# design 1

**Design 1: clock wires, drivers and flops**

Scale bar: 20 µm.
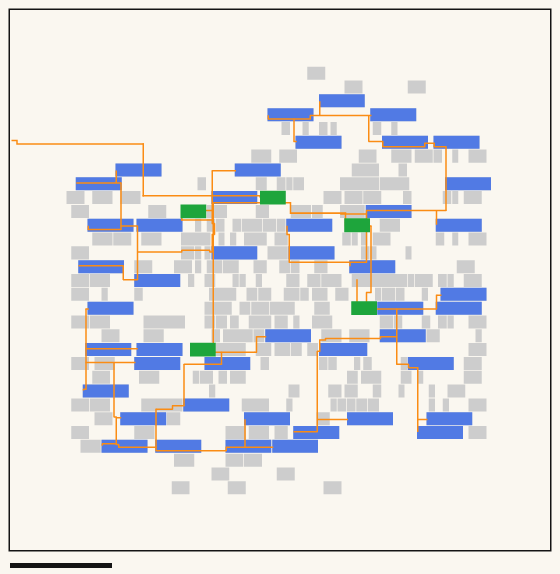

`config.mk`:
```
export PLATFORM = sky130hd
export DESIGN_NAME = serial_adder_ctrl_flat
export DESIGN_NICKNAME = d
export VERILOG_FILES = /design/src/rtl/serial_adder_ctrl_if.sv /design/src/rtl/serial_adder_ctrl.sv /design/src/flat_wrapper.sv
export SDC_FILE = /design/constraint.sdc
export NUM_CORES = 1
export LEC_CHECK = 0
export ABC_CLOCK_PERIOD_IN_PS = 1700
export CAP_MARGIN = 10
export CORE_MARGIN = 10
export CORE_UTILIZATION = 30
export CTS_CLUSTER_SIZE = 10
export DETAILED_ROUTE_END_ITERATION = 7
export GPL_TIMING_DRIVEN = 0
export HOLD_SLACK_MARGIN = 0.1
export PLACE_DENSITY = 0.51
export RECOVER_POWER = 25
export SYNTH_ARGS = -nofsm -noshare
export SYNTH_HDL_FRONTEND = slang
export SYNTH_SLANG_ARGS = --single-unit
```
`constraint.sdc`:
```
create_clock -name clock -period 1.7 [get_ports clock]
set_input_delay 0.255 -clock clock [delete_from_list [all_inputs] [get_ports clock]]
set_output_delay 0.255 -clock clock [all_outputs]
set_load 0.005 [all_outputs]
```
`src/rtl/serial_adder_ctrl_if.sv`:
```
// Handshake, operand/result and full-adder links of the bit-serial adder sequencer.
// master = requester plus adder cell side, slave = the sequencer.
interface serial_adder_ctrl_if #(
    parameter int WIDTH = 8
);
    logic             start;
    logic [WIDTH-1:0] op_a;
    logic [WIDTH-1:0] op_b;
    logic             carry_in;
    logic             busy;
    logic             done;
    logic [WIDTH-1:0] result;
    logic             carry_out;
    logic             fa_a;
    logic             fa_b;
    logic             fa_cin;
    logic             fa_sum;
    logic             fa_cout;

    modport master (
        output start, op_a, op_b, carry_in, fa_sum, fa_cout,
        input  busy, done, result, carry_out, fa_a, fa_b, fa_cin
    );

    modport slave (
        input  start, op_a, op_b, carry_in, fa_sum, fa_cout,
        output busy, done, result, carry_out, fa_a, fa_b, fa_cin
    );
endinterface

```
`src/rtl/serial_adder_ctrl.sv`:
```
// Bit-serial addition sequencer: feeds a registered full adder one bit pair per
// DRIVE/SAMPLE step, LSB first, and publishes {carry_out,result} with a done pulse.
module serial_adder_ctrl #(
    parameter int WIDTH = 8,
    parameter int CNT_W = 5
) (
    input  logic               clock,
    input  logic               reset,
    serial_adder_ctrl_if.slave bus
);
    typedef enum logic [1:0] {
        IDLE   = 2'd0,
        DRIVE  = 2'd1,
        SAMPLE = 2'd2,
        DONE   = 2'd3
    } state_t;

    state_t           state_r,     state_s;
    logic [WIDTH-1:0] a_r,         a_s;
    logic [WIDTH-1:0] b_r,         b_s;
    logic [WIDTH-1:0] sum_r,       sum_s;
    logic [WIDTH-1:0] result_r,    result_s;
    logic [CNT_W-1:0] idx_r,       idx_s;
    logic             carry_r,     carry_s;
    logic             carry_out_r, carry_out_s;
    logic             busy_r,      busy_s;
    logic             done_r,      done_s;
    logic             fa_a_r,      fa_a_s;
    logic             fa_b_r,      fa_b_s;
    logic             fa_cin_r,    fa_cin_s;

    logic [CNT_W-1:0] idx_inc_s;
    logic             last_s;
    logic [WIDTH-1:0] cur_mask_s;
    logic [WIDTH-1:0] nxt_mask_s;
    logic [WIDTH-1:0] sum_upd_s;

    // Next-state and next-register values; fa_* are registered on entry to DRIVE
    // so the adder captures them at the end of DRIVE and answers during SAMPLE.
    always_comb begin
        state_s     = state_r;
        a_s         = a_r;
        b_s         = b_r;
        sum_s       = sum_r;
        result_s    = result_r;
        idx_s       = idx_r;
        carry_s     = carry_r;
        carry_out_s = carry_out_r;
        busy_s      = busy_r;
        done_s      = 1'b0;
        fa_a_s      = fa_a_r;
        fa_b_s      = fa_b_r;
        fa_cin_s    = fa_cin_r;

        idx_inc_s  = idx_r + CNT_W'(1);
        last_s     = (idx_r == CNT_W'(WIDTH - 1));
        cur_mask_s = WIDTH'(1'b1) << idx_r;
        nxt_mask_s = WIDTH'(1'b1) << idx_inc_s;
        if (bus.fa_sum) begin
            sum_upd_s = sum_r | cur_mask_s;
        end else begin
            sum_upd_s = sum_r & ~cur_mask_s;
        end

        case (state_r)
            IDLE: begin
                if (bus.start) begin
                    state_s  = DRIVE;
                    a_s      = bus.op_a;
                    b_s      = bus.op_b;
                    carry_s  = bus.carry_in;
                    idx_s    = '0;
                    busy_s   = 1'b1;
                    fa_a_s   = bus.op_a[0];
                    fa_b_s   = bus.op_b[0];
                    fa_cin_s = bus.carry_in;
                end else begin
                    state_s = IDLE;
                end
            end
            DRIVE: begin
                state_s = SAMPLE;
            end
            SAMPLE: begin
                sum_s   = sum_upd_s;
                carry_s = bus.fa_cout;
                if (last_s) begin
                    state_s     = DONE;
                    busy_s      = 1'b0;
                    done_s      = 1'b1;
                    result_s    = sum_upd_s;
                    carry_out_s = bus.fa_cout;
                end else begin
                    state_s  = DRIVE;
                    idx_s    = idx_inc_s;
                    fa_a_s   = |(a_r & nxt_mask_s);
                    fa_b_s   = |(b_r & nxt_mask_s);
                    fa_cin_s = bus.fa_cout;
                end
            end
            DONE: begin
                state_s = IDLE;
            end
            default: begin
                state_s = IDLE;
                busy_s  = 1'b0;
            end
        endcase
    end

    // FSM state register
    always_ff @(posedge clock or posedge reset) begin
        if (reset) begin
            state_r <= IDLE;
        end else begin
            state_r <= state_s;
        end
    end

    // Datapath and output registers
    always_ff @(posedge clock or posedge reset) begin
        if (reset) begin
            a_r         <= '0;
            b_r         <= '0;
            sum_r       <= '0;
            result_r    <= '0;
            idx_r       <= '0;
            carry_r     <= 1'b0;
            carry_out_r <= 1'b0;
            busy_r      <= 1'b0;
            done_r      <= 1'b0;
            fa_a_r      <= 1'b0;
            fa_b_r      <= 1'b0;
            fa_cin_r    <= 1'b0;
        end else begin
            a_r         <= a_s;
            b_r         <= b_s;
            sum_r       <= sum_s;
            result_r    <= result_s;
            idx_r       <= idx_s;
            carry_r     <= carry_s;
            carry_out_r <= carry_out_s;
            busy_r      <= busy_s;
            done_r      <= done_s;
            fa_a_r      <= fa_a_s;
            fa_b_r      <= fa_b_s;
            fa_cin_r    <= fa_cin_s;
        end
    end

    assign bus.busy      = busy_r;
    assign bus.done      = done_r;
    assign bus.result    = result_r;
    assign bus.carry_out = carry_out_r;
    assign bus.fa_a      = fa_a_r;
    assign bus.fa_b      = fa_b_r;
    assign bus.fa_cin    = fa_cin_r;
endmodule

```
`src/flat_wrapper.sv`:
```
// flat-port wrapper written by rule: the top's interface ports become plain ports
module serial_adder_ctrl_flat 
#(
    parameter int WIDTH = 8,
    parameter int CNT_W = 5
)
  (clock, reset, bus_start, bus_op_a, bus_op_b, bus_carry_in, bus_fa_sum, bus_fa_cout, bus_busy, bus_done, bus_result, bus_carry_out, bus_fa_a, bus_fa_b, bus_fa_cin);
  serial_adder_ctrl_if #(.WIDTH(WIDTH)) bus_i ();
  input  logic clock;
  input  logic reset;
  input wire logic [$bits(bus_i.start)-1:0] bus_start;
  input wire logic [$bits(bus_i.op_a)-1:0] bus_op_a;
  input wire logic [$bits(bus_i.op_b)-1:0] bus_op_b;
  input wire logic [$bits(bus_i.carry_in)-1:0] bus_carry_in;
  input wire logic [$bits(bus_i.fa_sum)-1:0] bus_fa_sum;
  input wire logic [$bits(bus_i.fa_cout)-1:0] bus_fa_cout;
  output wire logic [$bits(bus_i.busy)-1:0] bus_busy;
  output wire logic [$bits(bus_i.done)-1:0] bus_done;
  output wire logic [$bits(bus_i.result)-1:0] bus_result;
  output wire logic [$bits(bus_i.carry_out)-1:0] bus_carry_out;
  output wire logic [$bits(bus_i.fa_a)-1:0] bus_fa_a;
  output wire logic [$bits(bus_i.fa_b)-1:0] bus_fa_b;
  output wire logic [$bits(bus_i.fa_cin)-1:0] bus_fa_cin;
  assign bus_i.start = bus_start;
  assign bus_i.op_a = bus_op_a;
  assign bus_i.op_b = bus_op_b;
  assign bus_i.carry_in = bus_carry_in;
  assign bus_i.fa_sum = bus_fa_sum;
  assign bus_i.fa_cout = bus_fa_cout;
  assign bus_busy = bus_i.busy;
  assign bus_done = bus_i.done;
  assign bus_result = bus_i.result;
  assign bus_carry_out = bus_i.carry_out;
  assign bus_fa_a = bus_i.fa_a;
  assign bus_fa_b = bus_i.fa_b;
  assign bus_fa_cin = bus_i.fa_cin;
  serial_adder_ctrl #(.WIDTH(WIDTH), .CNT_W(CNT_W)) u_core (.clock(clock), .reset(reset), .bus(bus_i));
endmodule
```
# design 2

===== src/rtl/alu_uart_interface_if.sv =====
// Bundle of the UART-side and ALU-side signals of the ALU byte-stream front end.
//   rx_data/rx_done        : byte and strobe from uart_rx
//   BusA/BusB/OpCode       : operands and opcode presented to the ALU
//   Result                 : combinational ALU result
//   tx_data/tx_start       : byte and start strobe to uart_tx
//   tx_done                : byte-sent strobe from uart_tx
//   busy/overrun           : frame-in-progress flag and sticky dropped-byte flag
// The master modport is the sequencer; the slave modport is its environment.
interface alu_uart_interface_if #(
    parameter int unsigned N = 7
);
    logic [7:0] rx_data;
    logic       rx_done;
    logic [N:0] BusA;
    logic [N:0] BusB;
    logic [5:0] OpCode;
    logic [N:0] Result;
    logic [7:0] tx_data;
    logic       tx_start;
    logic       tx_done;
    logic       busy;
    logic       overrun;

    modport master (
        input  rx_data, rx_done, Result, tx_done,
        output BusA, BusB, OpCode, tx_data, tx_start, busy, overrun
    );

    modport slave (
        output rx_data, rx_done, Result, tx_done,
        input  BusA, BusB, OpCode, tx_data, tx_start, busy, overrun
    );
endinterface


===== src/rtl/alu_uart_interface.sv =====
// Byte-stream front end for the ALU: collects operand A, operand B and opcode
// from uart_rx, presents them to the ALU on registered buses, captures the
// ALU result one cycle later and hands it to uart_tx.
//   clk   : system clock, rising edge
//   reset : synchronous, active-high
//   bus   : master side of alu_uart_interface_if (all other signals)
module alu_uart_interface #(
    parameter int unsigned N       = 7,
    parameter int unsigned TIMEOUT = 1000,
    parameter int unsigned TW      = 10
) (
    input  logic                 clk,
    input  logic                 reset,
    alu_uart_interface_if.master bus
);
    localparam int unsigned W = N + 1;

    typedef enum logic [2:0] {
        WAIT_A,
        WAIT_B,
        WAIT_OP,
        CALC,
        WAIT_TX
    } state_t;

    state_t        state_q, state_n;
    logic [W-1:0]  bus_a_q, bus_a_n;
    logic [W-1:0]  bus_b_q, bus_b_n;
    logic [5:0]    op_q, op_n;
    logic [7:0]    tx_data_q, tx_data_n;
    logic          tx_start_q, tx_start_n;
    logic          busy_q, busy_n;
    logic          overrun_q, overrun_n;
    logic [TW-1:0] tmo_q, tmo_n;
    logic          tmo_hit;

    assign tmo_hit = (tmo_q == TW'(TIMEOUT - 1));

    // Next-state and next-output logic
    always_comb begin
        state_n    = state_q;
        bus_a_n    = bus_a_q;
        bus_b_n    = bus_b_q;
        op_n       = op_q;
        tx_data_n  = tx_data_q;
        tx_start_n = 1'b0;
        overrun_n  = overrun_q;

        case (state_q)
            WAIT_A: begin
                if (bus.rx_done) begin
                    bus_a_n = W'(bus.rx_data);
                    state_n = WAIT_B;
                end
            end
            WAIT_B: begin
                // A byte arriving on the timeout cycle still wins
                if (bus.rx_done) begin
                    bus_b_n = W'(bus.rx_data);
                    state_n = WAIT_OP;
                end else if (tmo_hit) begin
                    state_n = WAIT_A;
                end
            end
            WAIT_OP: begin
                if (bus.rx_done) begin
                    op_n    = bus.rx_data[5:0];
                    state_n = CALC;
                end else if (tmo_hit) begin
                    state_n = WAIT_A;
                end
            end
            CALC: begin
                tx_data_n  = 8'(bus.Result);
                tx_start_n = 1'b1;
                state_n    = WAIT_TX;
                if (bus.rx_done) begin
                    overrun_n = 1'b1;
                end
            end
            WAIT_TX: begin
                // A byte here is dropped even when tx_done lands on the same cycle
                if (bus.rx_done) begin
                    overrun_n = 1'b1;
                end
                if (bus.tx_done) begin
                    state_n = WAIT_A;
                end
            end
            default: begin
                state_n = WAIT_A;
            end
        endcase

        busy_n = (state_n != WAIT_A);

        // Inter-byte timer only runs while a frame is partially received
        if ((state_n != state_q) || bus.rx_done) begin
            tmo_n = '0;
        end else if ((state_q == WAIT_B) || (state_q == WAIT_OP)) begin
            tmo_n = tmo_q + TW'(1);
        end else begin
            tmo_n = '0;
        end
    end

    // State and output registers
    always_ff @(posedge clk) begin
        if (reset) begin
            state_q    <= WAIT_A;
            bus_a_q    <= '0;
            bus_b_q    <= '0;
            op_q       <= '0;
            tx_data_q  <= '0;
            tx_start_q <= 1'b0;
            busy_q     <= 1'b0;
            overrun_q  <= 1'b0;
            tmo_q      <= '0;
        end else begin
            state_q    <= state_n;
            bus_a_q    <= bus_a_n;
            bus_b_q    <= bus_b_n;
            op_q       <= op_n;
            tx_data_q  <= tx_data_n;
            tx_start_q <= tx_start_n;
            busy_q     <= busy_n;
            overrun_q  <= overrun_n;
            tmo_q      <= tmo_n;
        end
    end

    assign bus.BusA     = bus_a_q;
    assign bus.BusB     = bus_b_q;
    assign bus.OpCode   = op_q;
    assign bus.tx_data  = tx_data_q;
    assign bus.tx_start = tx_start_q;
    assign bus.busy     = busy_q;
    assign bus.overrun  = overrun_q;
endmodule

===== src/flat_wrapper.sv =====
// flat-port wrapper written by rule: the top's interface ports become plain ports
module alu_uart_interface_flat 
#(
    parameter int unsigned N       = 7,
    parameter int unsigned TIMEOUT = 1000,
    parameter int unsigned TW      = 10
)
  (clk, reset, bus_rx_data, bus_rx_done, bus_Result, bus_tx_done, bus_BusA, bus_BusB, bus_OpCode, bus_tx_data, bus_tx_start, bus_busy, bus_overrun);
  alu_uart_interface_if #(.N(N)) bus_i ();
  input  logic clk;
  input  logic reset;
  input wire logic [$bits(bus_i.rx_data)-1:0] bus_rx_data;
  input wire logic [$bits(bus_i.rx_done)-1:0] bus_rx_done;
  input wire logic [$bits(bus_i.Result)-1:0] bus_Result;
  input wire logic [$bits(bus_i.tx_done)-1:0] bus_tx_done;
  output wire logic [$bits(bus_i.BusA)-1:0] bus_BusA;
  output wire logic [$bits(bus_i.BusB)-1:0] bus_BusB;
  output wire logic [$bits(bus_i.OpCode)-1:0] bus_OpCode;
  output wire logic [$bits(bus_i.tx_data)-1:0] bus_tx_data;
  output wire logic [$bits(bus_i.tx_start)-1:0] bus_tx_start;
  output wire logic [$bits(bus_i.busy)-1:0] bus_busy;
  output wire logic [$bits(bus_i.overrun)-1:0] bus_overrun;
  assign bus_i.rx_data = bus_rx_data;
  assign bus_i.rx_done = bus_rx_done;
  assign bus_i.Result = bus_Result;
  assign bus_i.tx_done = bus_tx_done;
  assign bus_BusA = bus_i.BusA;
  assign bus_BusB = bus_i.BusB;
  assign bus_OpCode = bus_i.OpCode;
  assign bus_tx_data = bus_i.tx_data;
  assign bus_tx_start = bus_i.tx_start;
  assign bus_busy = bus_i.busy;
  assign bus_overrun = bus_i.overrun;
  alu_uart_interface #(.N(N), .TIMEOUT(TIMEOUT), .TW(TW)) u_core (.clk(clk), .reset(reset), .bus(bus_i));
endmodule

===== config.mk =====
export PLATFORM = sky130hd
export DESIGN_NAME = alu_uart_interface_flat
export DESIGN_NICKNAME = d
export VERILOG_FILES = /design/src/rtl/alu_uart_interface_if.sv /design/src/rtl/alu_uart_interface.sv /design/src/flat_wrapper.sv
export SDC_FILE = /design/constraint.sdc
export NUM_CORES = 1
export LEC_CHECK = 0
export CORE_MARGIN = 2
export CORE_UTILIZATION = 40
export CTS_BUF_LIST = sky130_fd_sc_hd__clkbuf_4
export DETAILED_ROUTE_END_ITERATION = 12
export PLACE_DENSITY_LB_ADDON = 0.1
export SLEW_MARGIN = 20
export SYNTH_ARGS = -nofsm -noshare
export SYNTH_HDL_FRONTEND = slang
export SYNTH_SLANG_ARGS = --single-unit
export TNS_END_PERCENT = 30

===== constraint.sdc =====
create_clock -name clk -period 1.5 [get_ports clk]
set_clock_uncertainty 0.2 [all_clocks]
set_input_delay 0.15 -clock clk [delete_from_list [all_inputs] [get_ports clk]]
set_output_delay 0.15 -clock clk [all_outputs]
set_load 0.05 [all_outputs]

# design 3

### config.mk
export PLATFORM = sky130hd
export DESIGN_NAME = led_mode_scheduler_flat
export DESIGN_NICKNAME = d
export VERILOG_FILES = /design/src/rtl/led_mode_scheduler_pkg.sv /design/src/rtl/led_mode_scheduler_if.sv /design/src/rtl/led_mode_scheduler_step_timer.sv /design/src/rtl/led_mode_scheduler.sv /design/src/flat_wrapper.sv
export SDC_FILE = /design/constraint.sdc
export NUM_CORES = 1
export LEC_CHECK = 0
export ABC_AREA = 0
export CAP_MARGIN = 20
export CORE_MARGIN = 1.5
export CORE_UTILIZATION = 53
export CTS_CLUSTER_DIAMETER = 60
export DETAILED_ROUTE_END_ITERATION = 8
export PLACE_DENSITY = 0.8
export SETUP_SLACK_MARGIN = 0.1
export SYNTH_ARGS = -nofsm -noshare
export SYNTH_HDL_FRONTEND = slang
export SYNTH_SLANG_ARGS = --single-unit
### constraint.sdc
create_clock -name clk -period 3.16 [get_ports clk]
set_input_delay 0.948 -clock clk [delete_from_list [all_inputs] [get_ports clk]]
set_output_delay 0.948 -clock clk [all_outputs]
set_load 0.02 [all_outputs]
### src/rtl/led_mode_scheduler_pkg.sv
// Shared types, constants and pattern-stepping helpers for the LED mode scheduler.
// Patterns are defined for a 4-LED bank only.
package led_pkg;

    localparam int LED_W = 4;

    typedef enum logic [1:0] {
        MODE_FLOW_UP   = 2'd0,
        MODE_FLOW_DOWN = 2'd1,
        MODE_BLINK     = 2'd2,
        MODE_PINGPONG  = 2'd3
    } mode_t;

    typedef enum logic [1:0] {
        ST_IDLE  = 2'd0,
        ST_RUN   = 2'd1,
        ST_PAUSE = 2'd2
    } state_t;

    typedef logic [LED_W-1:0] led_t;

    localparam led_t INIT_FLOW_UP   = 4'b0001;
    localparam led_t INIT_FLOW_DOWN = 4'b1000;
    localparam led_t INIT_BLINK     = 4'b1111;
    localparam led_t INIT_PINGPONG  = 4'b0001;

    localparam logic DIR_UP   = 1'b0;
    localparam logic DIR_DOWN = 1'b1;

    typedef struct packed {
        led_t led;
        logic dir;
    } step_t;

    function automatic led_t init_pattern(mode_t mode);
        case (mode)
            MODE_FLOW_UP:   return INIT_FLOW_UP;
            MODE_FLOW_DOWN: return INIT_FLOW_DOWN;
            MODE_BLINK:     return INIT_BLINK;
            default:        return INIT_PINGPONG;
        endcase
    endfunction

    function automatic logic is_one_hot(led_t v);
        return (v != '0) && ((v & (v - led_t'(1))) == '0);
    endfunction

    // Corrupted (non one-hot) values in the shifting modes snap back to the start pattern.
    function automatic step_t next_pattern(mode_t mode, led_t led, logic dir);
        step_t r;
        r.led = led;
        r.dir = dir;
        case (mode)
            MODE_FLOW_UP: begin
                if (!is_one_hot(led))      r.led = INIT_FLOW_UP;
                else if (led == 4'b1000)   r.led = 4'b0001;
                else                       r.led = led << 1;
            end
            MODE_FLOW_DOWN: begin
                if (!is_one_hot(led))      r.led = INIT_FLOW_DOWN;
                else if (led == 4'b0001)   r.led = 4'b1000;
                else                       r.led = led >> 1;
            end
            MODE_BLINK: begin
                r.led = ~led;
            end
            default: begin
                if (!is_one_hot(led)) begin
                    r.led = INIT_PINGPONG;
                    r.dir = DIR_UP;
                end else if (led == 4'b1000) begin
                    r.led = 4'b0100;
                    r.dir = DIR_DOWN;
                end else if (led == 4'b0001) begin
                    r.led = 4'b0010;
                    r.dir = DIR_UP;
                end else if (dir == DIR_DOWN) begin
                    r.led = led >> 1;
                end else begin
                    r.led = led << 1;
                end
            end
        endcase
        return r;
    endfunction

endpackage

### src/rtl/led_mode_scheduler_if.sv
// Configuration handshake between software/top-level logic and the LED scheduler.
interface led_mode_scheduler_if #(
    parameter int CNT_W = 32
);
    logic             cfg_valid;
    logic             cfg_ready;
    logic [1:0]       cfg_mode;
    logic [CNT_W-1:0] cfg_period;

    modport master (
        output cfg_valid,
        output cfg_mode,
        output cfg_period,
        input  cfg_ready
    );

    modport slave (
        input  cfg_valid,
        input  cfg_mode,
        input  cfg_period,
        output cfg_ready
    );
endinterface

### src/rtl/led_mode_scheduler_step_timer.sv
// Step-period counter: counts while enabled and flags the last clock of each period.
module led_step_timer #(
    parameter int CNT_W = 32
) (
    input  logic             clk,
    input  logic             rst_n,
    input  logic             en,
    input  logic             clr,
    input  logic [CNT_W-1:0] period,
    output logic             tick,
    output logic [CNT_W-1:0] cnt
);

    assign tick = (cnt == period - CNT_W'(1));

    // Wraps to zero on the tick so the next period starts immediately.
    always_ff @(posedge clk) begin
        if (!rst_n) begin
            cnt <= '0;
        end else if (clr) begin
            cnt <= '0;
        end else if (en) begin
            cnt <= tick ? '0 : cnt + CNT_W'(1);
        end
    end

endmodule

### src/rtl/led_mode_scheduler.sv
// Drives the LED bank through one of four patterns at a programmable step period,
// configured over a valid/ready handshake and started/paused by the run level.
module led_mode_scheduler #(
    parameter int          CNT_W      = 32,
    parameter int          LED_W      = 4,
    parameter int unsigned DEF_PERIOD = 50_000_000,
    parameter logic [1:0]  DEF_MODE   = 2'd0
) (
    input  logic                 clk,
    input  logic                 rst_n,
    led_mode_scheduler_if.slave  cfg,
    input  logic                 run,
    output logic [LED_W-1:0]     led,
    output logic                 step_pulse,
    output logic                 busy
);
    import led_pkg::*;

    state_t           state_q;
    mode_t            mode_q;
    logic [CNT_W-1:0] period_q;
    led_t             led_q;
    logic             dir_q;
    logic             step_q;
    logic             busy_q;
    logic             ready_q;

    logic             xfer;
    logic             tick;
    logic             en;
    logic             clr;
    logic [CNT_W-1:0] step_cnt;
    mode_t            start_mode;
    step_t            nxt;

    assign xfer       = cfg.cfg_valid && ready_q;
    assign start_mode = xfer ? mode_t'(cfg.cfg_mode) : mode_q;
    assign nxt        = next_pattern(mode_q, led_q, dir_q);

    // Counter only advances while actually running; it is parked at zero whenever idle.
    assign en  = (state_q == ST_RUN) && run;
    assign clr = ((state_q == ST_PAUSE) && xfer) ||
                 ((state_q == ST_IDLE) && (step_cnt != '0));

    led_step_timer #(
        .CNT_W (CNT_W)
    ) u_timer (
        .clk    (clk),
        .rst_n  (rst_n),
        .en     (en),
        .clr    (clr),
        .period (period_q),
        .tick   (tick),
        .cnt    (step_cnt)
    );

    assign led           = led_q;
    assign step_pulse    = step_q;
    assign busy          = busy_q;
    assign cfg.cfg_ready = ready_q;

    always_ff @(posedge clk) begin
        if (!rst_n) begin
            state_q  <= ST_IDLE;
            mode_q   <= mode_t'(DEF_MODE);
            period_q <= CNT_W'(DEF_PERIOD);
            led_q    <= '0;
            dir_q    <= DIR_UP;
            step_q   <= 1'b0;
            busy_q   <= 1'b0;
            ready_q  <= 1'b1;
        end else begin
            step_q <= 1'b0;
            if (xfer) begin
                mode_q   <= mode_t'(cfg.cfg_mode);
                period_q <= (cfg.cfg_period == '0) ? CNT_W'(1) : cfg.cfg_period;
            end
            case (state_q)
                ST_IDLE: begin
                    led_q <= '0;
                    if (run) begin
                        state_q <= ST_RUN;
                        led_q   <= init_pattern(start_mode);
                        dir_q   <= DIR_UP;
                        busy_q  <= 1'b1;
                        ready_q <= 1'b0;
                    end
                end
                ST_RUN: begin
                    // Dropping run wins over a pending step in the same cycle.
                    if (!run) begin
                        state_q <= ST_PAUSE;
                        ready_q <= 1'b1;
                    end else if (tick) begin
                        led_q  <= nxt.led;
                        dir_q  <= nxt.dir;
                        step_q <= 1'b1;
                    end
                end
                ST_PAUSE: begin
                    if (xfer) begin
                        state_q <= ST_IDLE;
                        led_q   <= '0;
                        busy_q  <= 1'b0;
                    end else if (run) begin
                        state_q <= ST_RUN;
                        ready_q <= 1'b0;
                    end
                end
                default: begin
                    state_q <= ST_IDLE;
                    led_q   <= '0;
                    busy_q  <= 1'b0;
                    ready_q <= 1'b1;
                end
            endcase
        end
    end

endmodule
### src/flat_wrapper.sv
// flat-port wrapper written by rule: the top's interface ports become plain ports
module led_mode_scheduler_flat import led_pkg::*;
#(
    parameter int          CNT_W      = 32,
    parameter int          LED_W      = 4,
    parameter int unsigned DEF_PERIOD = 50_000_000,
    parameter logic [1:0]  DEF_MODE   = 2'd0
)
  (clk, rst_n, run, led, step_pulse, busy, cfg_cfg_valid, cfg_cfg_mode, cfg_cfg_period, cfg_cfg_ready);
  led_mode_scheduler_if #(.CNT_W(CNT_W)) cfg_i ();
  input  logic clk;
  input  logic rst_n;
  input  logic run;
  output logic [LED_W-1:0] led;
  output logic step_pulse;
  output logic busy;
  input wire logic [$bits(cfg_i.cfg_valid)-1:0] cfg_cfg_valid;
  input wire logic [$bits(cfg_i.cfg_mode)-1:0] cfg_cfg_mode;
  input wire logic [$bits(cfg_i.cfg_period)-1:0] cfg_cfg_period;
  output wire logic [$bits(cfg_i.cfg_ready)-1:0] cfg_cfg_ready;
  assign cfg_i.cfg_valid = cfg_cfg_valid;
  assign cfg_i.cfg_mode = cfg_cfg_mode;
  assign cfg_i.cfg_period = cfg_cfg_period;
  assign cfg_cfg_ready = cfg_i.cfg_ready;
  led_mode_scheduler #(.CNT_W(CNT_W), .LED_W(LED_W), .DEF_PERIOD(DEF_PERIOD), .DEF_MODE(DEF_MODE)) u_core (.clk(clk), .rst_n(rst_n), .cfg(cfg_i), .run(run), .led(led), .step_pulse(step_pulse), .busy(busy));
endmodule
# design 4

$ cat config.mk
export PLATFORM = sky130hd
export DESIGN_NAME = serial_subtractor_flat
export DESIGN_NICKNAME = d
export VERILOG_FILES = /design/src/rtl/serial_subtractor_if.sv /design/src/rtl/serial_subtractor.sv /design/src/flat_wrapper.sv
export SDC_FILE = /design/constraint.sdc
export NUM_CORES = 1
export LEC_CHECK = 0
export CAP_MARGIN = 20
export CORE_UTILIZATION = 55
export DETAILED_ROUTE_END_ITERATION = 10
export DONT_BUFFER_PORTS = 1
export PLACE_DENSITY = 0.73
export SYNTH_ARGS = -nofsm -noshare
export SYNTH_HDL_FRONTEND = slang
export SYNTH_SLANG_ARGS = --single-unit
$ cat constraint.sdc
create_clock -name clk -period 1.5 [get_ports clk]
set_input_delay 0.45 -clock clk [delete_from_list [all_inputs] [get_ports clk]]
set_output_delay 0.45 -clock clk [all_outputs]
set_load 0.005 [all_outputs]
$ cat src/rtl/serial_subtractor_if.sv
// serial_subtractor_if: start/busy/done handshake plus operand and result
// buses for the bit-serial subtractor. The ovf signal exists only when
// SERIAL_SUB_OVF_EN is defined.
interface serial_subtractor_if #(
    parameter int N = 8
);
    logic         start;
    logic [N-1:0] a;
    logic [N-1:0] b;
    logic         bin;
    logic         busy;
    logic         done;
    logic [N-1:0] diff;
    logic         bout;
`ifdef SERIAL_SUB_OVF_EN
    logic         ovf;
`endif

    // Requester side: issues operands, observes status and result.
    modport master (
        output start, a, b, bin,
`ifdef SERIAL_SUB_OVF_EN
        input  ovf,
`endif
        input  busy, done, diff, bout
    );

    // Subtractor side: consumes operands, produces status and result.
    modport slave (
        input  start, a, b, bin,
`ifdef SERIAL_SUB_OVF_EN
        output ovf,
`endif
        output busy, done, diff, bout
    );
endinterface

$ cat src/rtl/serial_subtractor.sv
// serial_subtractor: bit-serial N-bit subtractor computing a - b - bin,
// LSB first, one full-subtractor cell evaluated per clock with the borrow
// carried between bits in a flip-flop. A result takes N+1 cycles from the
// accepting edge to the done pulse; diff/bout are held in a result register
// that only changes when a new result completes.
// Optional feature: define SERIAL_SUB_OVF_EN to add the signed-overflow
// output ovf (borrow into MSB xor borrow out of MSB).
module serial_subtractor #(
    parameter int N = 8
) (
    input  logic                  clk,
    input  logic                  rst_n,
    serial_subtractor_if.slave    bus
);
    localparam int CW = $clog2(N);

    typedef enum logic [1:0] {
        IDLE = 2'd0,
        RUN  = 2'd1,
        DONE = 2'd2
    } state_t;

    state_t       state;
    state_t       next_state;

    logic [N-1:0]  sa;        // minuend, shifted right as bits are consumed
    logic [N-1:0]  sb;        // subtrahend, shifted right as bits are consumed
    logic [N-2:0]  sd;        // partial difference: the N-1 bits finished so far
    logic          br;        // borrow into the bit being processed
    logic [CW-1:0] cnt;       // index of the bit being processed

    logic [N-1:0]  diff_q;
    logic          bout_q;
`ifdef SERIAL_SUB_OVF_EN
    logic          ovf_q;
`endif

    logic          d;
    logic          bo;
    logic          last;
    logic          load;
    logic [N-1:0]  sd_next;
    logic          busy_c;
    logic          done_c;

    // Full-subtractor cell for the current bit plus load/last-bit decode.
    always_comb begin
        d       = sa[0] ^ sb[0] ^ br;
        bo      = (~sa[0] & sb[0]) | (~(sa[0] ^ sb[0]) & br);
        sd_next = {d, sd};
        last    = (cnt == CW'(N - 1));
        load    = bus.start && ((state == IDLE) || (state == DONE));
    end

    // State register.
    always_ff @(posedge clk or negedge rst_n) begin
        // NOTE: sequential state uses non-blocking assignments so every flop
        // samples pre-edge values regardless of block ordering.
        if (!rst_n) state <= IDLE;
        else        state <= next_state;
    end

    // Next-state and handshake outputs.
    always_comb begin
        // NOTE: defaults first so every path assigns every output; no latches.
        next_state = state;
        busy_c     = 1'b0;
        done_c     = 1'b0;
        case (state)
            IDLE: begin
                if (bus.start) next_state = RUN;
            end
            RUN: begin
                busy_c = 1'b1;
                if (last) next_state = DONE;
            end
            DONE: begin
                done_c     = 1'b1;
                next_state = bus.start ? RUN : IDLE;
            end
            default: next_state = IDLE;
        endcase
    end

    // Operand shift registers, borrow flop and bit counter.
    always_ff @(posedge clk or negedge rst_n) begin
        if (!rst_n) begin
            sa  <= '0;
            sb  <= '0;
            sd  <= '0;
            br  <= 1'b0;
            cnt <= '0;
        end else if (load) begin
            sa  <= bus.a;
            sb  <= bus.b;
            sd  <= '0;
            br  <= bus.bin;
            cnt <= '0;
        end else if (state == RUN) begin
            sa  <= {1'b0, sa[N-1:1]};
            sb  <= {1'b0, sb[N-1:1]};
            sd  <= sd_next[N-1:1];
            br  <= bo;
            // Return to zero after the last bit so the count stays within 0..N-1.
            cnt <= last ? '0 : cnt + 1'b1;
        end
    end

    // Result register: updated only on the edge that finishes bit N-1.
    always_ff @(posedge clk or negedge rst_n) begin
        if (!rst_n) begin
            diff_q <= '0;
            bout_q <= 1'b0;
`ifdef SERIAL_SUB_OVF_EN
            ovf_q  <= 1'b0;
`endif
        end else if ((state == RUN) && last) begin
            diff_q <= sd_next;
            bout_q <= bo;
`ifdef SERIAL_SUB_OVF_EN
            ovf_q  <= br ^ bo;
`endif
        end
    end

    assign bus.busy = busy_c;
    assign bus.done = done_c;
    assign bus.diff = diff_q;
    assign bus.bout = bout_q;
`ifdef SERIAL_SUB_OVF_EN
    assign bus.ovf  = ovf_q;
`endif

endmodule

$ cat src/flat_wrapper.sv
// flat-port wrapper written by rule: the top's interface ports become plain ports
module serial_subtractor_flat 
#(
    parameter int N = 8
)
  (clk, rst_n, bus_start, bus_a, bus_b, bus_bin, bus_busy, bus_done, bus_diff, bus_bout);
  serial_subtractor_if #(.N(N)) bus_i ();
  input  logic clk;
  input  logic rst_n;
  input wire logic [$bits(bus_i.start)-1:0] bus_start;
  input wire logic [$bits(bus_i.a)-1:0] bus_a;
  input wire logic [$bits(bus_i.b)-1:0] bus_b;
  input wire logic [$bits(bus_i.bin)-1:0] bus_bin;
  output wire logic [$bits(bus_i.busy)-1:0] bus_busy;
  output wire logic [$bits(bus_i.done)-1:0] bus_done;
  output wire logic [$bits(bus_i.diff)-1:0] bus_diff;
  output wire logic [$bits(bus_i.bout)-1:0] bus_bout;
  assign bus_i.start = bus_start;
  assign bus_i.a = bus_a;
  assign bus_i.b = bus_b;
  assign bus_i.bin = bus_bin;
  assign bus_busy = bus_i.busy;
  assign bus_done = bus_i.done;
  assign bus_diff = bus_i.diff;
  assign bus_bout = bus_i.bout;
  serial_subtractor #(.N(N)) u_core (.clk(clk), .rst_n(rst_n), .bus(bus_i));
endmodule
**Design 4: placed cells, one colour a class**

Scale bar: 20 µm.
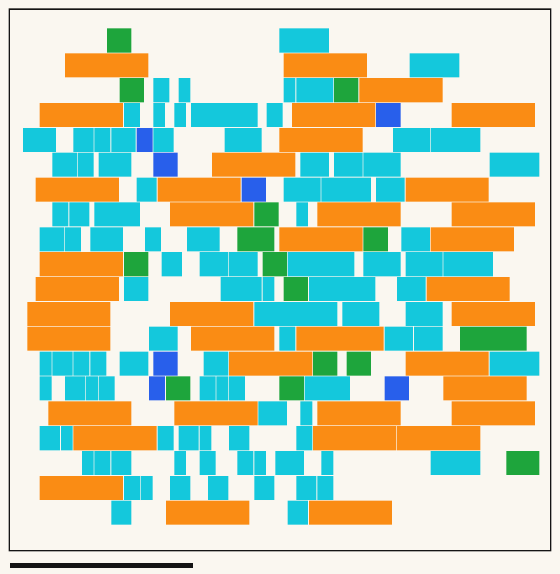
orange -> flip-flops  # cells 38, share of their area 49%
cyan -> all other logic  # cells 102, share of their area 42%
blue -> clock drivers and dummy loads  # cells 7, share of their area 2.4%
green -> other buffers and delay cells  # cells 15, share of their area 6.7%
Core Area: 3080 µm²
flop share of the area: 47.5%
std cell rows: 20
final core area utilization: 65.1%

**Design 4: floorplan with the power grid**

Pins as bars on the die edge.
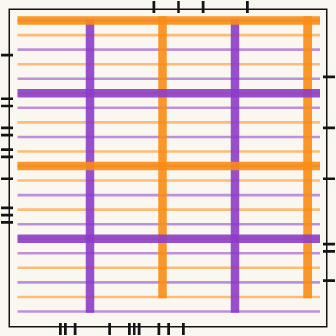
purple -> VSS
orange -> VDD
signal pins = 31
met4 straps = 4
met1 rails = 21

==> flow_summary_export.csv, design 4 <==
group,metric,value,unit
outcome,status,"finished with violations",
outcome,violations,"negative setup slack",
global_routing,grt_pass1_vias,1200,
yosys,yosysTopAreaCell,"dfrtp_1",
floorplanning,ios,31,
worst_setup_path,end_kind,"output pin",
finish,fin_cells,206,
timing,rsz0062_at_grt,"true",
power_and_ir_drop,ir_drop,1110,µV
route,wl,3.36,mm
yosys,synth.logic.top_family,"multiplexers",
global_routing,grtUsageMet1,28.7,%
finish,nNonClkBuffers,15,
timing,setup_viol,2,
global_routing,grt_pass1_wl,5.51,mm
clocking,cts_hold_buffers,2,
timing,tns,-24.9,ps
timing,worst_clock_skew,10.2,ps
route,routedWlPerCell,16.3,µm
global_routing,grt_max_degree,39,
timing,setup_ws,-24.3,ps
timing,holdWs,243,ps
run,log.warning_count,28,
global_routing,use_met3,7.42,%
yosys,adder_share,2.51,%
floorplanning,die_y,59.1,µm
worst_setup_path,path_class,"flip-flop to output pin",
finish,register_area,952,µm²
finish,comb_area,788,µm²
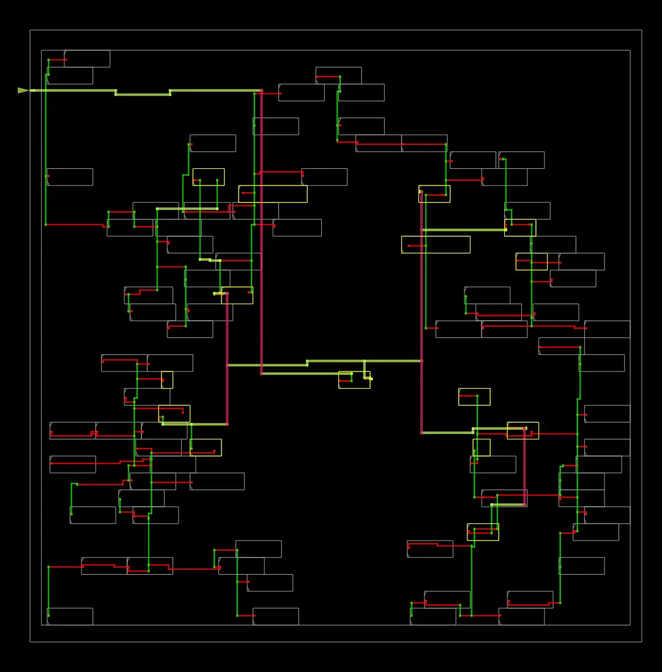
**Above:** design 3 (the clock network).
CTS Sinks: 76
Clk. pwr: 0.850 mW
clk latency of the worst-skew pair: 360 ps

**Design 3: clock wires, drivers and flops**

Scale bar: 20 µm.
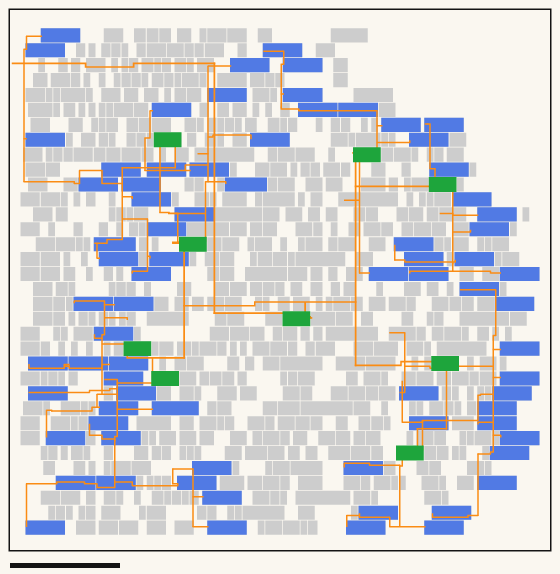
orange -> clock wires  # length 1030 µm
green -> cells driving clock nets  # count 9
blue -> flip-flops  # count 76
flops lie = all over the die

==> flow_summary_export.csv, design 3 <==
group,metric,value,unit
outcome,status,"finished, final reports clean",
worst_setup_path,slowest_delay,560,ps
clocking,cts_resized,2,
worst_setup_path,worst_r2r_endpoint,"u_core.u_timer.cnt[13]",
yosys,ff_type,"dfxtp_1",
power_and_ir_drop,leakage,2.24,nW
worst_setup_path,end_kind,"flip-flop",
yosys,ys_sh_aoi,12.6,%
worst_setup_path,crit_slowest_cell,"or4_4",
route,wl_met2,6.07,mm
finish,nets,738,
finish,final_cell_mix,"nand2_1, nor2_1, dfxtp_1, clkdlybuf4s50_1",
global_routing,grt_overflow,0,
yosys,yosysUniqueCellTypes,70,
yosys,synth.logic.top_family,"simple AND/OR/NAND/NOR gates",
clocking,cts_made_buffers,9,
route,met3_length,938,µm
timing,worstMarginPinSlew,610,ps
clocking,cts_setup_buffers,0,
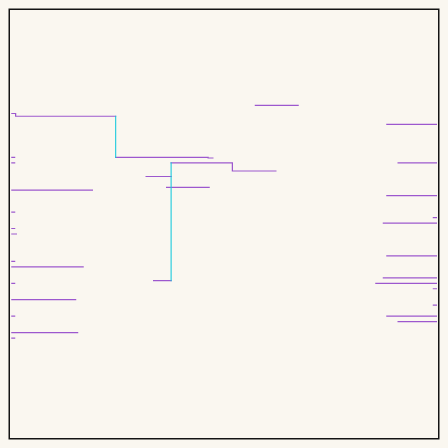
**Above:** design 1 (routed metal, one colour a layer).
Only two layers are drawn.
purple -> met3  # wire length 299 µm
cyan -> met4  # wire length 39.4 µm
Vias: 1684
Routed wire per std cell: 14.3 µm
GRT Resource Usage Total: 9.47%
final WL: 5.13 mm

About 'clock wires, drivers and flops' of design 1:
orange -> clock wires  # length 617 µm
blue -> flip-flops  # count 45
green -> cells driving clock nets  # count 5
routed clock nets = 6
clock share of power: 19.2%
clk latency of the worst-skew pair: 310 ps
Clk. pwr: 0.855 mW
clock skew: 9.23 ps

==> flow_summary_export.csv, design 1 <==
group,metric,value,unit
timing,tns,0,ps
clocking,cts_made_buffers,5,
outcome,status,"finished, final reports clean",
finish,num_antenna_cells,0,
route,dr.pass1.iters,4,
yosys,ys_sh_aoi,11.9,%
yosys,syn_inst,208,
floorplanning,die_w,106,µm
finish,seq_share,37.4,%
yosys,topCellsByArea,"dfrtp_1, mux2_2, o21ai_0",
power_and_ir_drop,seq-power,1.65,mW
finish,final-nonclk-buf-share,17.8,%
clocking,cts_hold_buffers,0,
finish,layout_top_cell,"dfrtp_1",
floorplanning,fp.dieArea,11300,µm²
**Design 2: floorplan with the power grid**

Pins as bars on the die edge.
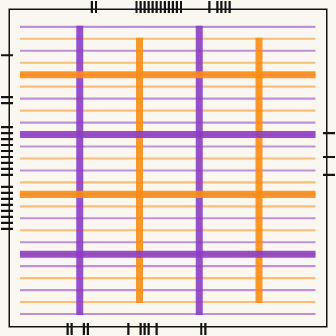
orange -> VDD
purple -> VSS
signal pins = 53
met5 straps = 4
met1 rails = 25
rows = 24
Core Area: 4380 µm²
die height: 71.8 µm
Die W: 71.8 µm
VDD IR-drop max: 548 µV

==> flow_summary_export.csv, design 2 <==
group,metric,value,unit
placement,hpwl,3.20,mm
finish,largest_register,"u_core.tmo_q",
yosys,ys_chip_area,1840,µm²
power_and_ir_drop,clockPowerShare,24.3,%
worst_setup_path,worstPathRequired,1530,ps
global_routing,busiest_layer,"met2",
floorplanning,fp.dieArea,5160,µm²
timing,min_period_over_period,100,%
placement,pre_cts_ws,-280,ps
yosys,yosysTopAreaCell,"dfxtp_1",
timing,setup_ws,-3.92,ps
timing,holdWs,188,ps
outcome,violations,"negative setup slack",
timing,setup_viol,1,
clocking,cts_resized,8,
yosys,ys_seq_elements,46,
outcome,status,"finished with violations",
worst_setup_path,r2r_start,"u_core.tmo_q[6]",

# design 5

**Design 5: routed metal, one colour a layer**

Only two layers are drawn.
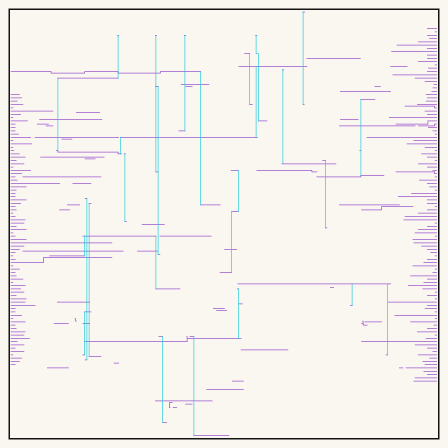

===== src/rtl/crypt_stream_framer.sv =====
// rtl/crypt_stream_framer.sv - byte-stream framer around the combinational Cryptographer core
//
// Collects 16 input bytes plus a per-frame key and mode into a held 128-bit state.
// It then waits SETTLE_CYCLES for the combinational core, captures its 128-bit result,
// and streams the result out as 16 bytes.
//
// Ports:
//   clk, rst_n                      clock, synchronous active-low reset
//   in_data/in_valid/in_ready       input byte stream (valid/ready handshake)
//   key_in, mode_in                 frame key and mode, sampled with byte 0
//   blk_out, key_out, mode_out      held frame state/key/mode driven to the core
//   res_in                          core result (byte 0 in bits [127:120])
//   out_data/out_valid/out_ready    output byte stream (valid/ready handshake)
//   busy                            a frame is in progress
//   frames_done                     wrapping count of completed frames
module crypt_stream_framer #(
  parameter int SETTLE_CYCLES = 2
) (
  input  logic         clk,
  input  logic         rst_n,
  input  logic [7:0]   in_data,
  input  logic         in_valid,
  output logic         in_ready,
  input  logic [9:0]   key_in,
  input  logic         mode_in,
  output logic [127:0] blk_out,
  output logic [9:0]   key_out,
  output logic         mode_out,
  input  logic [127:0] res_in,
  output logic [7:0]   out_data,
  output logic         out_valid,
  input  logic         out_ready,
  output logic         busy,
  output logic [15:0]  frames_done
);

  localparam logic [1:0] ST_LOAD   = 2'd0;
  localparam logic [1:0] ST_SETTLE = 2'd1;
  localparam logic [1:0] ST_DRAIN  = 2'd2;

  localparam logic [7:0] SETTLE_LOAD = 8'(SETTLE_CYCLES - 1);

  logic [1:0]   r_state;
  logic [3:0]   r_idx;
  logic [7:0]   r_cnt;
  logic [127:0] r_blk;
  logic [127:0] r_res;
  logic [9:0]   r_key;
  logic         r_mode;
  logic         r_out_valid;
  logic [15:0]  r_frames_done;

  logic         w_load;
  logic         w_in_fire;
  logic         w_out_fire;
  logic [6:0]   w_bit_base;

  assign w_load = (r_state == ST_LOAD);

  // Byte i occupies bits [127-8i -: 8]; one index serves both the load and drain
  // phases because they never overlap.
  assign w_bit_base = {4'd15 - r_idx, 3'b000};

  // Decoded outputs are forced low while reset is asserted.
  assign in_ready = rst_n & w_load;
  assign busy     = rst_n & (~w_load | (r_idx != 4'd0));

  assign w_in_fire  = in_valid & in_ready;
  assign w_out_fire = r_out_valid & out_ready;

  assign blk_out     = r_blk;
  assign key_out     = r_key;
  assign mode_out    = r_mode;
  assign out_valid   = r_out_valid;
  assign frames_done = r_frames_done;
  assign out_data    = r_res[w_bit_base +: 8];

  always_ff @(posedge clk) begin
    if (!rst_n) begin
      r_state       <= ST_LOAD;
      r_idx         <= 4'd0;
      r_cnt         <= 8'd0;
      r_blk         <= 128'd0;
      r_res         <= 128'd0;
      r_key         <= 10'd0;
      r_mode        <= 1'b0;
      r_out_valid   <= 1'b0;
      r_frames_done <= 16'd0;
    end else begin
      case (r_state)
        ST_LOAD: begin
          if (w_in_fire) begin
            r_blk[w_bit_base +: 8] <= in_data;
            if (r_idx == 4'd0) begin
              r_key  <= key_in;
              r_mode <= mode_in;
            end
            if (r_idx == 4'd15) begin
              r_state <= ST_SETTLE;
              r_cnt   <= SETTLE_LOAD;
              r_idx   <= 4'd0;
            end else begin
              r_idx <= r_idx + 4'd1;
            end
          end
        end
        ST_SETTLE: begin
          // The core input has been stable for SETTLE_CYCLES when the counter hits 0.
          if (r_cnt == 8'd0) begin
            r_res       <= res_in;
            r_out_valid <= 1'b1;
            r_state     <= ST_DRAIN;
          end else begin
            r_cnt <= r_cnt - 8'd1;
          end
        end
        ST_DRAIN: begin
          if (w_out_fire) begin
            if (r_idx == 4'd15) begin
              r_out_valid   <= 1'b0;
              r_idx         <= 4'd0;
              r_frames_done <= r_frames_done + 16'd1;
              r_state       <= ST_LOAD;
            end else begin
              r_idx <= r_idx + 4'd1;
            end
          end
        end
        default: begin
          r_state <= ST_LOAD;
          r_idx   <= 4'd0;
        end
      endcase
    end
  end

endmodule


===== config.mk =====
export PLATFORM = sky130hd
export DESIGN_NAME = crypt_stream_framer
export DESIGN_NICKNAME = d
export VERILOG_FILES = /design/src/rtl/crypt_stream_framer.sv
export SDC_FILE = /design/constraint.sdc
export NUM_CORES = 1
export LEC_CHECK = 0
export CORE_MARGIN = 1.5
export CORE_UTILIZATION = 40
export DETAILED_ROUTE_END_ITERATION = 6
export GPL_ROUTABILITY_DRIVEN = 1
export PLACE_DENSITY = 0.7
export SLEW_MARGIN = 15
export SYNTH_ARGS = -nofsm -noshare
export SYNTH_HDL_FRONTEND = slang
export SYNTH_SLANG_ARGS = --single-unit

===== constraint.sdc =====
create_clock -name clk -period 2.8 [get_ports clk]
set_input_delay 0.7 -clock clk [delete_from_list [all_inputs] [get_ports clk]]
set_output_delay 0.7 -clock clk [all_outputs]
set_load 0.03 [all_outputs]

# design 6

===== src/rtl/pwm_deadtime.sv =====
// pwm_deadtime: dead-time insertion for CHANNELS complementary gate-drive pairs.
// Ports: clk_i/rst_i (sync, active-high), pwm_i raw PWM, enable_i per channel,
//        deadtime_i shared dead-time length, pwm_h_o/pwm_l_o gate drives.
// Optional macro PWM_DEADTIME_FAULT_EN adds fault_i, fault_clr_i, fault_o
// (latched fault shutdown of all channels).
// Latency: one cycle from a sampled pwm_i edge with deadtime_i=0; otherwise
// deadtime_i cycles of both-low followed by the new side.
module pwm_deadtime #(
  parameter int CHANNELS = 3,
  parameter int DT_WIDTH = 8
) (
  input  logic                clk_i,
  input  logic                rst_i,
  input  logic [CHANNELS-1:0] pwm_i,
  input  logic [CHANNELS-1:0] enable_i,
  input  logic [DT_WIDTH-1:0] deadtime_i,
`ifdef PWM_DEADTIME_FAULT_EN
  input  logic                fault_i,
  input  logic                fault_clr_i,
  output logic                fault_o,
`endif
  output logic [CHANNELS-1:0] pwm_h_o,
  output logic [CHANNELS-1:0] pwm_l_o
);

  typedef enum logic [1:0] {
    IDLE = 2'd0,
    ON_H = 2'd1,
    ON_L = 2'd2,
    DEAD = 2'd3
  } state_e;

  // Load value makes DEAD last exactly deadtime_i cycles: the exit decision
  // is taken in the cycle the counter reads zero.
  logic                dt_zero;
  logic [DT_WIDTH-1:0] dt_load;
  logic                force_idle;

  assign dt_zero = (deadtime_i == '0);
  assign dt_load = deadtime_i - 1'b1;

`ifdef PWM_DEADTIME_FAULT_EN
  logic fault_q, fault_d;

  // A fault present in the same cycle as a clear request keeps the latch set.
  always_comb begin
    fault_d = fault_q;
    if (fault_i) begin
      fault_d = 1'b1;
    end else if (fault_clr_i) begin
      fault_d = 1'b0;
    end
  end

  always_ff @(posedge clk_i) begin
    if (rst_i) begin
      fault_q <= 1'b0;
    end else begin
      fault_q <= fault_d;
    end
  end

  // The raw fault input is included so shutdown happens on the very next edge.
  assign force_idle = fault_i | fault_q;
  assign fault_o    = fault_q;
`else
  assign force_idle = 1'b0;
`endif

  for (genvar g = 0; g < CHANNELS; g++) begin : g_ch
    state_e              state_q, state_d;
    logic [DT_WIDTH-1:0] cnt_q, cnt_d;
    logic                side_h;

    assign side_h = pwm_i[g];

    always_comb begin
      state_d = state_q;
      cnt_d   = cnt_q;
      case (state_q)
        IDLE, ON_H, ON_L: begin
          // Leave IDLE on enable, ON_H on pwm low, ON_L on pwm high.
          if ((state_q == IDLE) ||
              (state_q == ON_H && !side_h) ||
              (state_q == ON_L &&  side_h)) begin
            if (dt_zero) begin
              state_d = side_h ? ON_H : ON_L;
              cnt_d   = '0;
            end else begin
              state_d = DEAD;
              cnt_d   = dt_load;
            end
          end
        end
        DEAD: begin
          // pwm_i is ignored until expiry; the exit side follows pwm_i then.
          if (cnt_q == '0) begin
            state_d = side_h ? ON_H : ON_L;
          end else begin
            cnt_d = cnt_q - 1'b1;
          end
        end
        default: begin
          state_d = IDLE;
          cnt_d   = '0;
        end
      endcase
      if (!enable_i[g] || force_idle) begin
        state_d = IDLE;
        cnt_d   = '0;
      end
    end

    always_ff @(posedge clk_i) begin
      if (rst_i) begin
        state_q <= IDLE;
        cnt_q   <= '0;
      end else begin
        state_q <= state_d;
        cnt_q   <= cnt_d;
      end
    end

    // Decoded purely from the state register, so h and l are mutually exclusive.
    assign pwm_h_o[g] = (state_q == ON_H);
    assign pwm_l_o[g] = (state_q == ON_L);
  end

endmodule

===== config.mk =====
export PLATFORM = sky130hd
export DESIGN_NAME = pwm_deadtime
export DESIGN_NICKNAME = d
export VERILOG_FILES = /design/src/rtl/pwm_deadtime.sv
export SDC_FILE = /design/constraint.sdc
export NUM_CORES = 1
export LEC_CHECK = 0
export ABC_AREA = 1
export ABC_CLOCK_PERIOD_IN_PS = 1220
export CAP_MARGIN = 10
export CELL_PAD_IN_SITES_DETAIL_PLACEMENT = 1
export CELL_PAD_IN_SITES_GLOBAL_PLACEMENT = 2
export CORE_UTILIZATION = 27
export CTS_CLUSTER_SIZE = 25
export DETAILED_ROUTE_END_ITERATION = 10
export GPL_ROUTABILITY_DRIVEN = 0
export PLACE_DENSITY = 0.82
export SKIP_CTS_REPAIR_TIMING = 1
export SLEW_MARGIN = 20
export SYNTH_ARGS = -nofsm -noshare
export SYNTH_HDL_FRONTEND = slang
export SYNTH_SLANG_ARGS = --single-unit

===== constraint.sdc =====
create_clock -name clk_i -period 1.22 [get_ports clk_i]
set_input_delay 0.122 -clock clk_i [delete_from_list [all_inputs] [get_ports clk_i]]
set_output_delay 0.122 -clock clk_i [all_outputs]
set_load 0.03 [all_outputs]

# design 7

==> src/rtl/ps2_seg_scan_ctrl_if.sv <==
// Byte stream from the PS/2 receiver plus the link to the shared scancode->7-seg decoder.
interface ps2_seg_scan_ctrl_if;
    logic [7:0] code_in;
    logic       code_valid;
    logic [7:0] dec_code;
    logic [6:0] dec_seg;

    modport master (output code_in, output code_valid, output dec_seg, input dec_code);
    modport slave  (input code_in, input code_valid, input dec_seg, output dec_code);
endinterface

==> src/rtl/ps2_seg_scan_ctrl.sv <==
// PS/2 make-code parser feeding a shift buffer that is scanned onto multiplexed 7-seg digits.
// Optional macro REPEAT_FILTER_EN suppresses typematic repeats of the newest held key.
module ps2_seg_scan_ctrl #(
    parameter int unsigned NUM_DIGITS  = 4,
    parameter int unsigned REFRESH_DIV = 50000,
    parameter int unsigned DIV_W       = 16
) (
    input  logic                   clk,
    input  logic                   rst_n,
    input  logic                   clear,
    ps2_seg_scan_ctrl_if.slave     bus,
    output logic [6:0]             seg_out,
    output logic [NUM_DIGITS-1:0]  digit_en,
    output logic                   new_key
);

    localparam int unsigned IDX_W    = (NUM_DIGITS > 1) ? $clog2(NUM_DIGITS) : 1;
    localparam logic [7:0]  CODE_BRK = 8'hF0;
    localparam logic [7:0]  CODE_EXT = 8'hE0;

    typedef enum logic [1:0] {
        ST_IDLE,
        ST_BRK,
        ST_EXT,
        ST_EXT_BRK
    } state_t;

    state_t             state_q;
    state_t             state_d;
    logic               push_c;
    logic               repeat_c;
    logic [7:0]         code_buf [NUM_DIGITS];
    logic [DIV_W-1:0]   div_q;
    logic [IDX_W-1:0]   idx_q;

    // Parser state register; clear behaves like reset for the parser
    always_ff @(posedge clk) begin
        if (!rst_n || clear) begin
            state_q <= ST_IDLE;
        end else begin
            state_q <= state_d;
        end
    end

    // Next-state and push decision; only make codes seen in IDLE reach the buffer
    always_comb begin
        state_d = state_q;
        push_c  = 1'b0;
        if (bus.code_valid && !clear) begin
            unique case (state_q)
                ST_IDLE: begin
                    if (bus.code_in == CODE_BRK) begin
                        state_d = ST_BRK;
                    end else if (bus.code_in == CODE_EXT) begin
                        state_d = ST_EXT;
                    end else begin
                        push_c = !repeat_c;
                    end
                end
                ST_BRK:     state_d = ST_IDLE;
                ST_EXT:     state_d = (bus.code_in == CODE_BRK) ? ST_EXT_BRK : ST_IDLE;
                ST_EXT_BRK: state_d = ST_IDLE;
                default:    state_d = ST_IDLE;
            endcase
        end
    end

`ifdef REPEAT_FILTER_EN
    logic held_q;

    // Held-key flag: set by a push, dropped once any break sequence starts
    always_ff @(posedge clk) begin
        if (!rst_n || clear) begin
            held_q <= 1'b0;
        end else if (push_c) begin
            held_q <= 1'b1;
        end else if (state_d == ST_BRK || state_d == ST_EXT_BRK) begin
            held_q <= 1'b0;
        end
    end

    assign repeat_c = held_q && (bus.code_in == code_buf[0]);
`else
    assign repeat_c = 1'b0;
`endif

    // Display buffer: newest key on digit 0, oldest falls off the end
    always_ff @(posedge clk) begin
        if (!rst_n || clear) begin
            for (int k = 0; k < int'(NUM_DIGITS); k++) begin
                code_buf[k] <= 8'h00;
            end
        end else if (push_c) begin
            for (int k = int'(NUM_DIGITS) - 1; k > 0; k--) begin
                code_buf[k] <= code_buf[k-1];
            end
            code_buf[0] <= bus.code_in;
        end
    end

    // Refresh divider and digit index; unaffected by clear
    always_ff @(posedge clk) begin
        if (!rst_n) begin
            div_q <= '0;
            idx_q <= '0;
        end else if (div_q == DIV_W'(REFRESH_DIV - 1)) begin
            div_q <= '0;
            idx_q <= (idx_q == IDX_W'(NUM_DIGITS - 1)) ? '0 : idx_q + IDX_W'(1);
        end else begin
            div_q <= div_q + DIV_W'(1);
        end
    end

    assign bus.dec_code = code_buf[idx_q];

    // Segments and enable are registered from the same index so they stay aligned
    always_ff @(posedge clk) begin
        if (!rst_n) begin
            seg_out  <= 7'h7F;
            digit_en <= '1;
            new_key  <= 1'b0;
        end else begin
            seg_out  <= bus.dec_seg;
            digit_en <= ~(NUM_DIGITS'(1) << idx_q);
            new_key  <= push_c;
        end
    end

endmodule

==> src/flat_wrapper.sv <==
// flat-port wrapper written by rule: the top's interface ports become plain ports
module ps2_seg_scan_ctrl_flat 
#(
    parameter int unsigned NUM_DIGITS  = 4,
    parameter int unsigned REFRESH_DIV = 50000,
    parameter int unsigned DIV_W       = 16
)
  (clk, rst_n, clear, seg_out, digit_en, new_key, bus_code_in, bus_code_valid, bus_dec_seg, bus_dec_code);
  ps2_seg_scan_ctrl_if bus_i ();
  input  logic clk;
  input  logic rst_n;
  input  logic clear;
  output logic [6:0] seg_out;
  output logic [NUM_DIGITS-1:0] digit_en;
  output logic new_key;
  input wire logic [$bits(bus_i.code_in)-1:0] bus_code_in;
  input wire logic [$bits(bus_i.code_valid)-1:0] bus_code_valid;
  input wire logic [$bits(bus_i.dec_seg)-1:0] bus_dec_seg;
  output wire logic [$bits(bus_i.dec_code)-1:0] bus_dec_code;
  assign bus_i.code_in = bus_code_in;
  assign bus_i.code_valid = bus_code_valid;
  assign bus_i.dec_seg = bus_dec_seg;
  assign bus_dec_code = bus_i.dec_code;
  ps2_seg_scan_ctrl #(.NUM_DIGITS(NUM_DIGITS), .REFRESH_DIV(REFRESH_DIV), .DIV_W(DIV_W)) u_core (.clk(clk), .rst_n(rst_n), .clear(clear), .bus(bus_i), .seg_out(seg_out), .digit_en(digit_en), .new_key(new_key));
endmodule
==> config.mk <==
export PLATFORM = sky130hd
export DESIGN_NAME = ps2_seg_scan_ctrl_flat
export DESIGN_NICKNAME = d
export VERILOG_FILES = /design/src/rtl/ps2_seg_scan_ctrl_if.sv /design/src/rtl/ps2_seg_scan_ctrl.sv /design/src/flat_wrapper.sv
export SDC_FILE = /design/constraint.sdc
export NUM_CORES = 1
export LEC_CHECK = 0
export CORE_UTILIZATION = 53
export DETAILED_ROUTE_END_ITERATION = 16
export GPL_TIMING_DRIVEN = 0
export PLACE_DENSITY = 0.9
export REMOVE_ABC_BUFFERS = 1
export SYNTH_ARGS = -nofsm -noshare
export SYNTH_HDL_FRONTEND = slang
export SYNTH_SLANG_ARGS = --single-unit
==> constraint.sdc <==
create_clock -name clk -period 3.95 [get_ports clk]
set_input_delay 0.79 -clock clk [delete_from_list [all_inputs] [get_ports clk]]
set_output_delay 0.79 -clock clk [all_outputs]
set_load 0.05 [all_outputs]
# design 8

--- config.mk ---
export PLATFORM = sky130hd
export DESIGN_NAME = uart_rx_flat
export DESIGN_NICKNAME = d
export VERILOG_FILES = /design/src/rtl/uart_rx_if.sv /design/src/rtl/uart_rx.sv /design/src/flat_wrapper.sv
export SDC_FILE = /design/constraint.sdc
export NUM_CORES = 1
export LEC_CHECK = 0
export CORE_MARGIN = 4
export CORE_UTILIZATION = 55
export CTS_CLUSTER_DIAMETER = 100
export DETAILED_ROUTE_END_ITERATION = 10
export PLACE_DENSITY_LB_ADDON = 0.1
export SYNTH_ARGS = -nofsm -noshare
export SYNTH_HDL_FRONTEND = slang
export SYNTH_SLANG_ARGS = --single-unit
--- constraint.sdc ---
create_clock -name clk -period 2 [get_ports clk]
set_clock_uncertainty 0.2 [all_clocks]
set_input_delay 0.4 -clock clk [delete_from_list [all_inputs] [get_ports clk]]
set_output_delay 0.4 -clock clk [all_outputs]
set_load 0.005 [all_outputs]
--- src/rtl/uart_rx_if.sv ---
// rtl/uart_rx_if.sv - serial line, frame configuration and receive results for uart_rx
// Purpose: groups the receiver's serial input, frame configuration and result outputs.
// Signals:
//   serial_in    serial line, idles high
//   data_width   1 = 8 data bits, 0 = 7 data bits
//   parity_en    1 = parity bit follows the data bits
//   parity_type  0 = even, 1 = odd
//   stop_bits    0 = one stop bit, 1 = two stop bits
//   data_out     received byte (bit 7 is 0 in 7-bit mode)
//   rx_done      one-cycle pulse per completed frame
//   parity_err   parity mismatch, valid with rx_done
//   frame_err    a stop bit was sampled low, valid with rx_done
//   busy         receiver is inside a frame
// Modports: master drives the line and configuration; slave is the receiver.
interface uart_rx_if;
  logic       serial_in;
  logic       data_width;
  logic       parity_en;
  logic       parity_type;
  logic       stop_bits;
  logic [7:0] data_out;
  logic       rx_done;
  logic       parity_err;
  logic       frame_err;
  logic       busy;

  modport master (
    output serial_in, data_width, parity_en, parity_type, stop_bits,
    input  data_out, rx_done, parity_err, frame_err, busy
  );

  modport slave (
    input  serial_in, data_width, parity_en, parity_type, stop_bits,
    output data_out, rx_done, parity_err, frame_err, busy
  );
endinterface

--- src/rtl/uart_rx.sv ---
// rtl/uart_rx.sv - UART receiver with synchroniser, mid-bit sampling and error flags
// Purpose: deframes a 7/8-bit, optional-parity, 1/2-stop-bit UART stream into bytes.
// Ports:
//   clk  single clock, rising edge
//   rst  synchronous active-high reset
//   rx   uart_rx_if.slave (serial line, frame configuration, registered results)
// Parameter CLKS_PER_BIT (>= 1): clock cycles per serial bit.
module uart_rx #(
  parameter int CLKS_PER_BIT = 1
) (
  input  logic     clk,
  input  logic     rst,
  uart_rx_if.slave rx
);

  localparam int HALF = CLKS_PER_BIT / 2;
  localparam int CW   = (CLKS_PER_BIT > 1) ? $clog2(CLKS_PER_BIT) : 1;
  localparam logic [CW-1:0] CNT_LAST  = CW'(CLKS_PER_BIT - 1);
  localparam logic [CW-1:0] HALF_LAST = CW'((HALF > 0) ? HALF - 1 : 0);
  // With one clock per bit the start sample coincides with start detection,
  // so the start-bit check has nothing left to do and is skipped.
  localparam bit SKIP_START = (HALF == 0);

  typedef enum logic [2:0] {IDLE, START, DATA, PARITY, STOP, WAIT_IDLE} state_t;

  state_t          state, state_n;
  logic            sync1, s;
  logic [CW-1:0]   cnt;
  logic [2:0]      bit_cnt;
  logic            cfg_w8, cfg_pen, cfg_odd, cfg_stop2;
  logic [7:0]      shreg;
  logic            stop_bad, par_bad;
  logic            bit_tick;
  logic            frame_done;
  logic [2:0]      data_last;
  logic [2:0]      stop_last;
  logic [7:0]      data_bits;

  assign data_last = cfg_w8 ? 3'd7 : 3'd6;
  assign stop_last = {2'b00, cfg_stop2};
  assign data_bits = cfg_w8 ? shreg : {1'b0, shreg[6:0]};

  always_ff @(posedge clk) begin
    if (rst) state <= IDLE;
    else     state <= state_n;
  end

  // After the start sample the cycle counter restarts, so every later bit is
  // sampled when it reaches CLKS_PER_BIT-1, one full bit period later.
  always_comb begin
    state_n    = state;
    bit_tick   = (cnt == CNT_LAST);
    frame_done = 1'b0;
    case (state)
      IDLE:      if (!s) state_n = SKIP_START ? DATA : START;
      START:     if (cnt == HALF_LAST) state_n = s ? IDLE : DATA;
      DATA:      if (bit_tick && bit_cnt == data_last) state_n = cfg_pen ? PARITY : STOP;
      PARITY:    if (bit_tick) state_n = STOP;
      STOP: begin
        if (bit_tick && bit_cnt == stop_last) begin
          frame_done = 1'b1;
          state_n    = (stop_bad || !s) ? WAIT_IDLE : IDLE;
        end
      end
      WAIT_IDLE: if (s) state_n = IDLE;
      default:   state_n = IDLE;
    endcase
  end

  always_ff @(posedge clk) begin
    if (rst) begin
      sync1         <= 1'b1;
      s             <= 1'b1;
      cnt           <= '0;
      bit_cnt       <= '0;
      cfg_w8        <= 1'b0;
      cfg_pen       <= 1'b0;
      cfg_odd       <= 1'b0;
      cfg_stop2     <= 1'b0;
      shreg         <= '0;
      stop_bad      <= 1'b0;
      par_bad       <= 1'b0;
      rx.data_out   <= '0;
      rx.rx_done    <= 1'b0;
      rx.parity_err <= 1'b0;
      rx.frame_err  <= 1'b0;
      rx.busy       <= 1'b0;
    end else begin
      sync1      <= rx.serial_in;
      s          <= sync1;
      rx.rx_done <= frame_done;
      rx.busy    <= (state_n != IDLE);
      case (state)
        IDLE: begin
          // Configuration is captured continuously while idle and frozen once a frame starts.
          cnt       <= '0;
          bit_cnt   <= '0;
          shreg     <= '0;
          stop_bad  <= 1'b0;
          par_bad   <= 1'b0;
          cfg_w8    <= rx.data_width;
          cfg_pen   <= rx.parity_en;
          cfg_odd   <= rx.parity_type;
          cfg_stop2 <= rx.stop_bits;
        end
        START: cnt <= (cnt == HALF_LAST) ? '0 : cnt + 1'b1;
        DATA: begin
          cnt <= bit_tick ? '0 : cnt + 1'b1;
          if (bit_tick) begin
            shreg[bit_cnt] <= s;
            bit_cnt        <= (bit_cnt == data_last) ? 3'd0 : bit_cnt + 3'd1;
          end
        end
        PARITY: begin
          cnt <= bit_tick ? '0 : cnt + 1'b1;
          if (bit_tick) par_bad <= (s != ((^data_bits) ^ cfg_odd));
        end
        STOP: begin
          cnt <= bit_tick ? '0 : cnt + 1'b1;
          if (bit_tick) begin
            if (!s) stop_bad <= 1'b1;
            bit_cnt <= bit_cnt + 3'd1;
          end
        end
        default: begin
          cnt     <= '0;
          bit_cnt <= '0;
        end
      endcase
      if (frame_done) begin
        rx.data_out   <= data_bits;
        rx.parity_err <= par_bad;
        rx.frame_err  <= stop_bad | ~s;
      end
    end
  end

endmodule

--- src/flat_wrapper.sv ---
// flat-port wrapper written by rule: the top's interface ports become plain ports
module uart_rx_flat 
#(
  parameter int CLKS_PER_BIT = 1
)
  (clk, rst, rx_serial_in, rx_data_width, rx_parity_en, rx_parity_type, rx_stop_bits, rx_data_out, rx_rx_done, rx_parity_err, rx_frame_err, rx_busy);
  uart_rx_if rx_i ();
  input  logic clk;
  input  logic rst;
  input wire logic [$bits(rx_i.serial_in)-1:0] rx_serial_in;
  input wire logic [$bits(rx_i.data_width)-1:0] rx_data_width;
  input wire logic [$bits(rx_i.parity_en)-1:0] rx_parity_en;
  input wire logic [$bits(rx_i.parity_type)-1:0] rx_parity_type;
  input wire logic [$bits(rx_i.stop_bits)-1:0] rx_stop_bits;
  output wire logic [$bits(rx_i.data_out)-1:0] rx_data_out;
  output wire logic [$bits(rx_i.rx_done)-1:0] rx_rx_done;
  output wire logic [$bits(rx_i.parity_err)-1:0] rx_parity_err;
  output wire logic [$bits(rx_i.frame_err)-1:0] rx_frame_err;
  output wire logic [$bits(rx_i.busy)-1:0] rx_busy;
  assign rx_i.serial_in = rx_serial_in;
  assign rx_i.data_width = rx_data_width;
  assign rx_i.parity_en = rx_parity_en;
  assign rx_i.parity_type = rx_parity_type;
  assign rx_i.stop_bits = rx_stop_bits;
  assign rx_data_out = rx_i.data_out;
  assign rx_rx_done = rx_i.rx_done;
  assign rx_parity_err = rx_i.parity_err;
  assign rx_frame_err = rx_i.frame_err;
  assign rx_busy = rx_i.busy;
  uart_rx #(.CLKS_PER_BIT(CLKS_PER_BIT)) u_core (.clk(clk), .rst(rst), .rx(rx_i));
endmodule
**Design 6: clock wires, drivers and flops**

Scale bar: 20 µm.
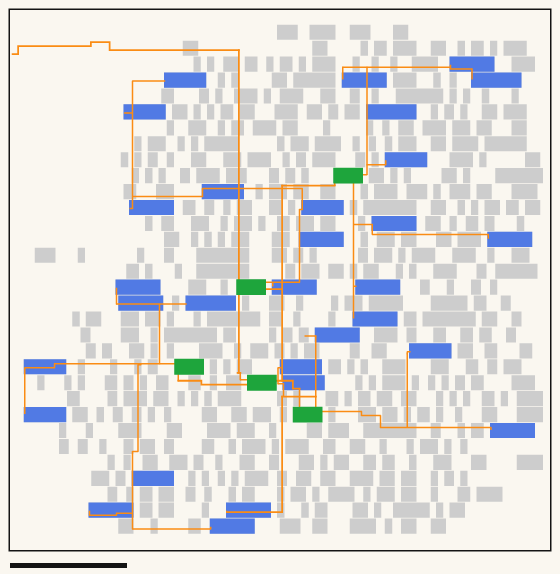
blue -> flip-flops  # count 30
orange -> clock wires  # length 585 µm
green -> cells driving clock nets  # count 5
routed clock nets = 6
flops lie = all over the die
clk latency of the worst-skew pair: 290 ps
Clk. pwr: 0.818 mW
clock share of power: 24.9%
clock skew: 6.41 ps

==> flow_summary_export.csv, design 6 <==
group,metric,value,unit
outcome,status,"finished with violations",
outcome,violations,"negative setup slack",
finish,seq_share,16.7,%
placement,pre_cts_ws,-571,ps
worst_setup_path,cp.depth,9,
yosys,synth-edff-count,0,
worst_setup_path,r2r_slack,-160,ps
route,drt_iter0_markers,80,
finish,dominant_cells,"combinational gates",
power_and_ir_drop,powerDensity,869,nW/µm²
yosys,ff_type,"dfxtp_1",
timing,setup_viol,28,
timing,setup_ws,-163,ps
finish,layout_top_cell,"buf_4",
worst_setup_path,path_max_fanout,2,
placement,placedInstanceArea,3070,µm²
finish,drive_gt1_share,50.0,%
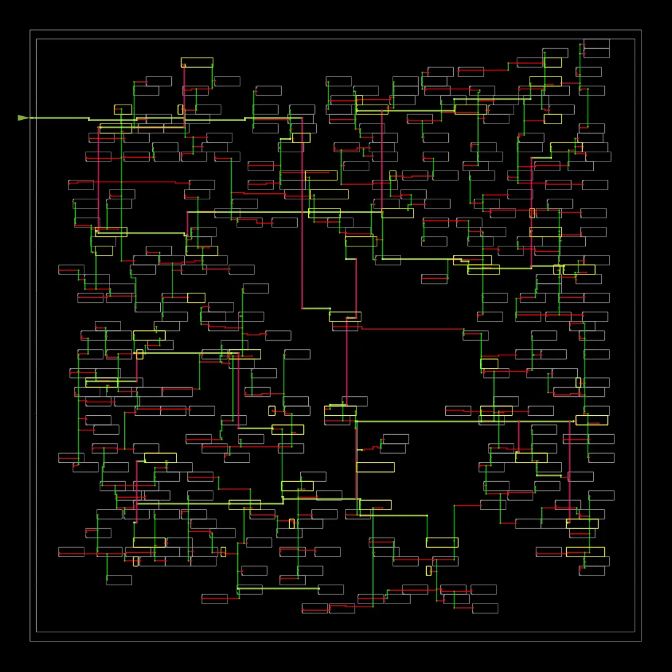
**Above:** design 5 (the clock network).
# clk buffers: 45
clk latency of the worst-skew pair: 550 ps
Num CTS Buffers: 31

About 'routed metal, one colour a layer' of design 5:
purple -> met3  # wire length 2170 µm
cyan -> met4  # wire length 880 µm

==> flow_summary_export.csv, design 5 <==
group,metric,value,unit
outcome,status,"finished with violations",
outcome,violations,"negative setup slack",
timing,worst_clock_skew,13.4,ps
worst_setup_path,cp-start-kind,"flip-flop",
floorplanning,rows,63,
timing,min_period_over_period,105,%
finish,final-nonclk-buf-share,21.7,%
timing,setup_ws,-146,ps
power_and_ir_drop,leakage,6.43,nW
yosys,synth.logic.top_family,"simple AND/OR/NAND/NOR gates",
timing,setup_viol,8,
global_routing,busiest_layer,"met2",
worst_setup_path,end_kind,"output pin",
timing,relSlewSlack,43.9,%
yosys,synth.top_cells.by_count,"nand2_1, dfxtp_1, a21oi_1",
yosys,synth_warnings,0,
worst_setup_path,worstPathRequired,2100,ps
timing,timing.fmax,0.339,GHz
global_routing,antenna_found_initial,2,
global_routing,grt_util_all_layers,22.3,%
yosys,adder_share,0.622,%
finish,nets,1807,
yosys,ys_seq_share,49.4,%
power_and_ir_drop,pg_comb,0.604,mW
global_routing,use_met2,37.8,%
route,met3_length,2.17,mm
placement,pre_cts_ws,51.0,ps
finish,seq_share,35.0,%
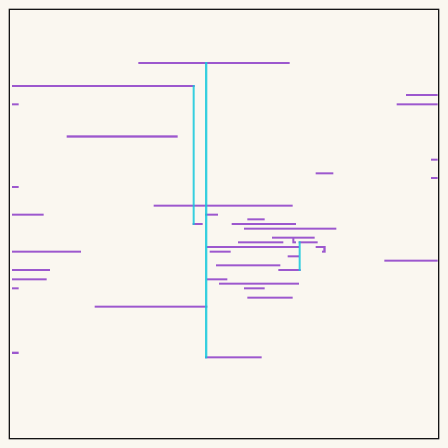
**Above:** design 8 (routed metal, one colour a layer).
Only two layers are drawn.
purple -> met3  # wire length 257 µm
cyan -> met4  # wire length 68.0 µm
final WL: 3.61 mm
Vias: 1474
Routed wire per std cell: 14.7 µm
GRT Resource Usage Total: 19.3%

==> flow_summary_export.csv, design 8 <==
group,metric,value,unit
finish,register_area,701,µm²
outcome,status,"finished, final reports clean",
yosys,top_cell_area_share,41.8,%
clocking,cts_resized,0,
timing,min_period_over_period,91.4,%
route,final_antenna_net_count,0,
worst_setup_path,worstPathRequired,1400,ps
clocking,htree_levels,2,
worst_setup_path,r2r_start,"u_core.state[2]",
worst_setup_path,endpoint,"rx_data_out[3]",
global_routing,use_met3,6.39,%
run,cap_viol_max_count,0,
route,vias_per_cell,5.99,
clocking,cts_made_buffers,5,
worst_setup_path,reg2reg_depth,4,
timing,drv_slew,0,
run,log.warning_count,26,
power_and_ir_drop,p_int,0.893,mW
**Design 7: placed cells, one colour a class**

Scale bar: 20 µm.
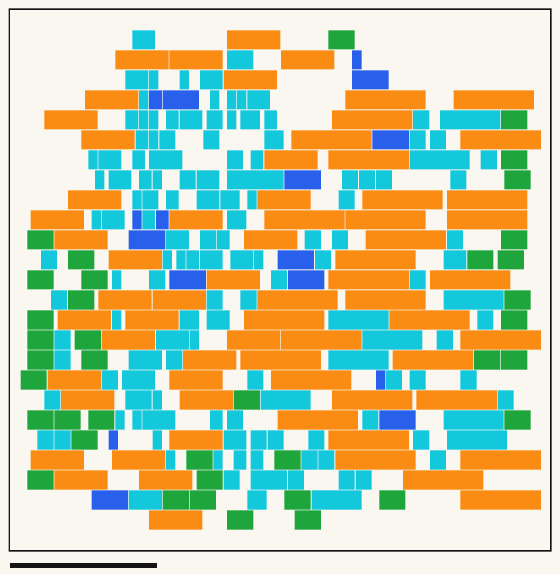
blue -> clock drivers and dummy loads  # cells 16, share of their area 5.0%
orange -> flip-flops  # cells 66, share of their area 51%
cyan -> all other logic  # cells 138, share of their area 32%
green -> other buffers and delay cells  # cells 38, share of their area 12%

==> flow_summary_export.csv, design 7 <==
group,metric,value,unit
timing,drv_slew,0,
global_routing,grt_pass1_wl,7.51,mm
placement,place_inst,309,
finish,clk_share,4.91,%
finish,top_regs,"u_core.code_buf (32), u_core.div_q (16), u_core.seg_out (7)",
clocking,cts_hold_buffers,0,
yosys,synth.most_common_cell,"dfxtp_1",
placement,pre_cts_ws,602,ps
worst_setup_path,critPathBufInv,1,
finish,largest_reg_flops,32,
worst_hold_path,worstHoldStart,"u_core.div_q[15]",
power_and_ir_drop,p_int,1.03,mW
route,final_antenna_net_count,0,
timing,rsz0062_at_grt,"false",
floorplanning,die_w,73.4,µm
route,dr.pass1.iters,4,
clocking,clock_path_buffers,2,
worst_setup_path,reg2reg_depth,3,
power_and_ir_drop,pg_comb,0.118,mW
outcome,status,"finished, final reports clean",

# design 9

--- src/rtl/i2c_timer_arb_if.sv ---
// Bundle between i2c_timer_arb, its three requesters and the shared timer_n_s instance.
// Handshake: req[i] is a level held by requester i until done[i] (or dropped to abort); gnt is
// one-hot while i owns the timer; done[i] is a one-cycle pulse coinciding with gnt falling.
interface i2c_timer_arb_if;
  logic [2:0] req;
  logic [8:0] size0;
  logic [8:0] size1;
  logic [8:0] size2;
  logic [2:0] gnt;
  logic [2:0] done;
  logic       tmr_timeout;
  logic       tmr_cnt_en;
  logic [8:0] tmr_cnt_size;
  logic       tmr_cnt_pulse;

  modport slave (
    input  req, size0, size1, size2, tmr_timeout,
    output gnt, done, tmr_cnt_en, tmr_cnt_size, tmr_cnt_pulse
  );

  modport master (
    output req, size0, size1, size2, tmr_timeout,
    input  gnt, done, tmr_cnt_en, tmr_cnt_size, tmr_cnt_pulse
  );
endinterface

--- src/rtl/i2c_timer_arb.sv ---
// Shares one timer_n_s timeout counter between three requesters: IDLE -> RUN -> GAP sequencing.
// Define TMR_ARB_ROUND_ROBIN_EN for round-robin arbitration; otherwise fixed priority req[0] first.
module i2c_timer_arb #(
  parameter int PRESCALE = 100
) (
  input  logic            sys_clk,
  input  logic            sys_rst_n,
  i2c_timer_arb_if.slave  bus,
  output logic [1:0]      o_state
);

  typedef enum logic [1:0] {
    ST_IDLE = 2'd0,
    ST_RUN  = 2'd1,
    ST_GAP  = 2'd2
  } state_t;

  localparam logic [15:0] LP_PRESC_MAX = 16'(PRESCALE - 1);

  state_t      r_state;
  state_t      w_state_nxt;
  logic [2:0]  r_gnt;
  logic [2:0]  w_gnt_nxt;
  logic [2:0]  r_done;
  logic [2:0]  w_done_nxt;
  logic [8:0]  r_size;
  logic [8:0]  w_size_nxt;
  logic [15:0] r_presc;
  logic        w_presc_clr;
  logic [2:0]  w_win;
  logic [8:0]  w_win_size;
  logic        w_grant;

  assign w_grant = (r_state == ST_IDLE) && (bus.req != 3'b000);

`ifdef TMR_ARB_ROUND_ROBIN_EN
  logic [1:0] r_last;

  // Search starts one past the previous owner, wrapping modulo 3.
  always_comb begin
    w_win = 3'b000;
    case (r_last)
      2'd0: begin
        if (bus.req[1])      w_win = 3'b010;
        else if (bus.req[2]) w_win = 3'b100;
        else if (bus.req[0]) w_win = 3'b001;
      end
      2'd1: begin
        if (bus.req[2])      w_win = 3'b100;
        else if (bus.req[0]) w_win = 3'b001;
        else if (bus.req[1]) w_win = 3'b010;
      end
      default: begin
        if (bus.req[0])      w_win = 3'b001;
        else if (bus.req[1]) w_win = 3'b010;
        else if (bus.req[2]) w_win = 3'b100;
      end
    endcase
  end

  always_ff @(posedge sys_clk or negedge sys_rst_n) begin
    if (!sys_rst_n) begin
      r_last <= 2'd2;
    end else if (w_grant) begin
      if (w_win[0])      r_last <= 2'd0;
      else if (w_win[1]) r_last <= 2'd1;
      else               r_last <= 2'd2;
    end
  end
`else
  always_comb begin
    w_win = 3'b000;
    if (bus.req[0])      w_win = 3'b001;
    else if (bus.req[1]) w_win = 3'b010;
    else if (bus.req[2]) w_win = 3'b100;
  end
`endif

  always_comb begin
    w_win_size = 9'd0;
    if (w_win[0])      w_win_size = bus.size0;
    else if (w_win[1]) w_win_size = bus.size1;
    else if (w_win[2]) w_win_size = bus.size2;
  end

  always_comb begin
    w_state_nxt = r_state;
    w_gnt_nxt   = r_gnt;
    w_done_nxt  = 3'b000;
    w_size_nxt  = r_size;
    w_presc_clr = 1'b0;
    case (r_state)
      ST_IDLE: begin
        if (w_grant) begin
          w_gnt_nxt   = w_win;
          w_size_nxt  = w_win_size;
          w_presc_clr = 1'b1;
          w_state_nxt = ST_RUN;
        end
      end
      ST_RUN: begin
        // Timeout takes precedence over a same-cycle withdrawal.
        if (bus.tmr_timeout) begin
          w_done_nxt  = r_gnt;
          w_gnt_nxt   = 3'b000;
          w_state_nxt = ST_GAP;
        end else if ((bus.req & r_gnt) == 3'b000) begin
          w_gnt_nxt   = 3'b000;
          w_state_nxt = ST_GAP;
        end
      end
      ST_GAP: begin
        w_state_nxt = ST_IDLE;
      end
      default: begin
        w_gnt_nxt   = 3'b000;
        w_state_nxt = ST_IDLE;
      end
    endcase
  end

  always_ff @(posedge sys_clk or negedge sys_rst_n) begin
    if (!sys_rst_n) begin
      r_state <= ST_IDLE;
      r_gnt   <= 3'b000;
      r_done  <= 3'b000;
      r_size  <= 9'd0;
    end else begin
      r_state <= w_state_nxt;
      r_gnt   <= w_gnt_nxt;
      r_done  <= w_done_nxt;
      r_size  <= w_size_nxt;
    end
  end

  // Cleared on grant so tick k of a run lands exactly k*PRESCALE cycles after the request.
  always_ff @(posedge sys_clk or negedge sys_rst_n) begin
    if (!sys_rst_n) begin
      r_presc <= 16'd0;
    end else if (w_presc_clr || (r_presc == LP_PRESC_MAX)) begin
      r_presc <= 16'd0;
    end else begin
      r_presc <= r_presc + 16'd1;
    end
  end

  assign bus.gnt           = r_gnt;
  assign bus.done          = r_done;
  assign bus.tmr_cnt_en    = (r_state == ST_RUN);
  assign bus.tmr_cnt_size  = r_size;
  assign bus.tmr_cnt_pulse = (r_presc == LP_PRESC_MAX);
  assign o_state           = r_state;

endmodule
--- src/flat_wrapper.sv ---
// flat-port wrapper written by rule: the top's interface ports become plain ports
module i2c_timer_arb_flat 
#(
  parameter int PRESCALE = 100
)
  (sys_clk, sys_rst_n, o_state, bus_req, bus_size0, bus_size1, bus_size2, bus_tmr_timeout, bus_gnt, bus_done, bus_tmr_cnt_en, bus_tmr_cnt_size, bus_tmr_cnt_pulse);
  i2c_timer_arb_if bus_i ();
  input  logic sys_clk;
  input  logic sys_rst_n;
  output logic [1:0] o_state;
  input wire logic [$bits(bus_i.req)-1:0] bus_req;
  input wire logic [$bits(bus_i.size0)-1:0] bus_size0;
  input wire logic [$bits(bus_i.size1)-1:0] bus_size1;
  input wire logic [$bits(bus_i.size2)-1:0] bus_size2;
  input wire logic [$bits(bus_i.tmr_timeout)-1:0] bus_tmr_timeout;
  output wire logic [$bits(bus_i.gnt)-1:0] bus_gnt;
  output wire logic [$bits(bus_i.done)-1:0] bus_done;
  output wire logic [$bits(bus_i.tmr_cnt_en)-1:0] bus_tmr_cnt_en;
  output wire logic [$bits(bus_i.tmr_cnt_size)-1:0] bus_tmr_cnt_size;
  output wire logic [$bits(bus_i.tmr_cnt_pulse)-1:0] bus_tmr_cnt_pulse;
  assign bus_i.req = bus_req;
  assign bus_i.size0 = bus_size0;
  assign bus_i.size1 = bus_size1;
  assign bus_i.size2 = bus_size2;
  assign bus_i.tmr_timeout = bus_tmr_timeout;
  assign bus_gnt = bus_i.gnt;
  assign bus_done = bus_i.done;
  assign bus_tmr_cnt_en = bus_i.tmr_cnt_en;
  assign bus_tmr_cnt_size = bus_i.tmr_cnt_size;
  assign bus_tmr_cnt_pulse = bus_i.tmr_cnt_pulse;
  i2c_timer_arb #(.PRESCALE(PRESCALE)) u_core (.sys_clk(sys_clk), .sys_rst_n(sys_rst_n), .bus(bus_i), .o_state(o_state));
endmodule
--- config.mk ---
export PLATFORM = sky130hd
export DESIGN_NAME = i2c_timer_arb_flat
export DESIGN_NICKNAME = d
export VERILOG_FILES = /design/src/rtl/i2c_timer_arb_if.sv /design/src/rtl/i2c_timer_arb.sv /design/src/flat_wrapper.sv
export SDC_FILE = /design/constraint.sdc
export NUM_CORES = 1
export LEC_CHECK = 0
export CAP_MARGIN = 30
export CORE_MARGIN = 5
export CORE_UTILIZATION = 40
export CTS_BUF_LIST = sky130_fd_sc_hd__clkbuf_4 sky130_fd_sc_hd__clkbuf_8
export DETAILED_ROUTE_END_ITERATION = 7
export PLACE_DENSITY_LB_ADDON = 0.05
export SYNTH_ARGS = -nofsm -noshare
export SYNTH_HDL_FRONTEND = slang
export SYNTH_SLANG_ARGS = --single-unit
export TNS_END_PERCENT = 30
--- constraint.sdc ---
create_clock -name sys_clk -period 1.65 [get_ports sys_clk]
set_input_delay 0.33 -clock sys_clk [delete_from_list [all_inputs] [get_ports sys_clk]]
set_output_delay 0.33 -clock sys_clk [all_outputs]
set_load 0.01 [all_outputs]
# design 10

### src/rtl/alu_datapath.sv
// Register file (R0-R2) plus accumulator/ALU datapath driven by a per-cycle control word.
// Optional signed-overflow flag enabled by defining ALU_DATAPATH_OVF_EN.
module alu_datapath #(
  parameter int unsigned WIDTH = 4
) (
  input  logic             clk,
  input  logic             reset,
  input  logic             clr_i,
  input  logic [3:0]       ce_i,
  input  logic [2:0]       w_i,
  input  logic [1:0]       sel_i,
  input  logic [2:0]       s_i,
  input  logic [WIDTH-1:0] m0_i,
  input  logic [WIDTH-1:0] m1_i,
  input  logic [WIDTH-1:0] m2_i,
  input  logic             cin_i,
  output logic [WIDTH-1:0] r0_o,
  output logic [WIDTH-1:0] r1_o,
  output logic [WIDTH-1:0] r2_o,
  output logic [WIDTH-1:0] a_o,
  output logic             cout_o,
  output logic             zero_o,
  output logic             ovf_o
);

  logic [WIDTH-1:0] r_r0, r_r1, r_r2, r_a;
  logic             r_cout, r_zero;
  logic [WIDTH-1:0] w_b;
  logic [WIDTH:0]   w_sum;
  logic [WIDTH-1:0] w_res;
  logic             w_cout;

  always_comb begin
    w_b = r_a;
    unique case (sel_i)
      2'b00:   w_b = r_r0;
      2'b01:   w_b = r_r1;
      2'b10:   w_b = r_r2;
      default: w_b = r_a;
    endcase
  end

  // Every op goes through a WIDTH+1 bit sum so carry is always bit WIDTH.
  always_comb begin
    w_sum = '0;
    unique case (s_i)
      3'b000:  w_sum = {1'b0, r_a} + {1'b0, w_b} + (WIDTH+1)'(cin_i);
      3'b001:  w_sum = {1'b0, r_a} + {1'b0, ~w_b} + (WIDTH+1)'(cin_i);
      3'b010:  w_sum = {1'b0, w_b};
      3'b011:  w_sum = {1'b0, r_a & w_b};
      3'b100:  w_sum = {1'b0, r_a | w_b};
      3'b101:  w_sum = {1'b0, r_a ^ w_b};
      3'b110:  w_sum = {1'b0, r_a} + (WIDTH+1)'(1);
      default: w_sum = {1'b0, r_a};
    endcase
    w_res  = w_sum[WIDTH-1:0];
    w_cout = w_sum[WIDTH];
  end

  always_ff @(posedge clk or posedge reset) begin
    if (reset) begin
      r_r0   <= '0;
      r_r1   <= '0;
      r_r2   <= '0;
      r_a    <= '0;
      r_cout <= 1'b0;
      r_zero <= 1'b0;
    end else if (clr_i) begin
      r_r0   <= '0;
      r_r1   <= '0;
      r_r2   <= '0;
      r_a    <= '0;
      r_cout <= 1'b0;
      r_zero <= 1'b0;
    end else begin
      // Register sources read pre-edge A, so R_k <= A and A <= ALU may share an edge.
      if (ce_i[0]) r_r0 <= w_i[0] ? r_a : m0_i;
      if (ce_i[1]) r_r1 <= w_i[1] ? r_a : m1_i;
      if (ce_i[2]) r_r2 <= w_i[2] ? r_a : m2_i;
      if (ce_i[3]) begin
        r_a    <= w_res;
        r_cout <= w_cout;
        r_zero <= (w_res == '0);
      end
    end
  end

`ifdef ALU_DATAPATH_OVF_EN
  logic             r_ovf;
  logic             w_ovf;
  logic             w_eb_sign;

  always_comb begin
    w_ovf     = 1'b0;
    w_eb_sign = 1'b0;
    unique case (s_i)
      3'b000: begin
        w_eb_sign = w_b[WIDTH-1];
        w_ovf     = (r_a[WIDTH-1] == w_eb_sign) && (w_res[WIDTH-1] != r_a[WIDTH-1]);
      end
      3'b001: begin
        w_eb_sign = ~w_b[WIDTH-1];
        w_ovf     = (r_a[WIDTH-1] == w_eb_sign) && (w_res[WIDTH-1] != r_a[WIDTH-1]);
      end
      3'b110: begin
        // Increment operand is +1, always non-negative.
        w_eb_sign = 1'b0;
        w_ovf     = (r_a[WIDTH-1] == w_eb_sign) && (w_res[WIDTH-1] != r_a[WIDTH-1]);
      end
      default: begin
        w_eb_sign = 1'b0;
        w_ovf     = 1'b0;
      end
    endcase
  end

  always_ff @(posedge clk or posedge reset) begin
    if (reset)         r_ovf <= 1'b0;
    else if (clr_i)    r_ovf <= 1'b0;
    else if (ce_i[3])  r_ovf <= w_ovf;
  end

  assign ovf_o = r_ovf;
`else
  assign ovf_o = 1'b0;
`endif

  assign r0_o   = r_r0;
  assign r1_o   = r_r1;
  assign r2_o   = r_r2;
  assign a_o    = r_a;
  assign cout_o = r_cout;
  assign zero_o = r_zero;

endmodule

### config.mk
export PLATFORM = sky130hd
export DESIGN_NAME = alu_datapath
export DESIGN_NICKNAME = d
export VERILOG_FILES = /design/src/rtl/alu_datapath.sv
export SDC_FILE = /design/constraint.sdc
export NUM_CORES = 1
export LEC_CHECK = 0
export ABC_CLOCK_PERIOD_IN_PS = 3900
export CAP_MARGIN = 20
export CORE_MARGIN = 1
export CORE_UTILIZATION = 49
export CTS_CLUSTER_DIAMETER = 40
export DETAILED_ROUTE_END_ITERATION = 8
export PLACE_DENSITY = 0.86
export SYNTH_ARGS = -nofsm -noshare
export SYNTH_HDL_FRONTEND = slang
export SYNTH_SLANG_ARGS = --single-unit
export TNS_END_PERCENT = 100
### constraint.sdc
create_clock -name clk -period 3.9 [get_ports clk]
set_input_delay 0.975 -clock clk [delete_from_list [all_inputs] [get_ports clk]]
set_output_delay 0.975 -clock clk [all_outputs]
set_load 0.01 [all_outputs]
# design 11

## config.mk

```make
export PLATFORM = sky130hd
export DESIGN_NAME = rpn_stack_engine
export DESIGN_NICKNAME = d
export VERILOG_FILES = /design/src/rtl/rpn_stack_engine.sv
export SDC_FILE = /design/constraint.sdc
export NUM_CORES = 1
export LEC_CHECK = 0
export ABC_CLOCK_PERIOD_IN_PS = 6900
export CAP_MARGIN = 10
export CORE_AREA = 2 2 87 89
export DETAILED_ROUTE_END_ITERATION = 10
export DIE_AREA = 0 0 89 91
export GPL_TIMING_DRIVEN = 0
export HOLD_SLACK_MARGIN = 0.02
export PLACE_DENSITY = 0.73
export RECOVER_POWER = 25
export REMOVE_ABC_BUFFERS = 1
export SLEW_MARGIN = 20
export SYNTH_ARGS = -nofsm -noshare
export SYNTH_HDL_FRONTEND = slang
export SYNTH_SLANG_ARGS = --single-unit
```

## constraint.sdc

```tcl
create_clock -name clk -period 6.9 [get_ports clk]
set_clock_uncertainty 0.15 [all_clocks]
set_input_delay 1.035 -clock clk [delete_from_list [all_inputs] [get_ports clk]]
set_output_delay 1.035 -clock clk [all_outputs]
set_load 0.02 [all_outputs]
```

## src/rtl/rpn_stack_engine.sv

```systemverilog
// Reverse-Polish arithmetic engine driving an external LIFO stack.
// Tokens in, push/pop out to the stack, results out over valid/ready.
module rpn_stack_engine #(
    parameter int B = 8
) (
    input  logic         clk,
    input  logic         reset,
    input  logic         tok_valid,
    output logic         tok_ready,
    input  logic         tok_is_op,
    input  logic [B-1:0] tok_data,
    output logic         stk_push,
    output logic         stk_pop,
    output logic [B-1:0] stk_push_data,
    input  logic [B-1:0] stk_pop_data,
    input  logic         stk_empty,
    input  logic         stk_full,
    output logic         res_valid,
    input  logic         res_ready,
    output logic [B-1:0] res_data,
    output logic         busy,
    output logic         err,
    output logic [1:0]   err_code
);

    typedef enum logic [2:0] {
        S_IDLE,
        S_PUSH_V,
        S_POP_A,
        S_POP_B,
        S_PUSH_R,
        S_DUP_R,
        S_EMIT,
        S_ERR
    } state_t;

    localparam logic [2:0] OP_ADD  = 3'd0;
    localparam logic [2:0] OP_SUB  = 3'd1;
    localparam logic [2:0] OP_MUL  = 3'd2;
    localparam logic [2:0] OP_AND  = 3'd3;
    localparam logic [2:0] OP_DUP  = 3'd4;
    localparam logic [2:0] OP_DROP = 3'd5;
    localparam logic [2:0] OP_OUT  = 3'd6;

    localparam logic [1:0] E_UNDER = 2'b01;
    localparam logic [1:0] E_OVER  = 2'b10;
    localparam logic [1:0] E_ILL   = 2'b11;

    state_t       state_q, state_d;
    logic [2:0]   op_q, op_d;
    logic [B-1:0] val_q, val_d;
    logic [B-1:0] a_q, a_d;
    logic [B-1:0] b_q, b_d;
    logic [B-1:0] pdata_q, pdata_d;
    logic [1:0]   ecode_q, ecode_d;
    logic         push;
    logic         pop;
    logic [B-1:0] push_val;
    logic [B-1:0] alu;

    // Operand order: b is the deeper word, a was on top.
    always_comb begin
        alu = '0;
        unique case (op_q)
            OP_ADD:  alu = b_q + a_q;
            OP_SUB:  alu = b_q - a_q;
            OP_MUL:  alu = b_q * a_q;
            OP_AND:  alu = b_q & a_q;
            default: alu = '0;
        endcase
    end

    always_comb begin
        state_d  = state_q;
        op_d     = op_q;
        val_d    = val_q;
        a_d      = a_q;
        b_d      = b_q;
        ecode_d  = ecode_q;
        push     = 1'b0;
        pop      = 1'b0;
        push_val = val_q;
        unique case (state_q)
            S_IDLE: begin
                if (tok_valid) begin
                    op_d  = tok_data[2:0];
                    val_d = tok_data;
                    if (!tok_is_op) begin
                        state_d = S_PUSH_V;
                    end else begin
                        unique case (tok_data[2:0])
                            OP_DUP:  state_d = S_DUP_R;
                            3'd7: begin
                                state_d = S_ERR;
                                ecode_d = E_ILL;
                            end
                            default: state_d = S_POP_A;
                        endcase
                    end
                end
            end
            S_PUSH_V: begin
                if (stk_full) begin
                    state_d = S_ERR;
                    ecode_d = E_OVER;
                end else begin
                    push     = 1'b1;
                    push_val = val_q;
                    state_d  = S_IDLE;
                end
            end
            S_POP_A: begin
                if (stk_empty) begin
                    state_d = S_ERR;
                    ecode_d = E_UNDER;
                end else begin
                    a_d = stk_pop_data;
                    pop = 1'b1;
                    unique case (op_q)
                        OP_DROP: state_d = S_IDLE;
                        OP_OUT:  state_d = S_EMIT;
                        default: state_d = S_POP_B;
                    endcase
                end
            end
            S_POP_B: begin
                if (stk_empty) begin
                    state_d = S_ERR;
                    ecode_d = E_UNDER;
                end else begin
                    b_d     = stk_pop_data;
                    pop     = 1'b1;
                    state_d = S_PUSH_R;
                end
            end
            S_PUSH_R: begin
                push     = 1'b1;
                push_val = alu;
                state_d  = S_IDLE;
            end
            S_DUP_R: begin
                if (stk_empty) begin
                    state_d = S_ERR;
                    ecode_d = E_UNDER;
                end else if (stk_full) begin
                    state_d = S_ERR;
                    ecode_d = E_OVER;
                end else begin
                    val_d   = stk_pop_data;
                    state_d = S_PUSH_V;
                end
            end
            S_EMIT: begin
                if (res_ready) begin
                    state_d = S_IDLE;
                end
            end
            S_ERR: begin
                state_d = S_ERR;
            end
            default: begin
                state_d = S_IDLE;
            end
        endcase
        pdata_d = push ? push_val : pdata_q;
    end

    always_ff @(posedge clk) begin
        if (reset) begin
            state_q <= S_IDLE;
            op_q    <= '0;
            val_q   <= '0;
            a_q     <= '0;
            b_q     <= '0;
            pdata_q <= '0;
            ecode_q <= '0;
        end else begin
            state_q <= state_d;
            op_q    <= op_d;
            val_q   <= val_d;
            a_q     <= a_d;
            b_q     <= b_d;
            pdata_q <= pdata_d;
            ecode_q <= ecode_d;
        end
    end

    // Outputs are forced to their idle values while reset is held.
    always_comb begin
        tok_ready     = !reset && (state_q == S_IDLE);
        busy          = !reset && (state_q != S_IDLE);
        stk_push      = !reset && push;
        stk_pop       = !reset && pop;
        stk_push_data = reset ? '0 : (push ? push_val : pdata_q);
        res_valid     = !reset && (state_q == S_EMIT);
        res_data      = res_valid ? a_q : '0;
        err           = !reset && (state_q == S_ERR);
        err_code      = err ? ecode_q : 2'b00;
    end

endmodule

```

# design 12

## src/rtl/ring_arb_pkg.sv

```systemverilog
// Shared types and helpers for the ring token arbiter: FSM state, one-hot/binary
// conversion and the ring successor rotation.
package ring_arb_pkg;

  // Widest requester vector the helper functions accept.
  localparam int unsigned MaxN = 32;

  typedef enum logic [0:0] {
    ST_IDLE,
    ST_GRANT
  } arb_state_e;

  // Token value after reset: bit n-1 set, so the highest index searches first.
  function automatic logic [MaxN-1:0] reset_token(input int unsigned n);
    return MaxN'(1) << (n - 1);
  endfunction

  function automatic int unsigned onehot_to_bin(input logic [MaxN-1:0] v);
    int unsigned idx;
    idx = 0;
    for (int unsigned i = 0; i < MaxN; i++) begin
      if (v[i]) begin
        idx = idx | i;
      end
    end
    return idx;
  endfunction

  // Successor of index i is i-1; index 0 wraps to n-1. Bits above n-1 must be zero.
  function automatic logic [MaxN-1:0] rotate_right_1(input logic [MaxN-1:0] v,
                                                      input int unsigned n);
    logic [MaxN-1:0] r;
    r        = v >> 1;
    r[n - 1] = v[0];
    return r;
  endfunction

endpackage

```

## src/rtl/ring_priority_pick.sv

```systemverilog
// Combinational round-robin pick: starting at the token index and walking downwards
// with wrap, returns the first requester as a one-hot vector and as a binary index.
module ring_priority_pick
  import ring_arb_pkg::*;
#(
  parameter int unsigned N = 4,
  localparam int unsigned ID_W = $clog2(N)
) (
  input  logic [N-1:0]    req,
  input  logic [N-1:0]    token,
  output logic [N-1:0]    winner,
  output logic [ID_W-1:0] winner_id,
  output logic            any
);

  localparam logic [2*N-1:0] DblOne = {{(2 * N - 1) {1'b0}}, 1'b1};

  logic [2*N-1:0] dbl;
  logic [2*N-1:0] mask;
  logic [2*N-1:0] hit;
  logic [2*N-1:0] top;

  always_comb begin
    dbl  = {req, req};
    // Keep every position at or below the token's slot in the upper copy; the
    // highest surviving bit is then the first requester in downward ring order.
    mask = ({token, {N{1'b0}}} << 1) - DblOne;
    hit  = dbl & mask;
    top  = '0;
    for (int unsigned j = 0; j < 2 * N; j++) begin
      if (hit[j]) begin
        top    = '0;
        top[j] = 1'b1;
      end
    end
    winner    = top[2*N-1:N] | top[N-1:0];
    winner_id = ID_W'(onehot_to_bin(MaxN'(winner)));
    any       = |req;
  end

endmodule

```

## src/rtl/ring_token_arbiter.sv

```systemverilog
// Round-robin arbiter with a rotating one-hot token, bounded hold time under
// contention and a mandatory idle cycle between successive grants.
module ring_token_arbiter
  import ring_arb_pkg::*;
#(
  parameter int unsigned N        = 4,
  parameter int unsigned MAX_HOLD = 4,
  localparam int unsigned ID_W    = $clog2(N),
  localparam int unsigned CNT_W   = $clog2(MAX_HOLD + 1)
) (
  input  logic            clk,
  input  logic            rst,
  input  logic [N-1:0]    req,
  output logic [N-1:0]    gnt,
  output logic            gnt_valid,
  output logic [ID_W-1:0] gnt_id,
  output logic [N-1:0]    token,
  output logic            preempt
);

  localparam logic [N-1:0]     TokenRst = N'(reset_token(N));
  localparam logic [CNT_W-1:0] HoldMax  = CNT_W'(MAX_HOLD);
  localparam logic [CNT_W-1:0] HoldOne  = CNT_W'(1);

  arb_state_e       state_q, state_d;
  logic [N-1:0]     gnt_q, gnt_d;
  logic [ID_W-1:0]  gnt_id_q, gnt_id_d;
  logic [N-1:0]     token_q, token_d;
  logic [CNT_W-1:0] hold_q, hold_d;
  logic             preempt_q, preempt_d;

  logic [N-1:0]    pick_gnt;
  logic [ID_W-1:0] pick_id;
  logic            pick_any;
  logic [N-1:0]    owner_succ;
  logic            owner_req;
  logic            others_wait;

  ring_priority_pick #(
    .N(N)
  ) u_pick (
    .req      (req),
    .token    (token_q),
    .winner   (pick_gnt),
    .winner_id(pick_id),
    .any      (pick_any)
  );

  assign owner_succ  = N'(rotate_right_1(MaxN'(gnt_q), N));
  assign owner_req   = req[gnt_id_q];
  assign others_wait = |(req & ~gnt_q);

  always_comb begin
    state_d   = state_q;
    gnt_d     = gnt_q;
    gnt_id_d  = gnt_id_q;
    hold_d    = hold_q;
    preempt_d = 1'b0;
    // A corrupted token heals to the reset pointer on the next edge.
    token_d   = $onehot(token_q) ? token_q : TokenRst;

    unique case (state_q)
      ST_IDLE: begin
        if (pick_any) begin
          gnt_d    = pick_gnt;
          gnt_id_d = pick_id;
          hold_d   = HoldOne;
          state_d  = ST_GRANT;
        end
      end
      ST_GRANT: begin
        if (!owner_req) begin
          gnt_d    = '0;
          gnt_id_d = '0;
          token_d  = owner_succ;
          hold_d   = '0;
          state_d  = ST_IDLE;
        end else if (hold_q == HoldMax && others_wait) begin
          gnt_d     = '0;
          gnt_id_d  = '0;
          token_d   = owner_succ;
          hold_d    = '0;
          preempt_d = 1'b1;
          state_d   = ST_IDLE;
        end else if (hold_q != HoldMax) begin
          hold_d = hold_q + HoldOne;
        end
      end
      default: begin
        gnt_d    = '0;
        gnt_id_d = '0;
        hold_d   = '0;
        state_d  = ST_IDLE;
      end
    endcase
  end

  always_ff @(posedge clk or posedge rst) begin
    if (rst) begin
      state_q   <= ST_IDLE;
      gnt_q     <= '0;
      gnt_id_q  <= '0;
      token_q   <= TokenRst;
      hold_q    <= '0;
      preempt_q <= 1'b0;
    end else begin
      state_q   <= state_d;
      gnt_q     <= gnt_d;
      gnt_id_q  <= gnt_id_d;
      token_q   <= token_d;
      hold_q    <= hold_d;
      preempt_q <= preempt_d;
    end
  end

  assign gnt       = gnt_q;
  assign gnt_valid = |gnt_q;
  assign gnt_id    = gnt_id_q;
  assign token     = token_q;
  assign preempt   = preempt_q;

  gnt_onehot0: assert property (@(posedge clk) disable iff (rst) $onehot0(gnt_q));

endmodule
```

## config.mk

```make
export PLATFORM = sky130hd
export DESIGN_NAME = ring_token_arbiter
export DESIGN_NICKNAME = d
export VERILOG_FILES = /design/src/rtl/ring_arb_pkg.sv /design/src/rtl/ring_priority_pick.sv /design/src/rtl/ring_token_arbiter.sv
export SDC_FILE = /design/constraint.sdc
export NUM_CORES = 1
export LEC_CHECK = 0
export ABC_AREA = 1
export CAP_MARGIN = 10
export CORE_AREA = 3 3 49 51
export DETAILED_ROUTE_END_ITERATION = 8
export DIE_AREA = 0 0 52 54
export PLACE_DENSITY = 0.8
export SLEW_MARGIN = 0
export SYNTH_ARGS = -nofsm -noshare
export SYNTH_HDL_FRONTEND = slang
export SYNTH_SLANG_ARGS = --single-unit
```

## constraint.sdc

```tcl
create_clock -name clk -period 2.8 [get_ports clk]
set_input_delay 0.7 -clock clk [delete_from_list [all_inputs] [get_ports clk]]
set_output_delay 0.7 -clock clk [all_outputs]
set_load 0.05 [all_outputs]
```


==> notes/layouts.md <==
Pictures saved along the way, in no particular order.

Placed cells, one colour a class.
Scale bar: 20 µm.
image #1
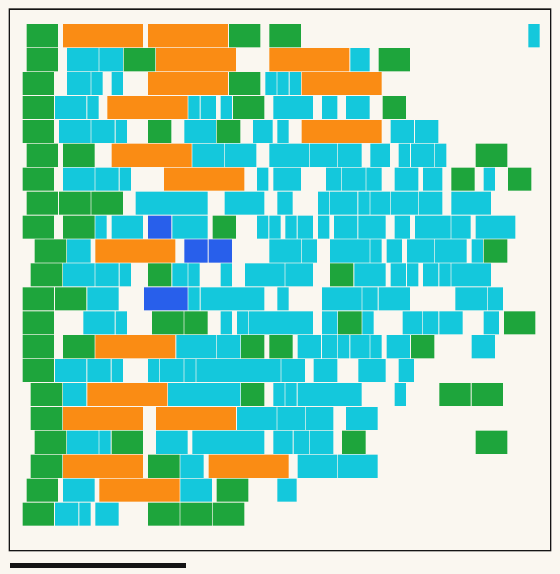
image #2
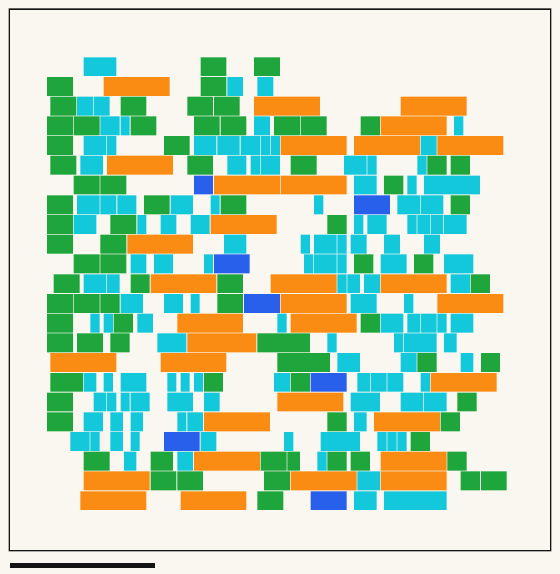
image #3
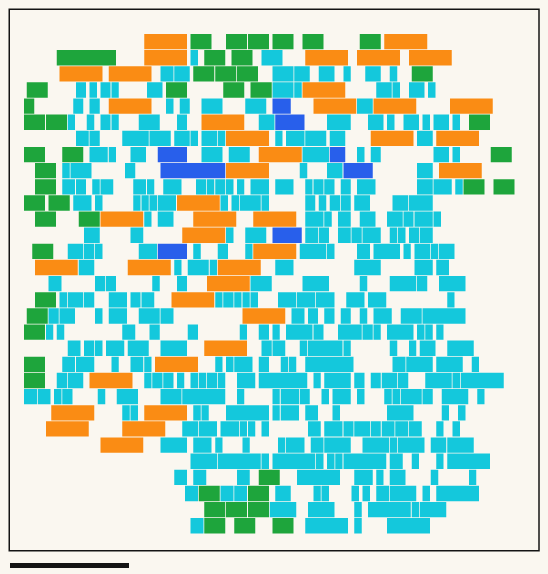
image #4
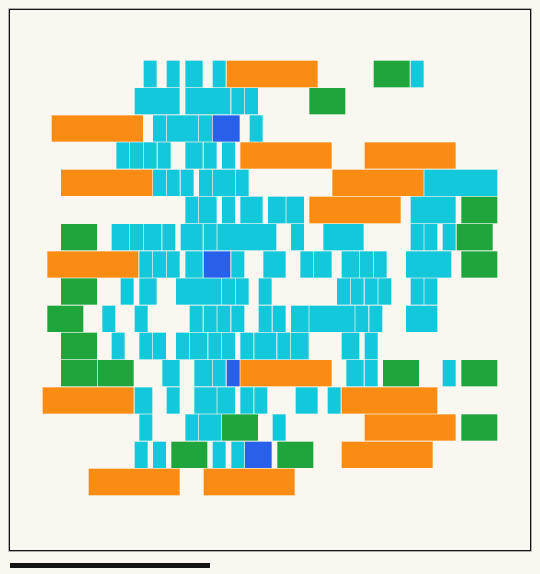
The one with the smallest die is image #4.
| picture | from |
|---|---|
| image #4 | design 12 |
| image #1 | design 10 |
| image #2 | design 9 |
| image #3 | design 11 |

Key to image #2:
green -> other buffers and delay cells  # cells 79, share of their area 30%
orange -> flip-flops  # cells 33, share of their area 33%
blue -> clock drivers and dummy loads  # cells 7, share of their area 3.6%
cyan -> all other logic  # cells 130, share of their area 34%

**Design 10: routed metal, one colour a layer**

Only two layers are drawn.
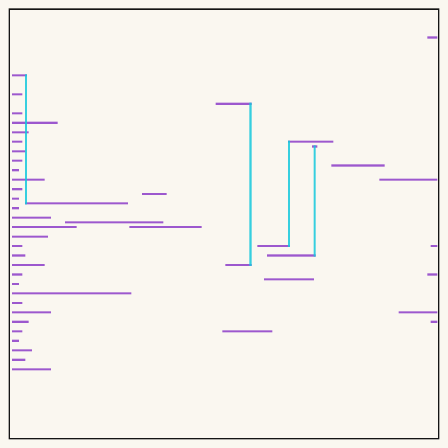
purple -> met3  # wire length 194 µm
cyan -> met4  # wire length 72.1 µm
final WL: 4.66 mm
Routed wire per std cell: 16.2 µm
Vias: 1655
GRT Resource Usage Total: 26.6%

==> flow_summary_export.csv, design 10 <==
group,metric,value,unit
floorplanning,die_w,61.4,µm
yosys,synth.most_common_cell,"nor2_1",
finish,nFillCells,272,
worst_setup_path,endpoint,"zero_o",
yosys,topCellsByArea,"dfrtp_1, mux2i_1, ha_1",
yosys,synth.top_cells.by_count,"nor2_1, dfrtp_1, mux2i_1",
clocking,root_buffer,"clkbuf_4",
worst_setup_path,r2r_slack,870,ps
outcome,status,"finished, final reports clean",
worst_hold_path,hold_class,"flip-flop to flip-flop",
finish,comb_area_share,49.2,%
route,drt_iter0_markers,120,
run,cap_viol_max_count,0,
worst_setup_path,slowest_delay,530,ps
timing,rsz0062_at_grt,"false",
power_and_ir_drop,switchingPower,0.201,mW
power_and_ir_drop,combPwrFrac,43.6,%
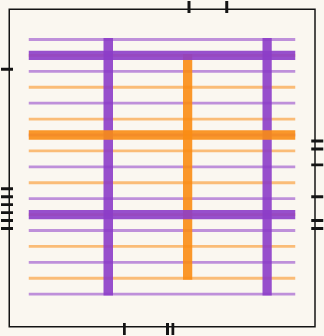
**Above:** design 12 (floorplan with the power grid).
Pins as bars on the die edge.
orange -> VDD
purple -> VSS
met1 rails = 17
signal pins = 18
rows = 16
met5 straps = 3
met4 straps = 3
VDD IR-drop max: 752 µV
Core Area: 1980 µm²

**Design 12: the clock network**

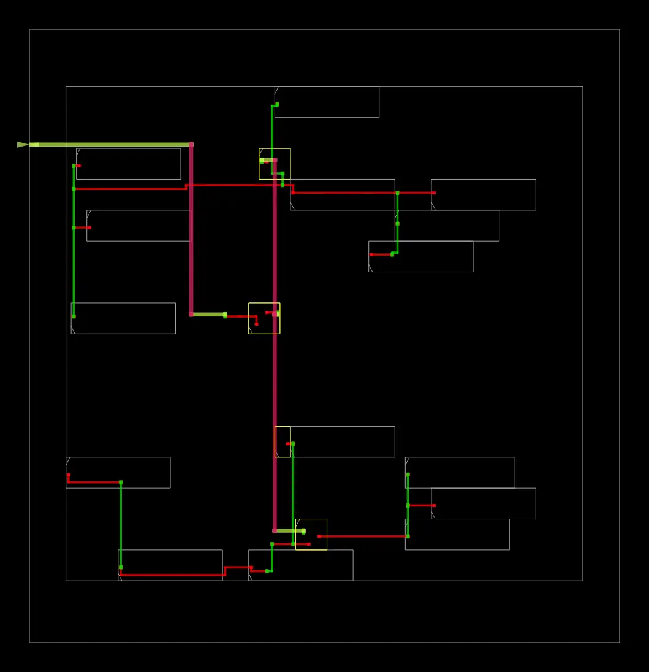
Clk. pwr: 0.123 mW
Num CTS Buffers: 3
FF+latch count: 15
CTS Sinks: 15
clock skew: 0.587 ps

==> flow_summary_export.csv, design 12 <==
group,metric,value,unit
worst_setup_path,critPathBufInv,3,
timing,rsz0062_at_grt,"false",
worst_setup_path,end_kind,"flip-flop",
floorplanning,ios,18,
yosys,ys_cells,133,
finish,comb_area,497,µm²
finish,drive_gt1_share,9.09,%
yosys,synth.logic.top_family,"simple AND/OR/NAND/NOR gates",
route,wl_met2,1.06,mm
worst_setup_path,worst_r2r_endpoint,"token[3]",
power_and_ir_drop,leakage,0.639,nW
yosys,ys_seq_elements,15,
worst_setup_path,crit_chain,"inv_1 -> fa_1 -> inv_1 -> ha_1 -> ha_1 -> or3b_2 -> nor2_1 -> nand2_1 -> nand2_1 -> inv_1",
global_routing,grt_pass1_wl,3.68,mm
yosys,syn_inst,133,
finish,final_cell_mix,"nand2_1, inv_1, clkdlybuf4s50_1, dfrtp_1, nor2_1",
floorplanning,fp.dieArea,2810,µm²
global_routing,grt_overflow,0,
outcome,status,"finished, final reports clean",
power_and_ir_drop,fin_total_pwr,1.50,mW
**Design 11: the clock network**

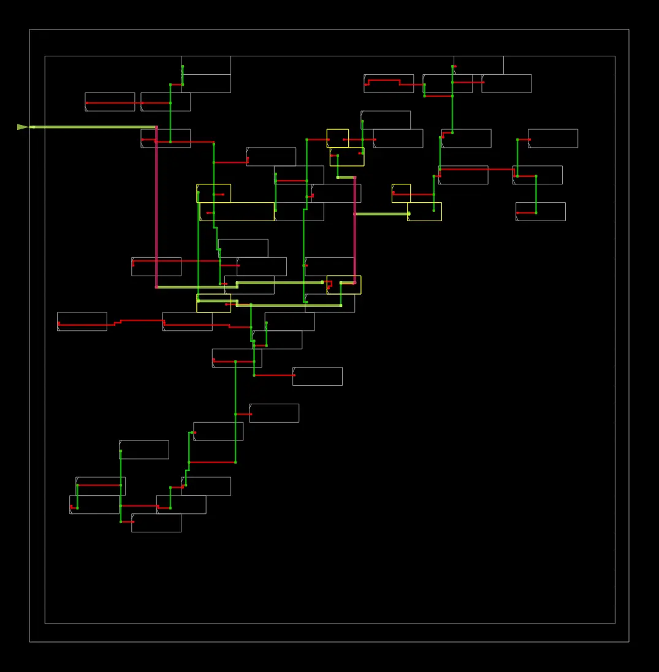
Num CTS Buffers: 5
# clk buffers: 5
CTS Sinks: 40

**Design 11: clock wires, drivers and flops**

Scale bar: 20 µm.
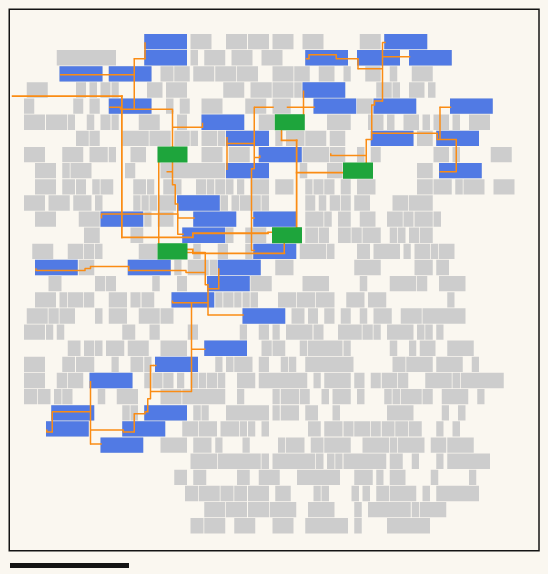
blue -> flip-flops  # count 40
orange -> clock wires  # length 496 µm
green -> cells driving clock nets  # count 5
routed clock nets = 6

==> flow_summary_export.csv, design 11 <==
group,metric,value,unit
outcome,status,"finished with violations",
yosys,async_flop_share,0,%
power_and_ir_drop,clockPowerShare,16.8,%
outcome,violations,"max-capacitance violations, max-slew violations",
placement,placedInstanceArea,3980,µm²
clocking,clock_path_buffers,2,
run,cap_viol_max_count,1,
global_routing,grt_max_degree,31,
timing,min_period_over_period,93.6,%
yosys,ff_type,"dfxtp_1",
power_and_ir_drop,combPwrFrac,50.1,%
global_routing,use_met2,38.8,%
power_and_ir_drop,seq-power,0.388,mW
worst_setup_path,r2r_slack,2320,ps
clocking,htree_levels,2,
floorplanning,core_area,7140,µm²
floorplanning,n_tap_cell,99,
finish,final-nonclk-buf-share,11.8,%
floorplanning,ios,47,
timing,drv_slew,9,
**Design 9: routed metal, one colour a layer**

Only two layers are drawn.
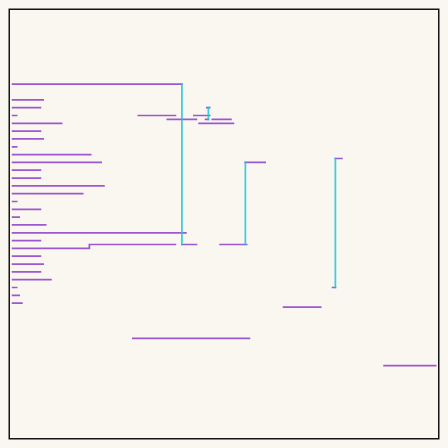
cyan -> met4  # wire length 66.6 µm
purple -> met3  # wire length 299 µm
GRT Resource Usage Total: 17.4%
Routed wire per std cell: 14.4 µm
Vias: 1600

==> flow_summary_export.csv, design 9 <==
group,metric,value,unit
timing,min_period_over_period,107,%
yosys,top_cell_area_share,49.7,%
finish,nFillCells,328,
yosys,synth-edff-count,0,
finish,nets,283,
power_and_ir_drop,fin_total_pwr,3.16,mW
outcome,violations,"negative setup slack",
timing,setup_ws,-110,ps
power_and_ir_drop,ir_drop,722,µV
worst_setup_path,cp-startpoint,"u_core.r_presc[7]",
worst_setup_path,arrival,1430,ps
power_and_ir_drop,swShare,32.9,%
placement,port_buffers,51,
finish,largest_reg_flops,16,
yosys,topCellsByArea,"dfrtp_1, o31ai_1, a221oi_1",
outcome,status,"finished with violations",
clocking,cts_made_buffers,5,
run,cap_viol_max_count,0,
power_and_ir_drop,power_leader,"combinational cells",
power_and_ir_drop,p_int,2.12,mW
global_routing,use_met2,30.6,%
yosys,ys_seq_share,49.7,%
route,wl_met2,2.25,mm
worst_setup_path,crit_family,"flip-flops",
finish,largest_register,"u_core.r_presc",
timing,setup_viol,1,
power_and_ir_drop,pg_comb,1.37,mW
finish,nNonClkBuffers,79,
route,wl,4.31,mm


==> notes/layouts.md <==
Pictures saved along the way, in no particular order.

Placed cells, one colour a class.
Plate I
Scale bar: 20 µm.
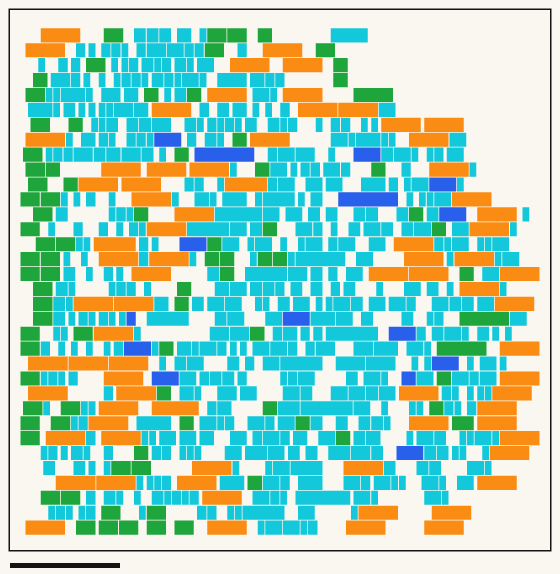
Plate II
Scale bar: 50 µm.
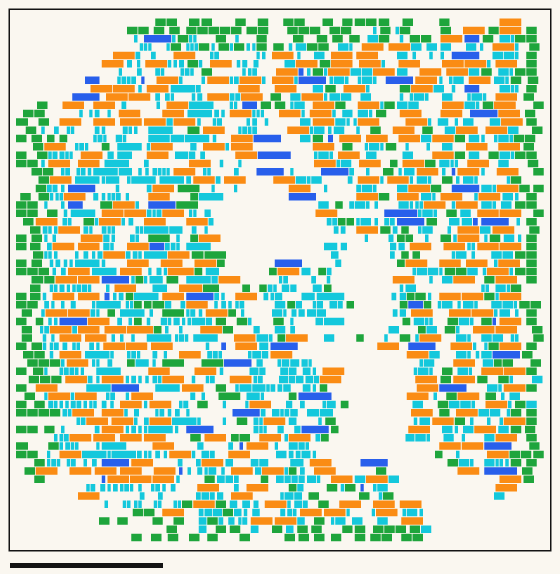
Plate III
Scale bar: 20 µm.
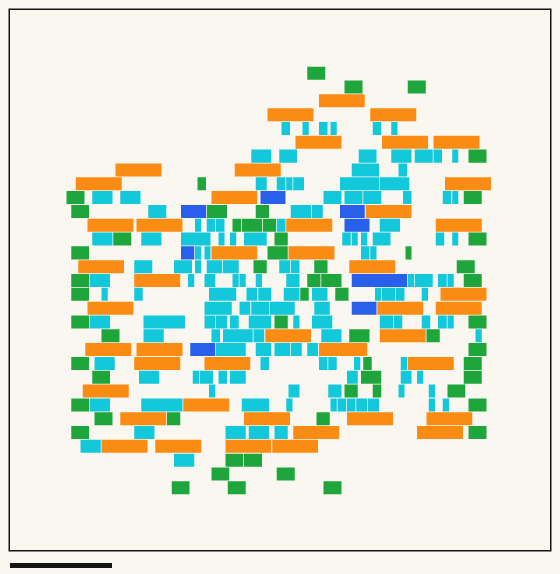
Plate IV
Scale bar: 20 µm.
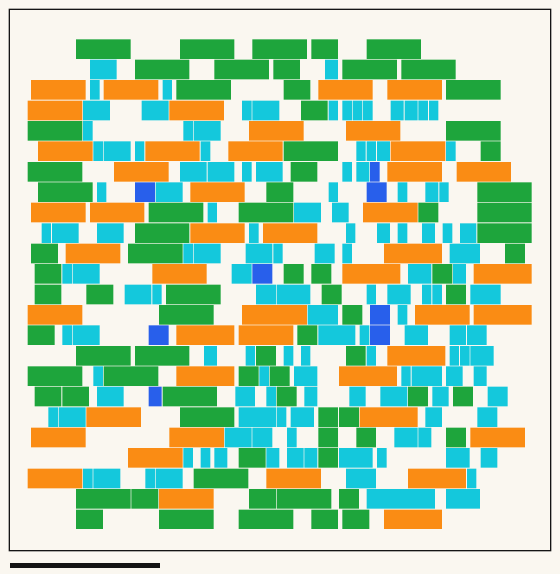
Plate V
Scale bar: 20 µm.
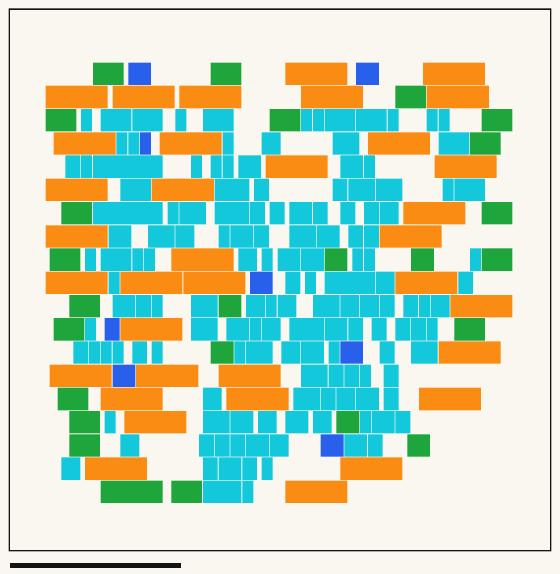
Plate VI
Scale bar: 20 µm.
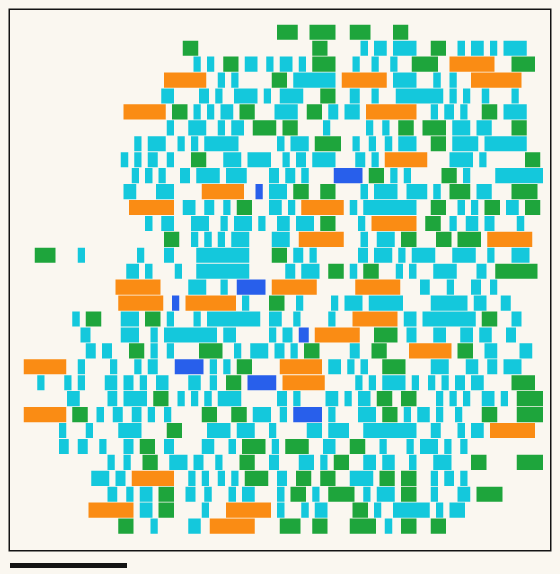
design 8 -> Plate V
design 5 -> Plate II
design 2 -> Plate IV
design 3 -> Plate I
design 1 -> Plate III
design 6 -> Plate VI

Key to Plate IV:
blue -> clock drivers and dummy loads  # cells 8, share of their area 1.8%
green -> other buffers and delay cells  # cells 78, share of their area 36%
cyan -> all other logic  # cells 135, share of their area 30%
orange -> flip-flops  # cells 46, share of their area 32%


==> screenshots <==
Clock wires, drivers and flops.
(a)
Scale bar: 20 µm.
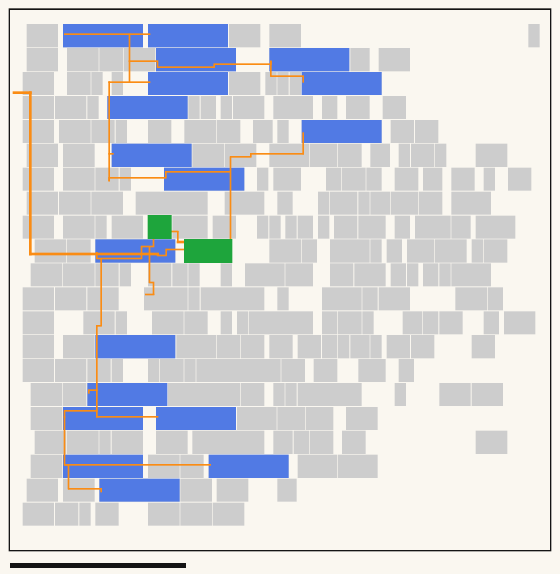
(b)
Scale bar: 20 µm.
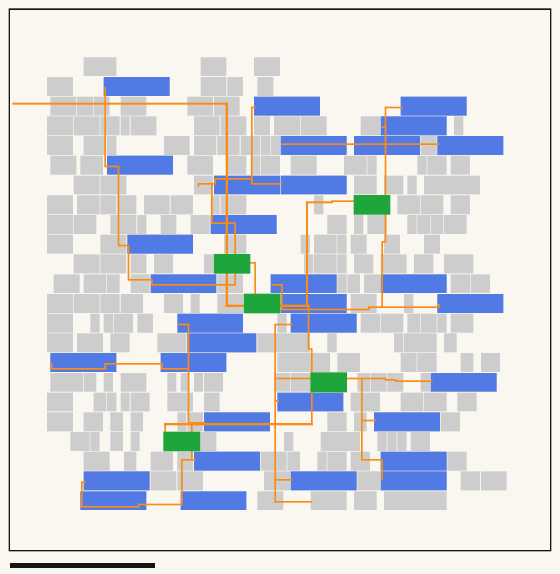
(c)
Scale bar: 20 µm.
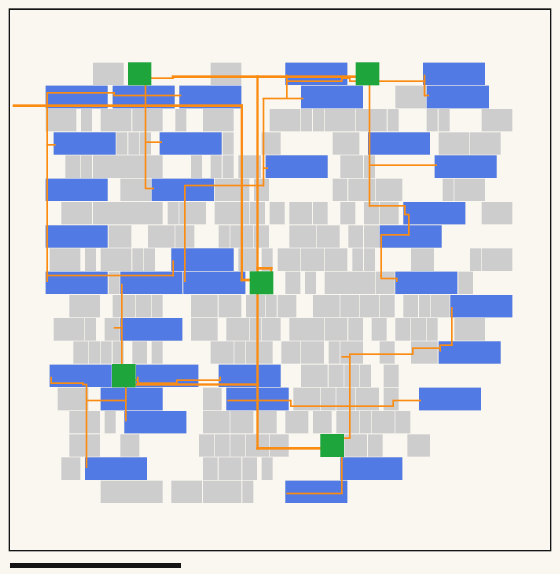
(d)
Scale bar: 50 µm.
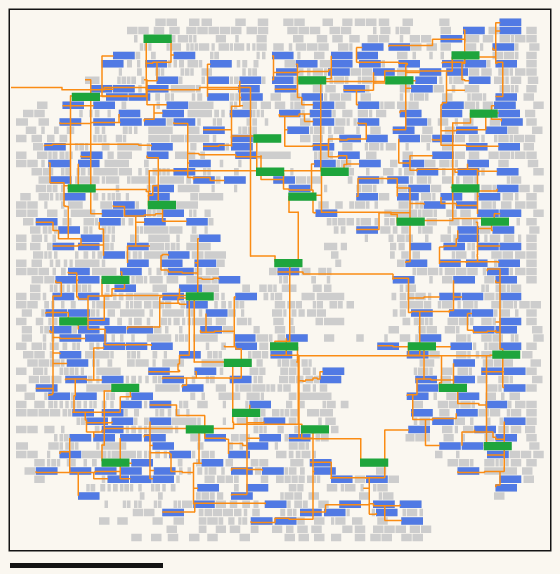
(e)
Scale bar: 20 µm.
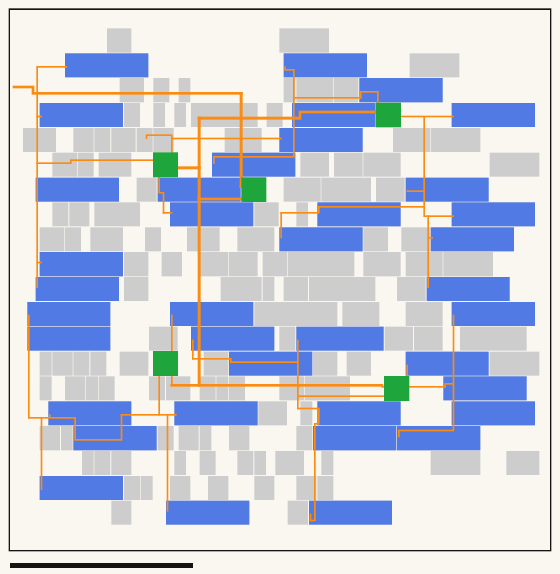
(f)
Scale bar: 20 µm.
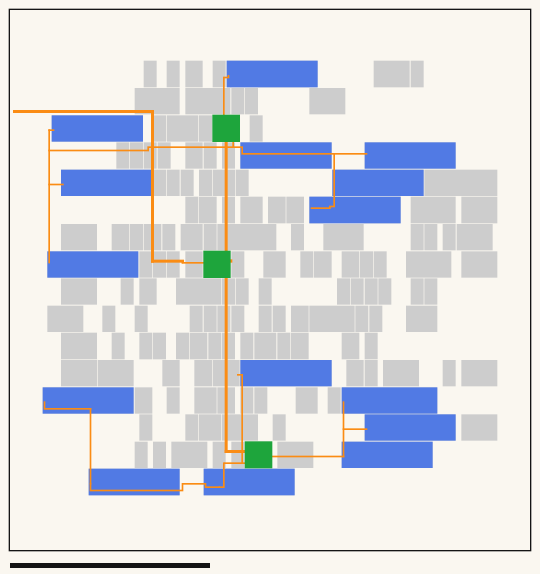
(e) comes from design 4.
(c) comes from design 8.
(a) comes from design 10.
(b) comes from design 9.
(d) comes from design 5.
(f) comes from design 12.

Key to (e):
green -> cells driving clock nets  # count 5
orange -> clock wires  # length 416 µm
blue -> flip-flops  # count 38
routed clock nets = 6

Power is estimated from default activity; no workload was simulated.
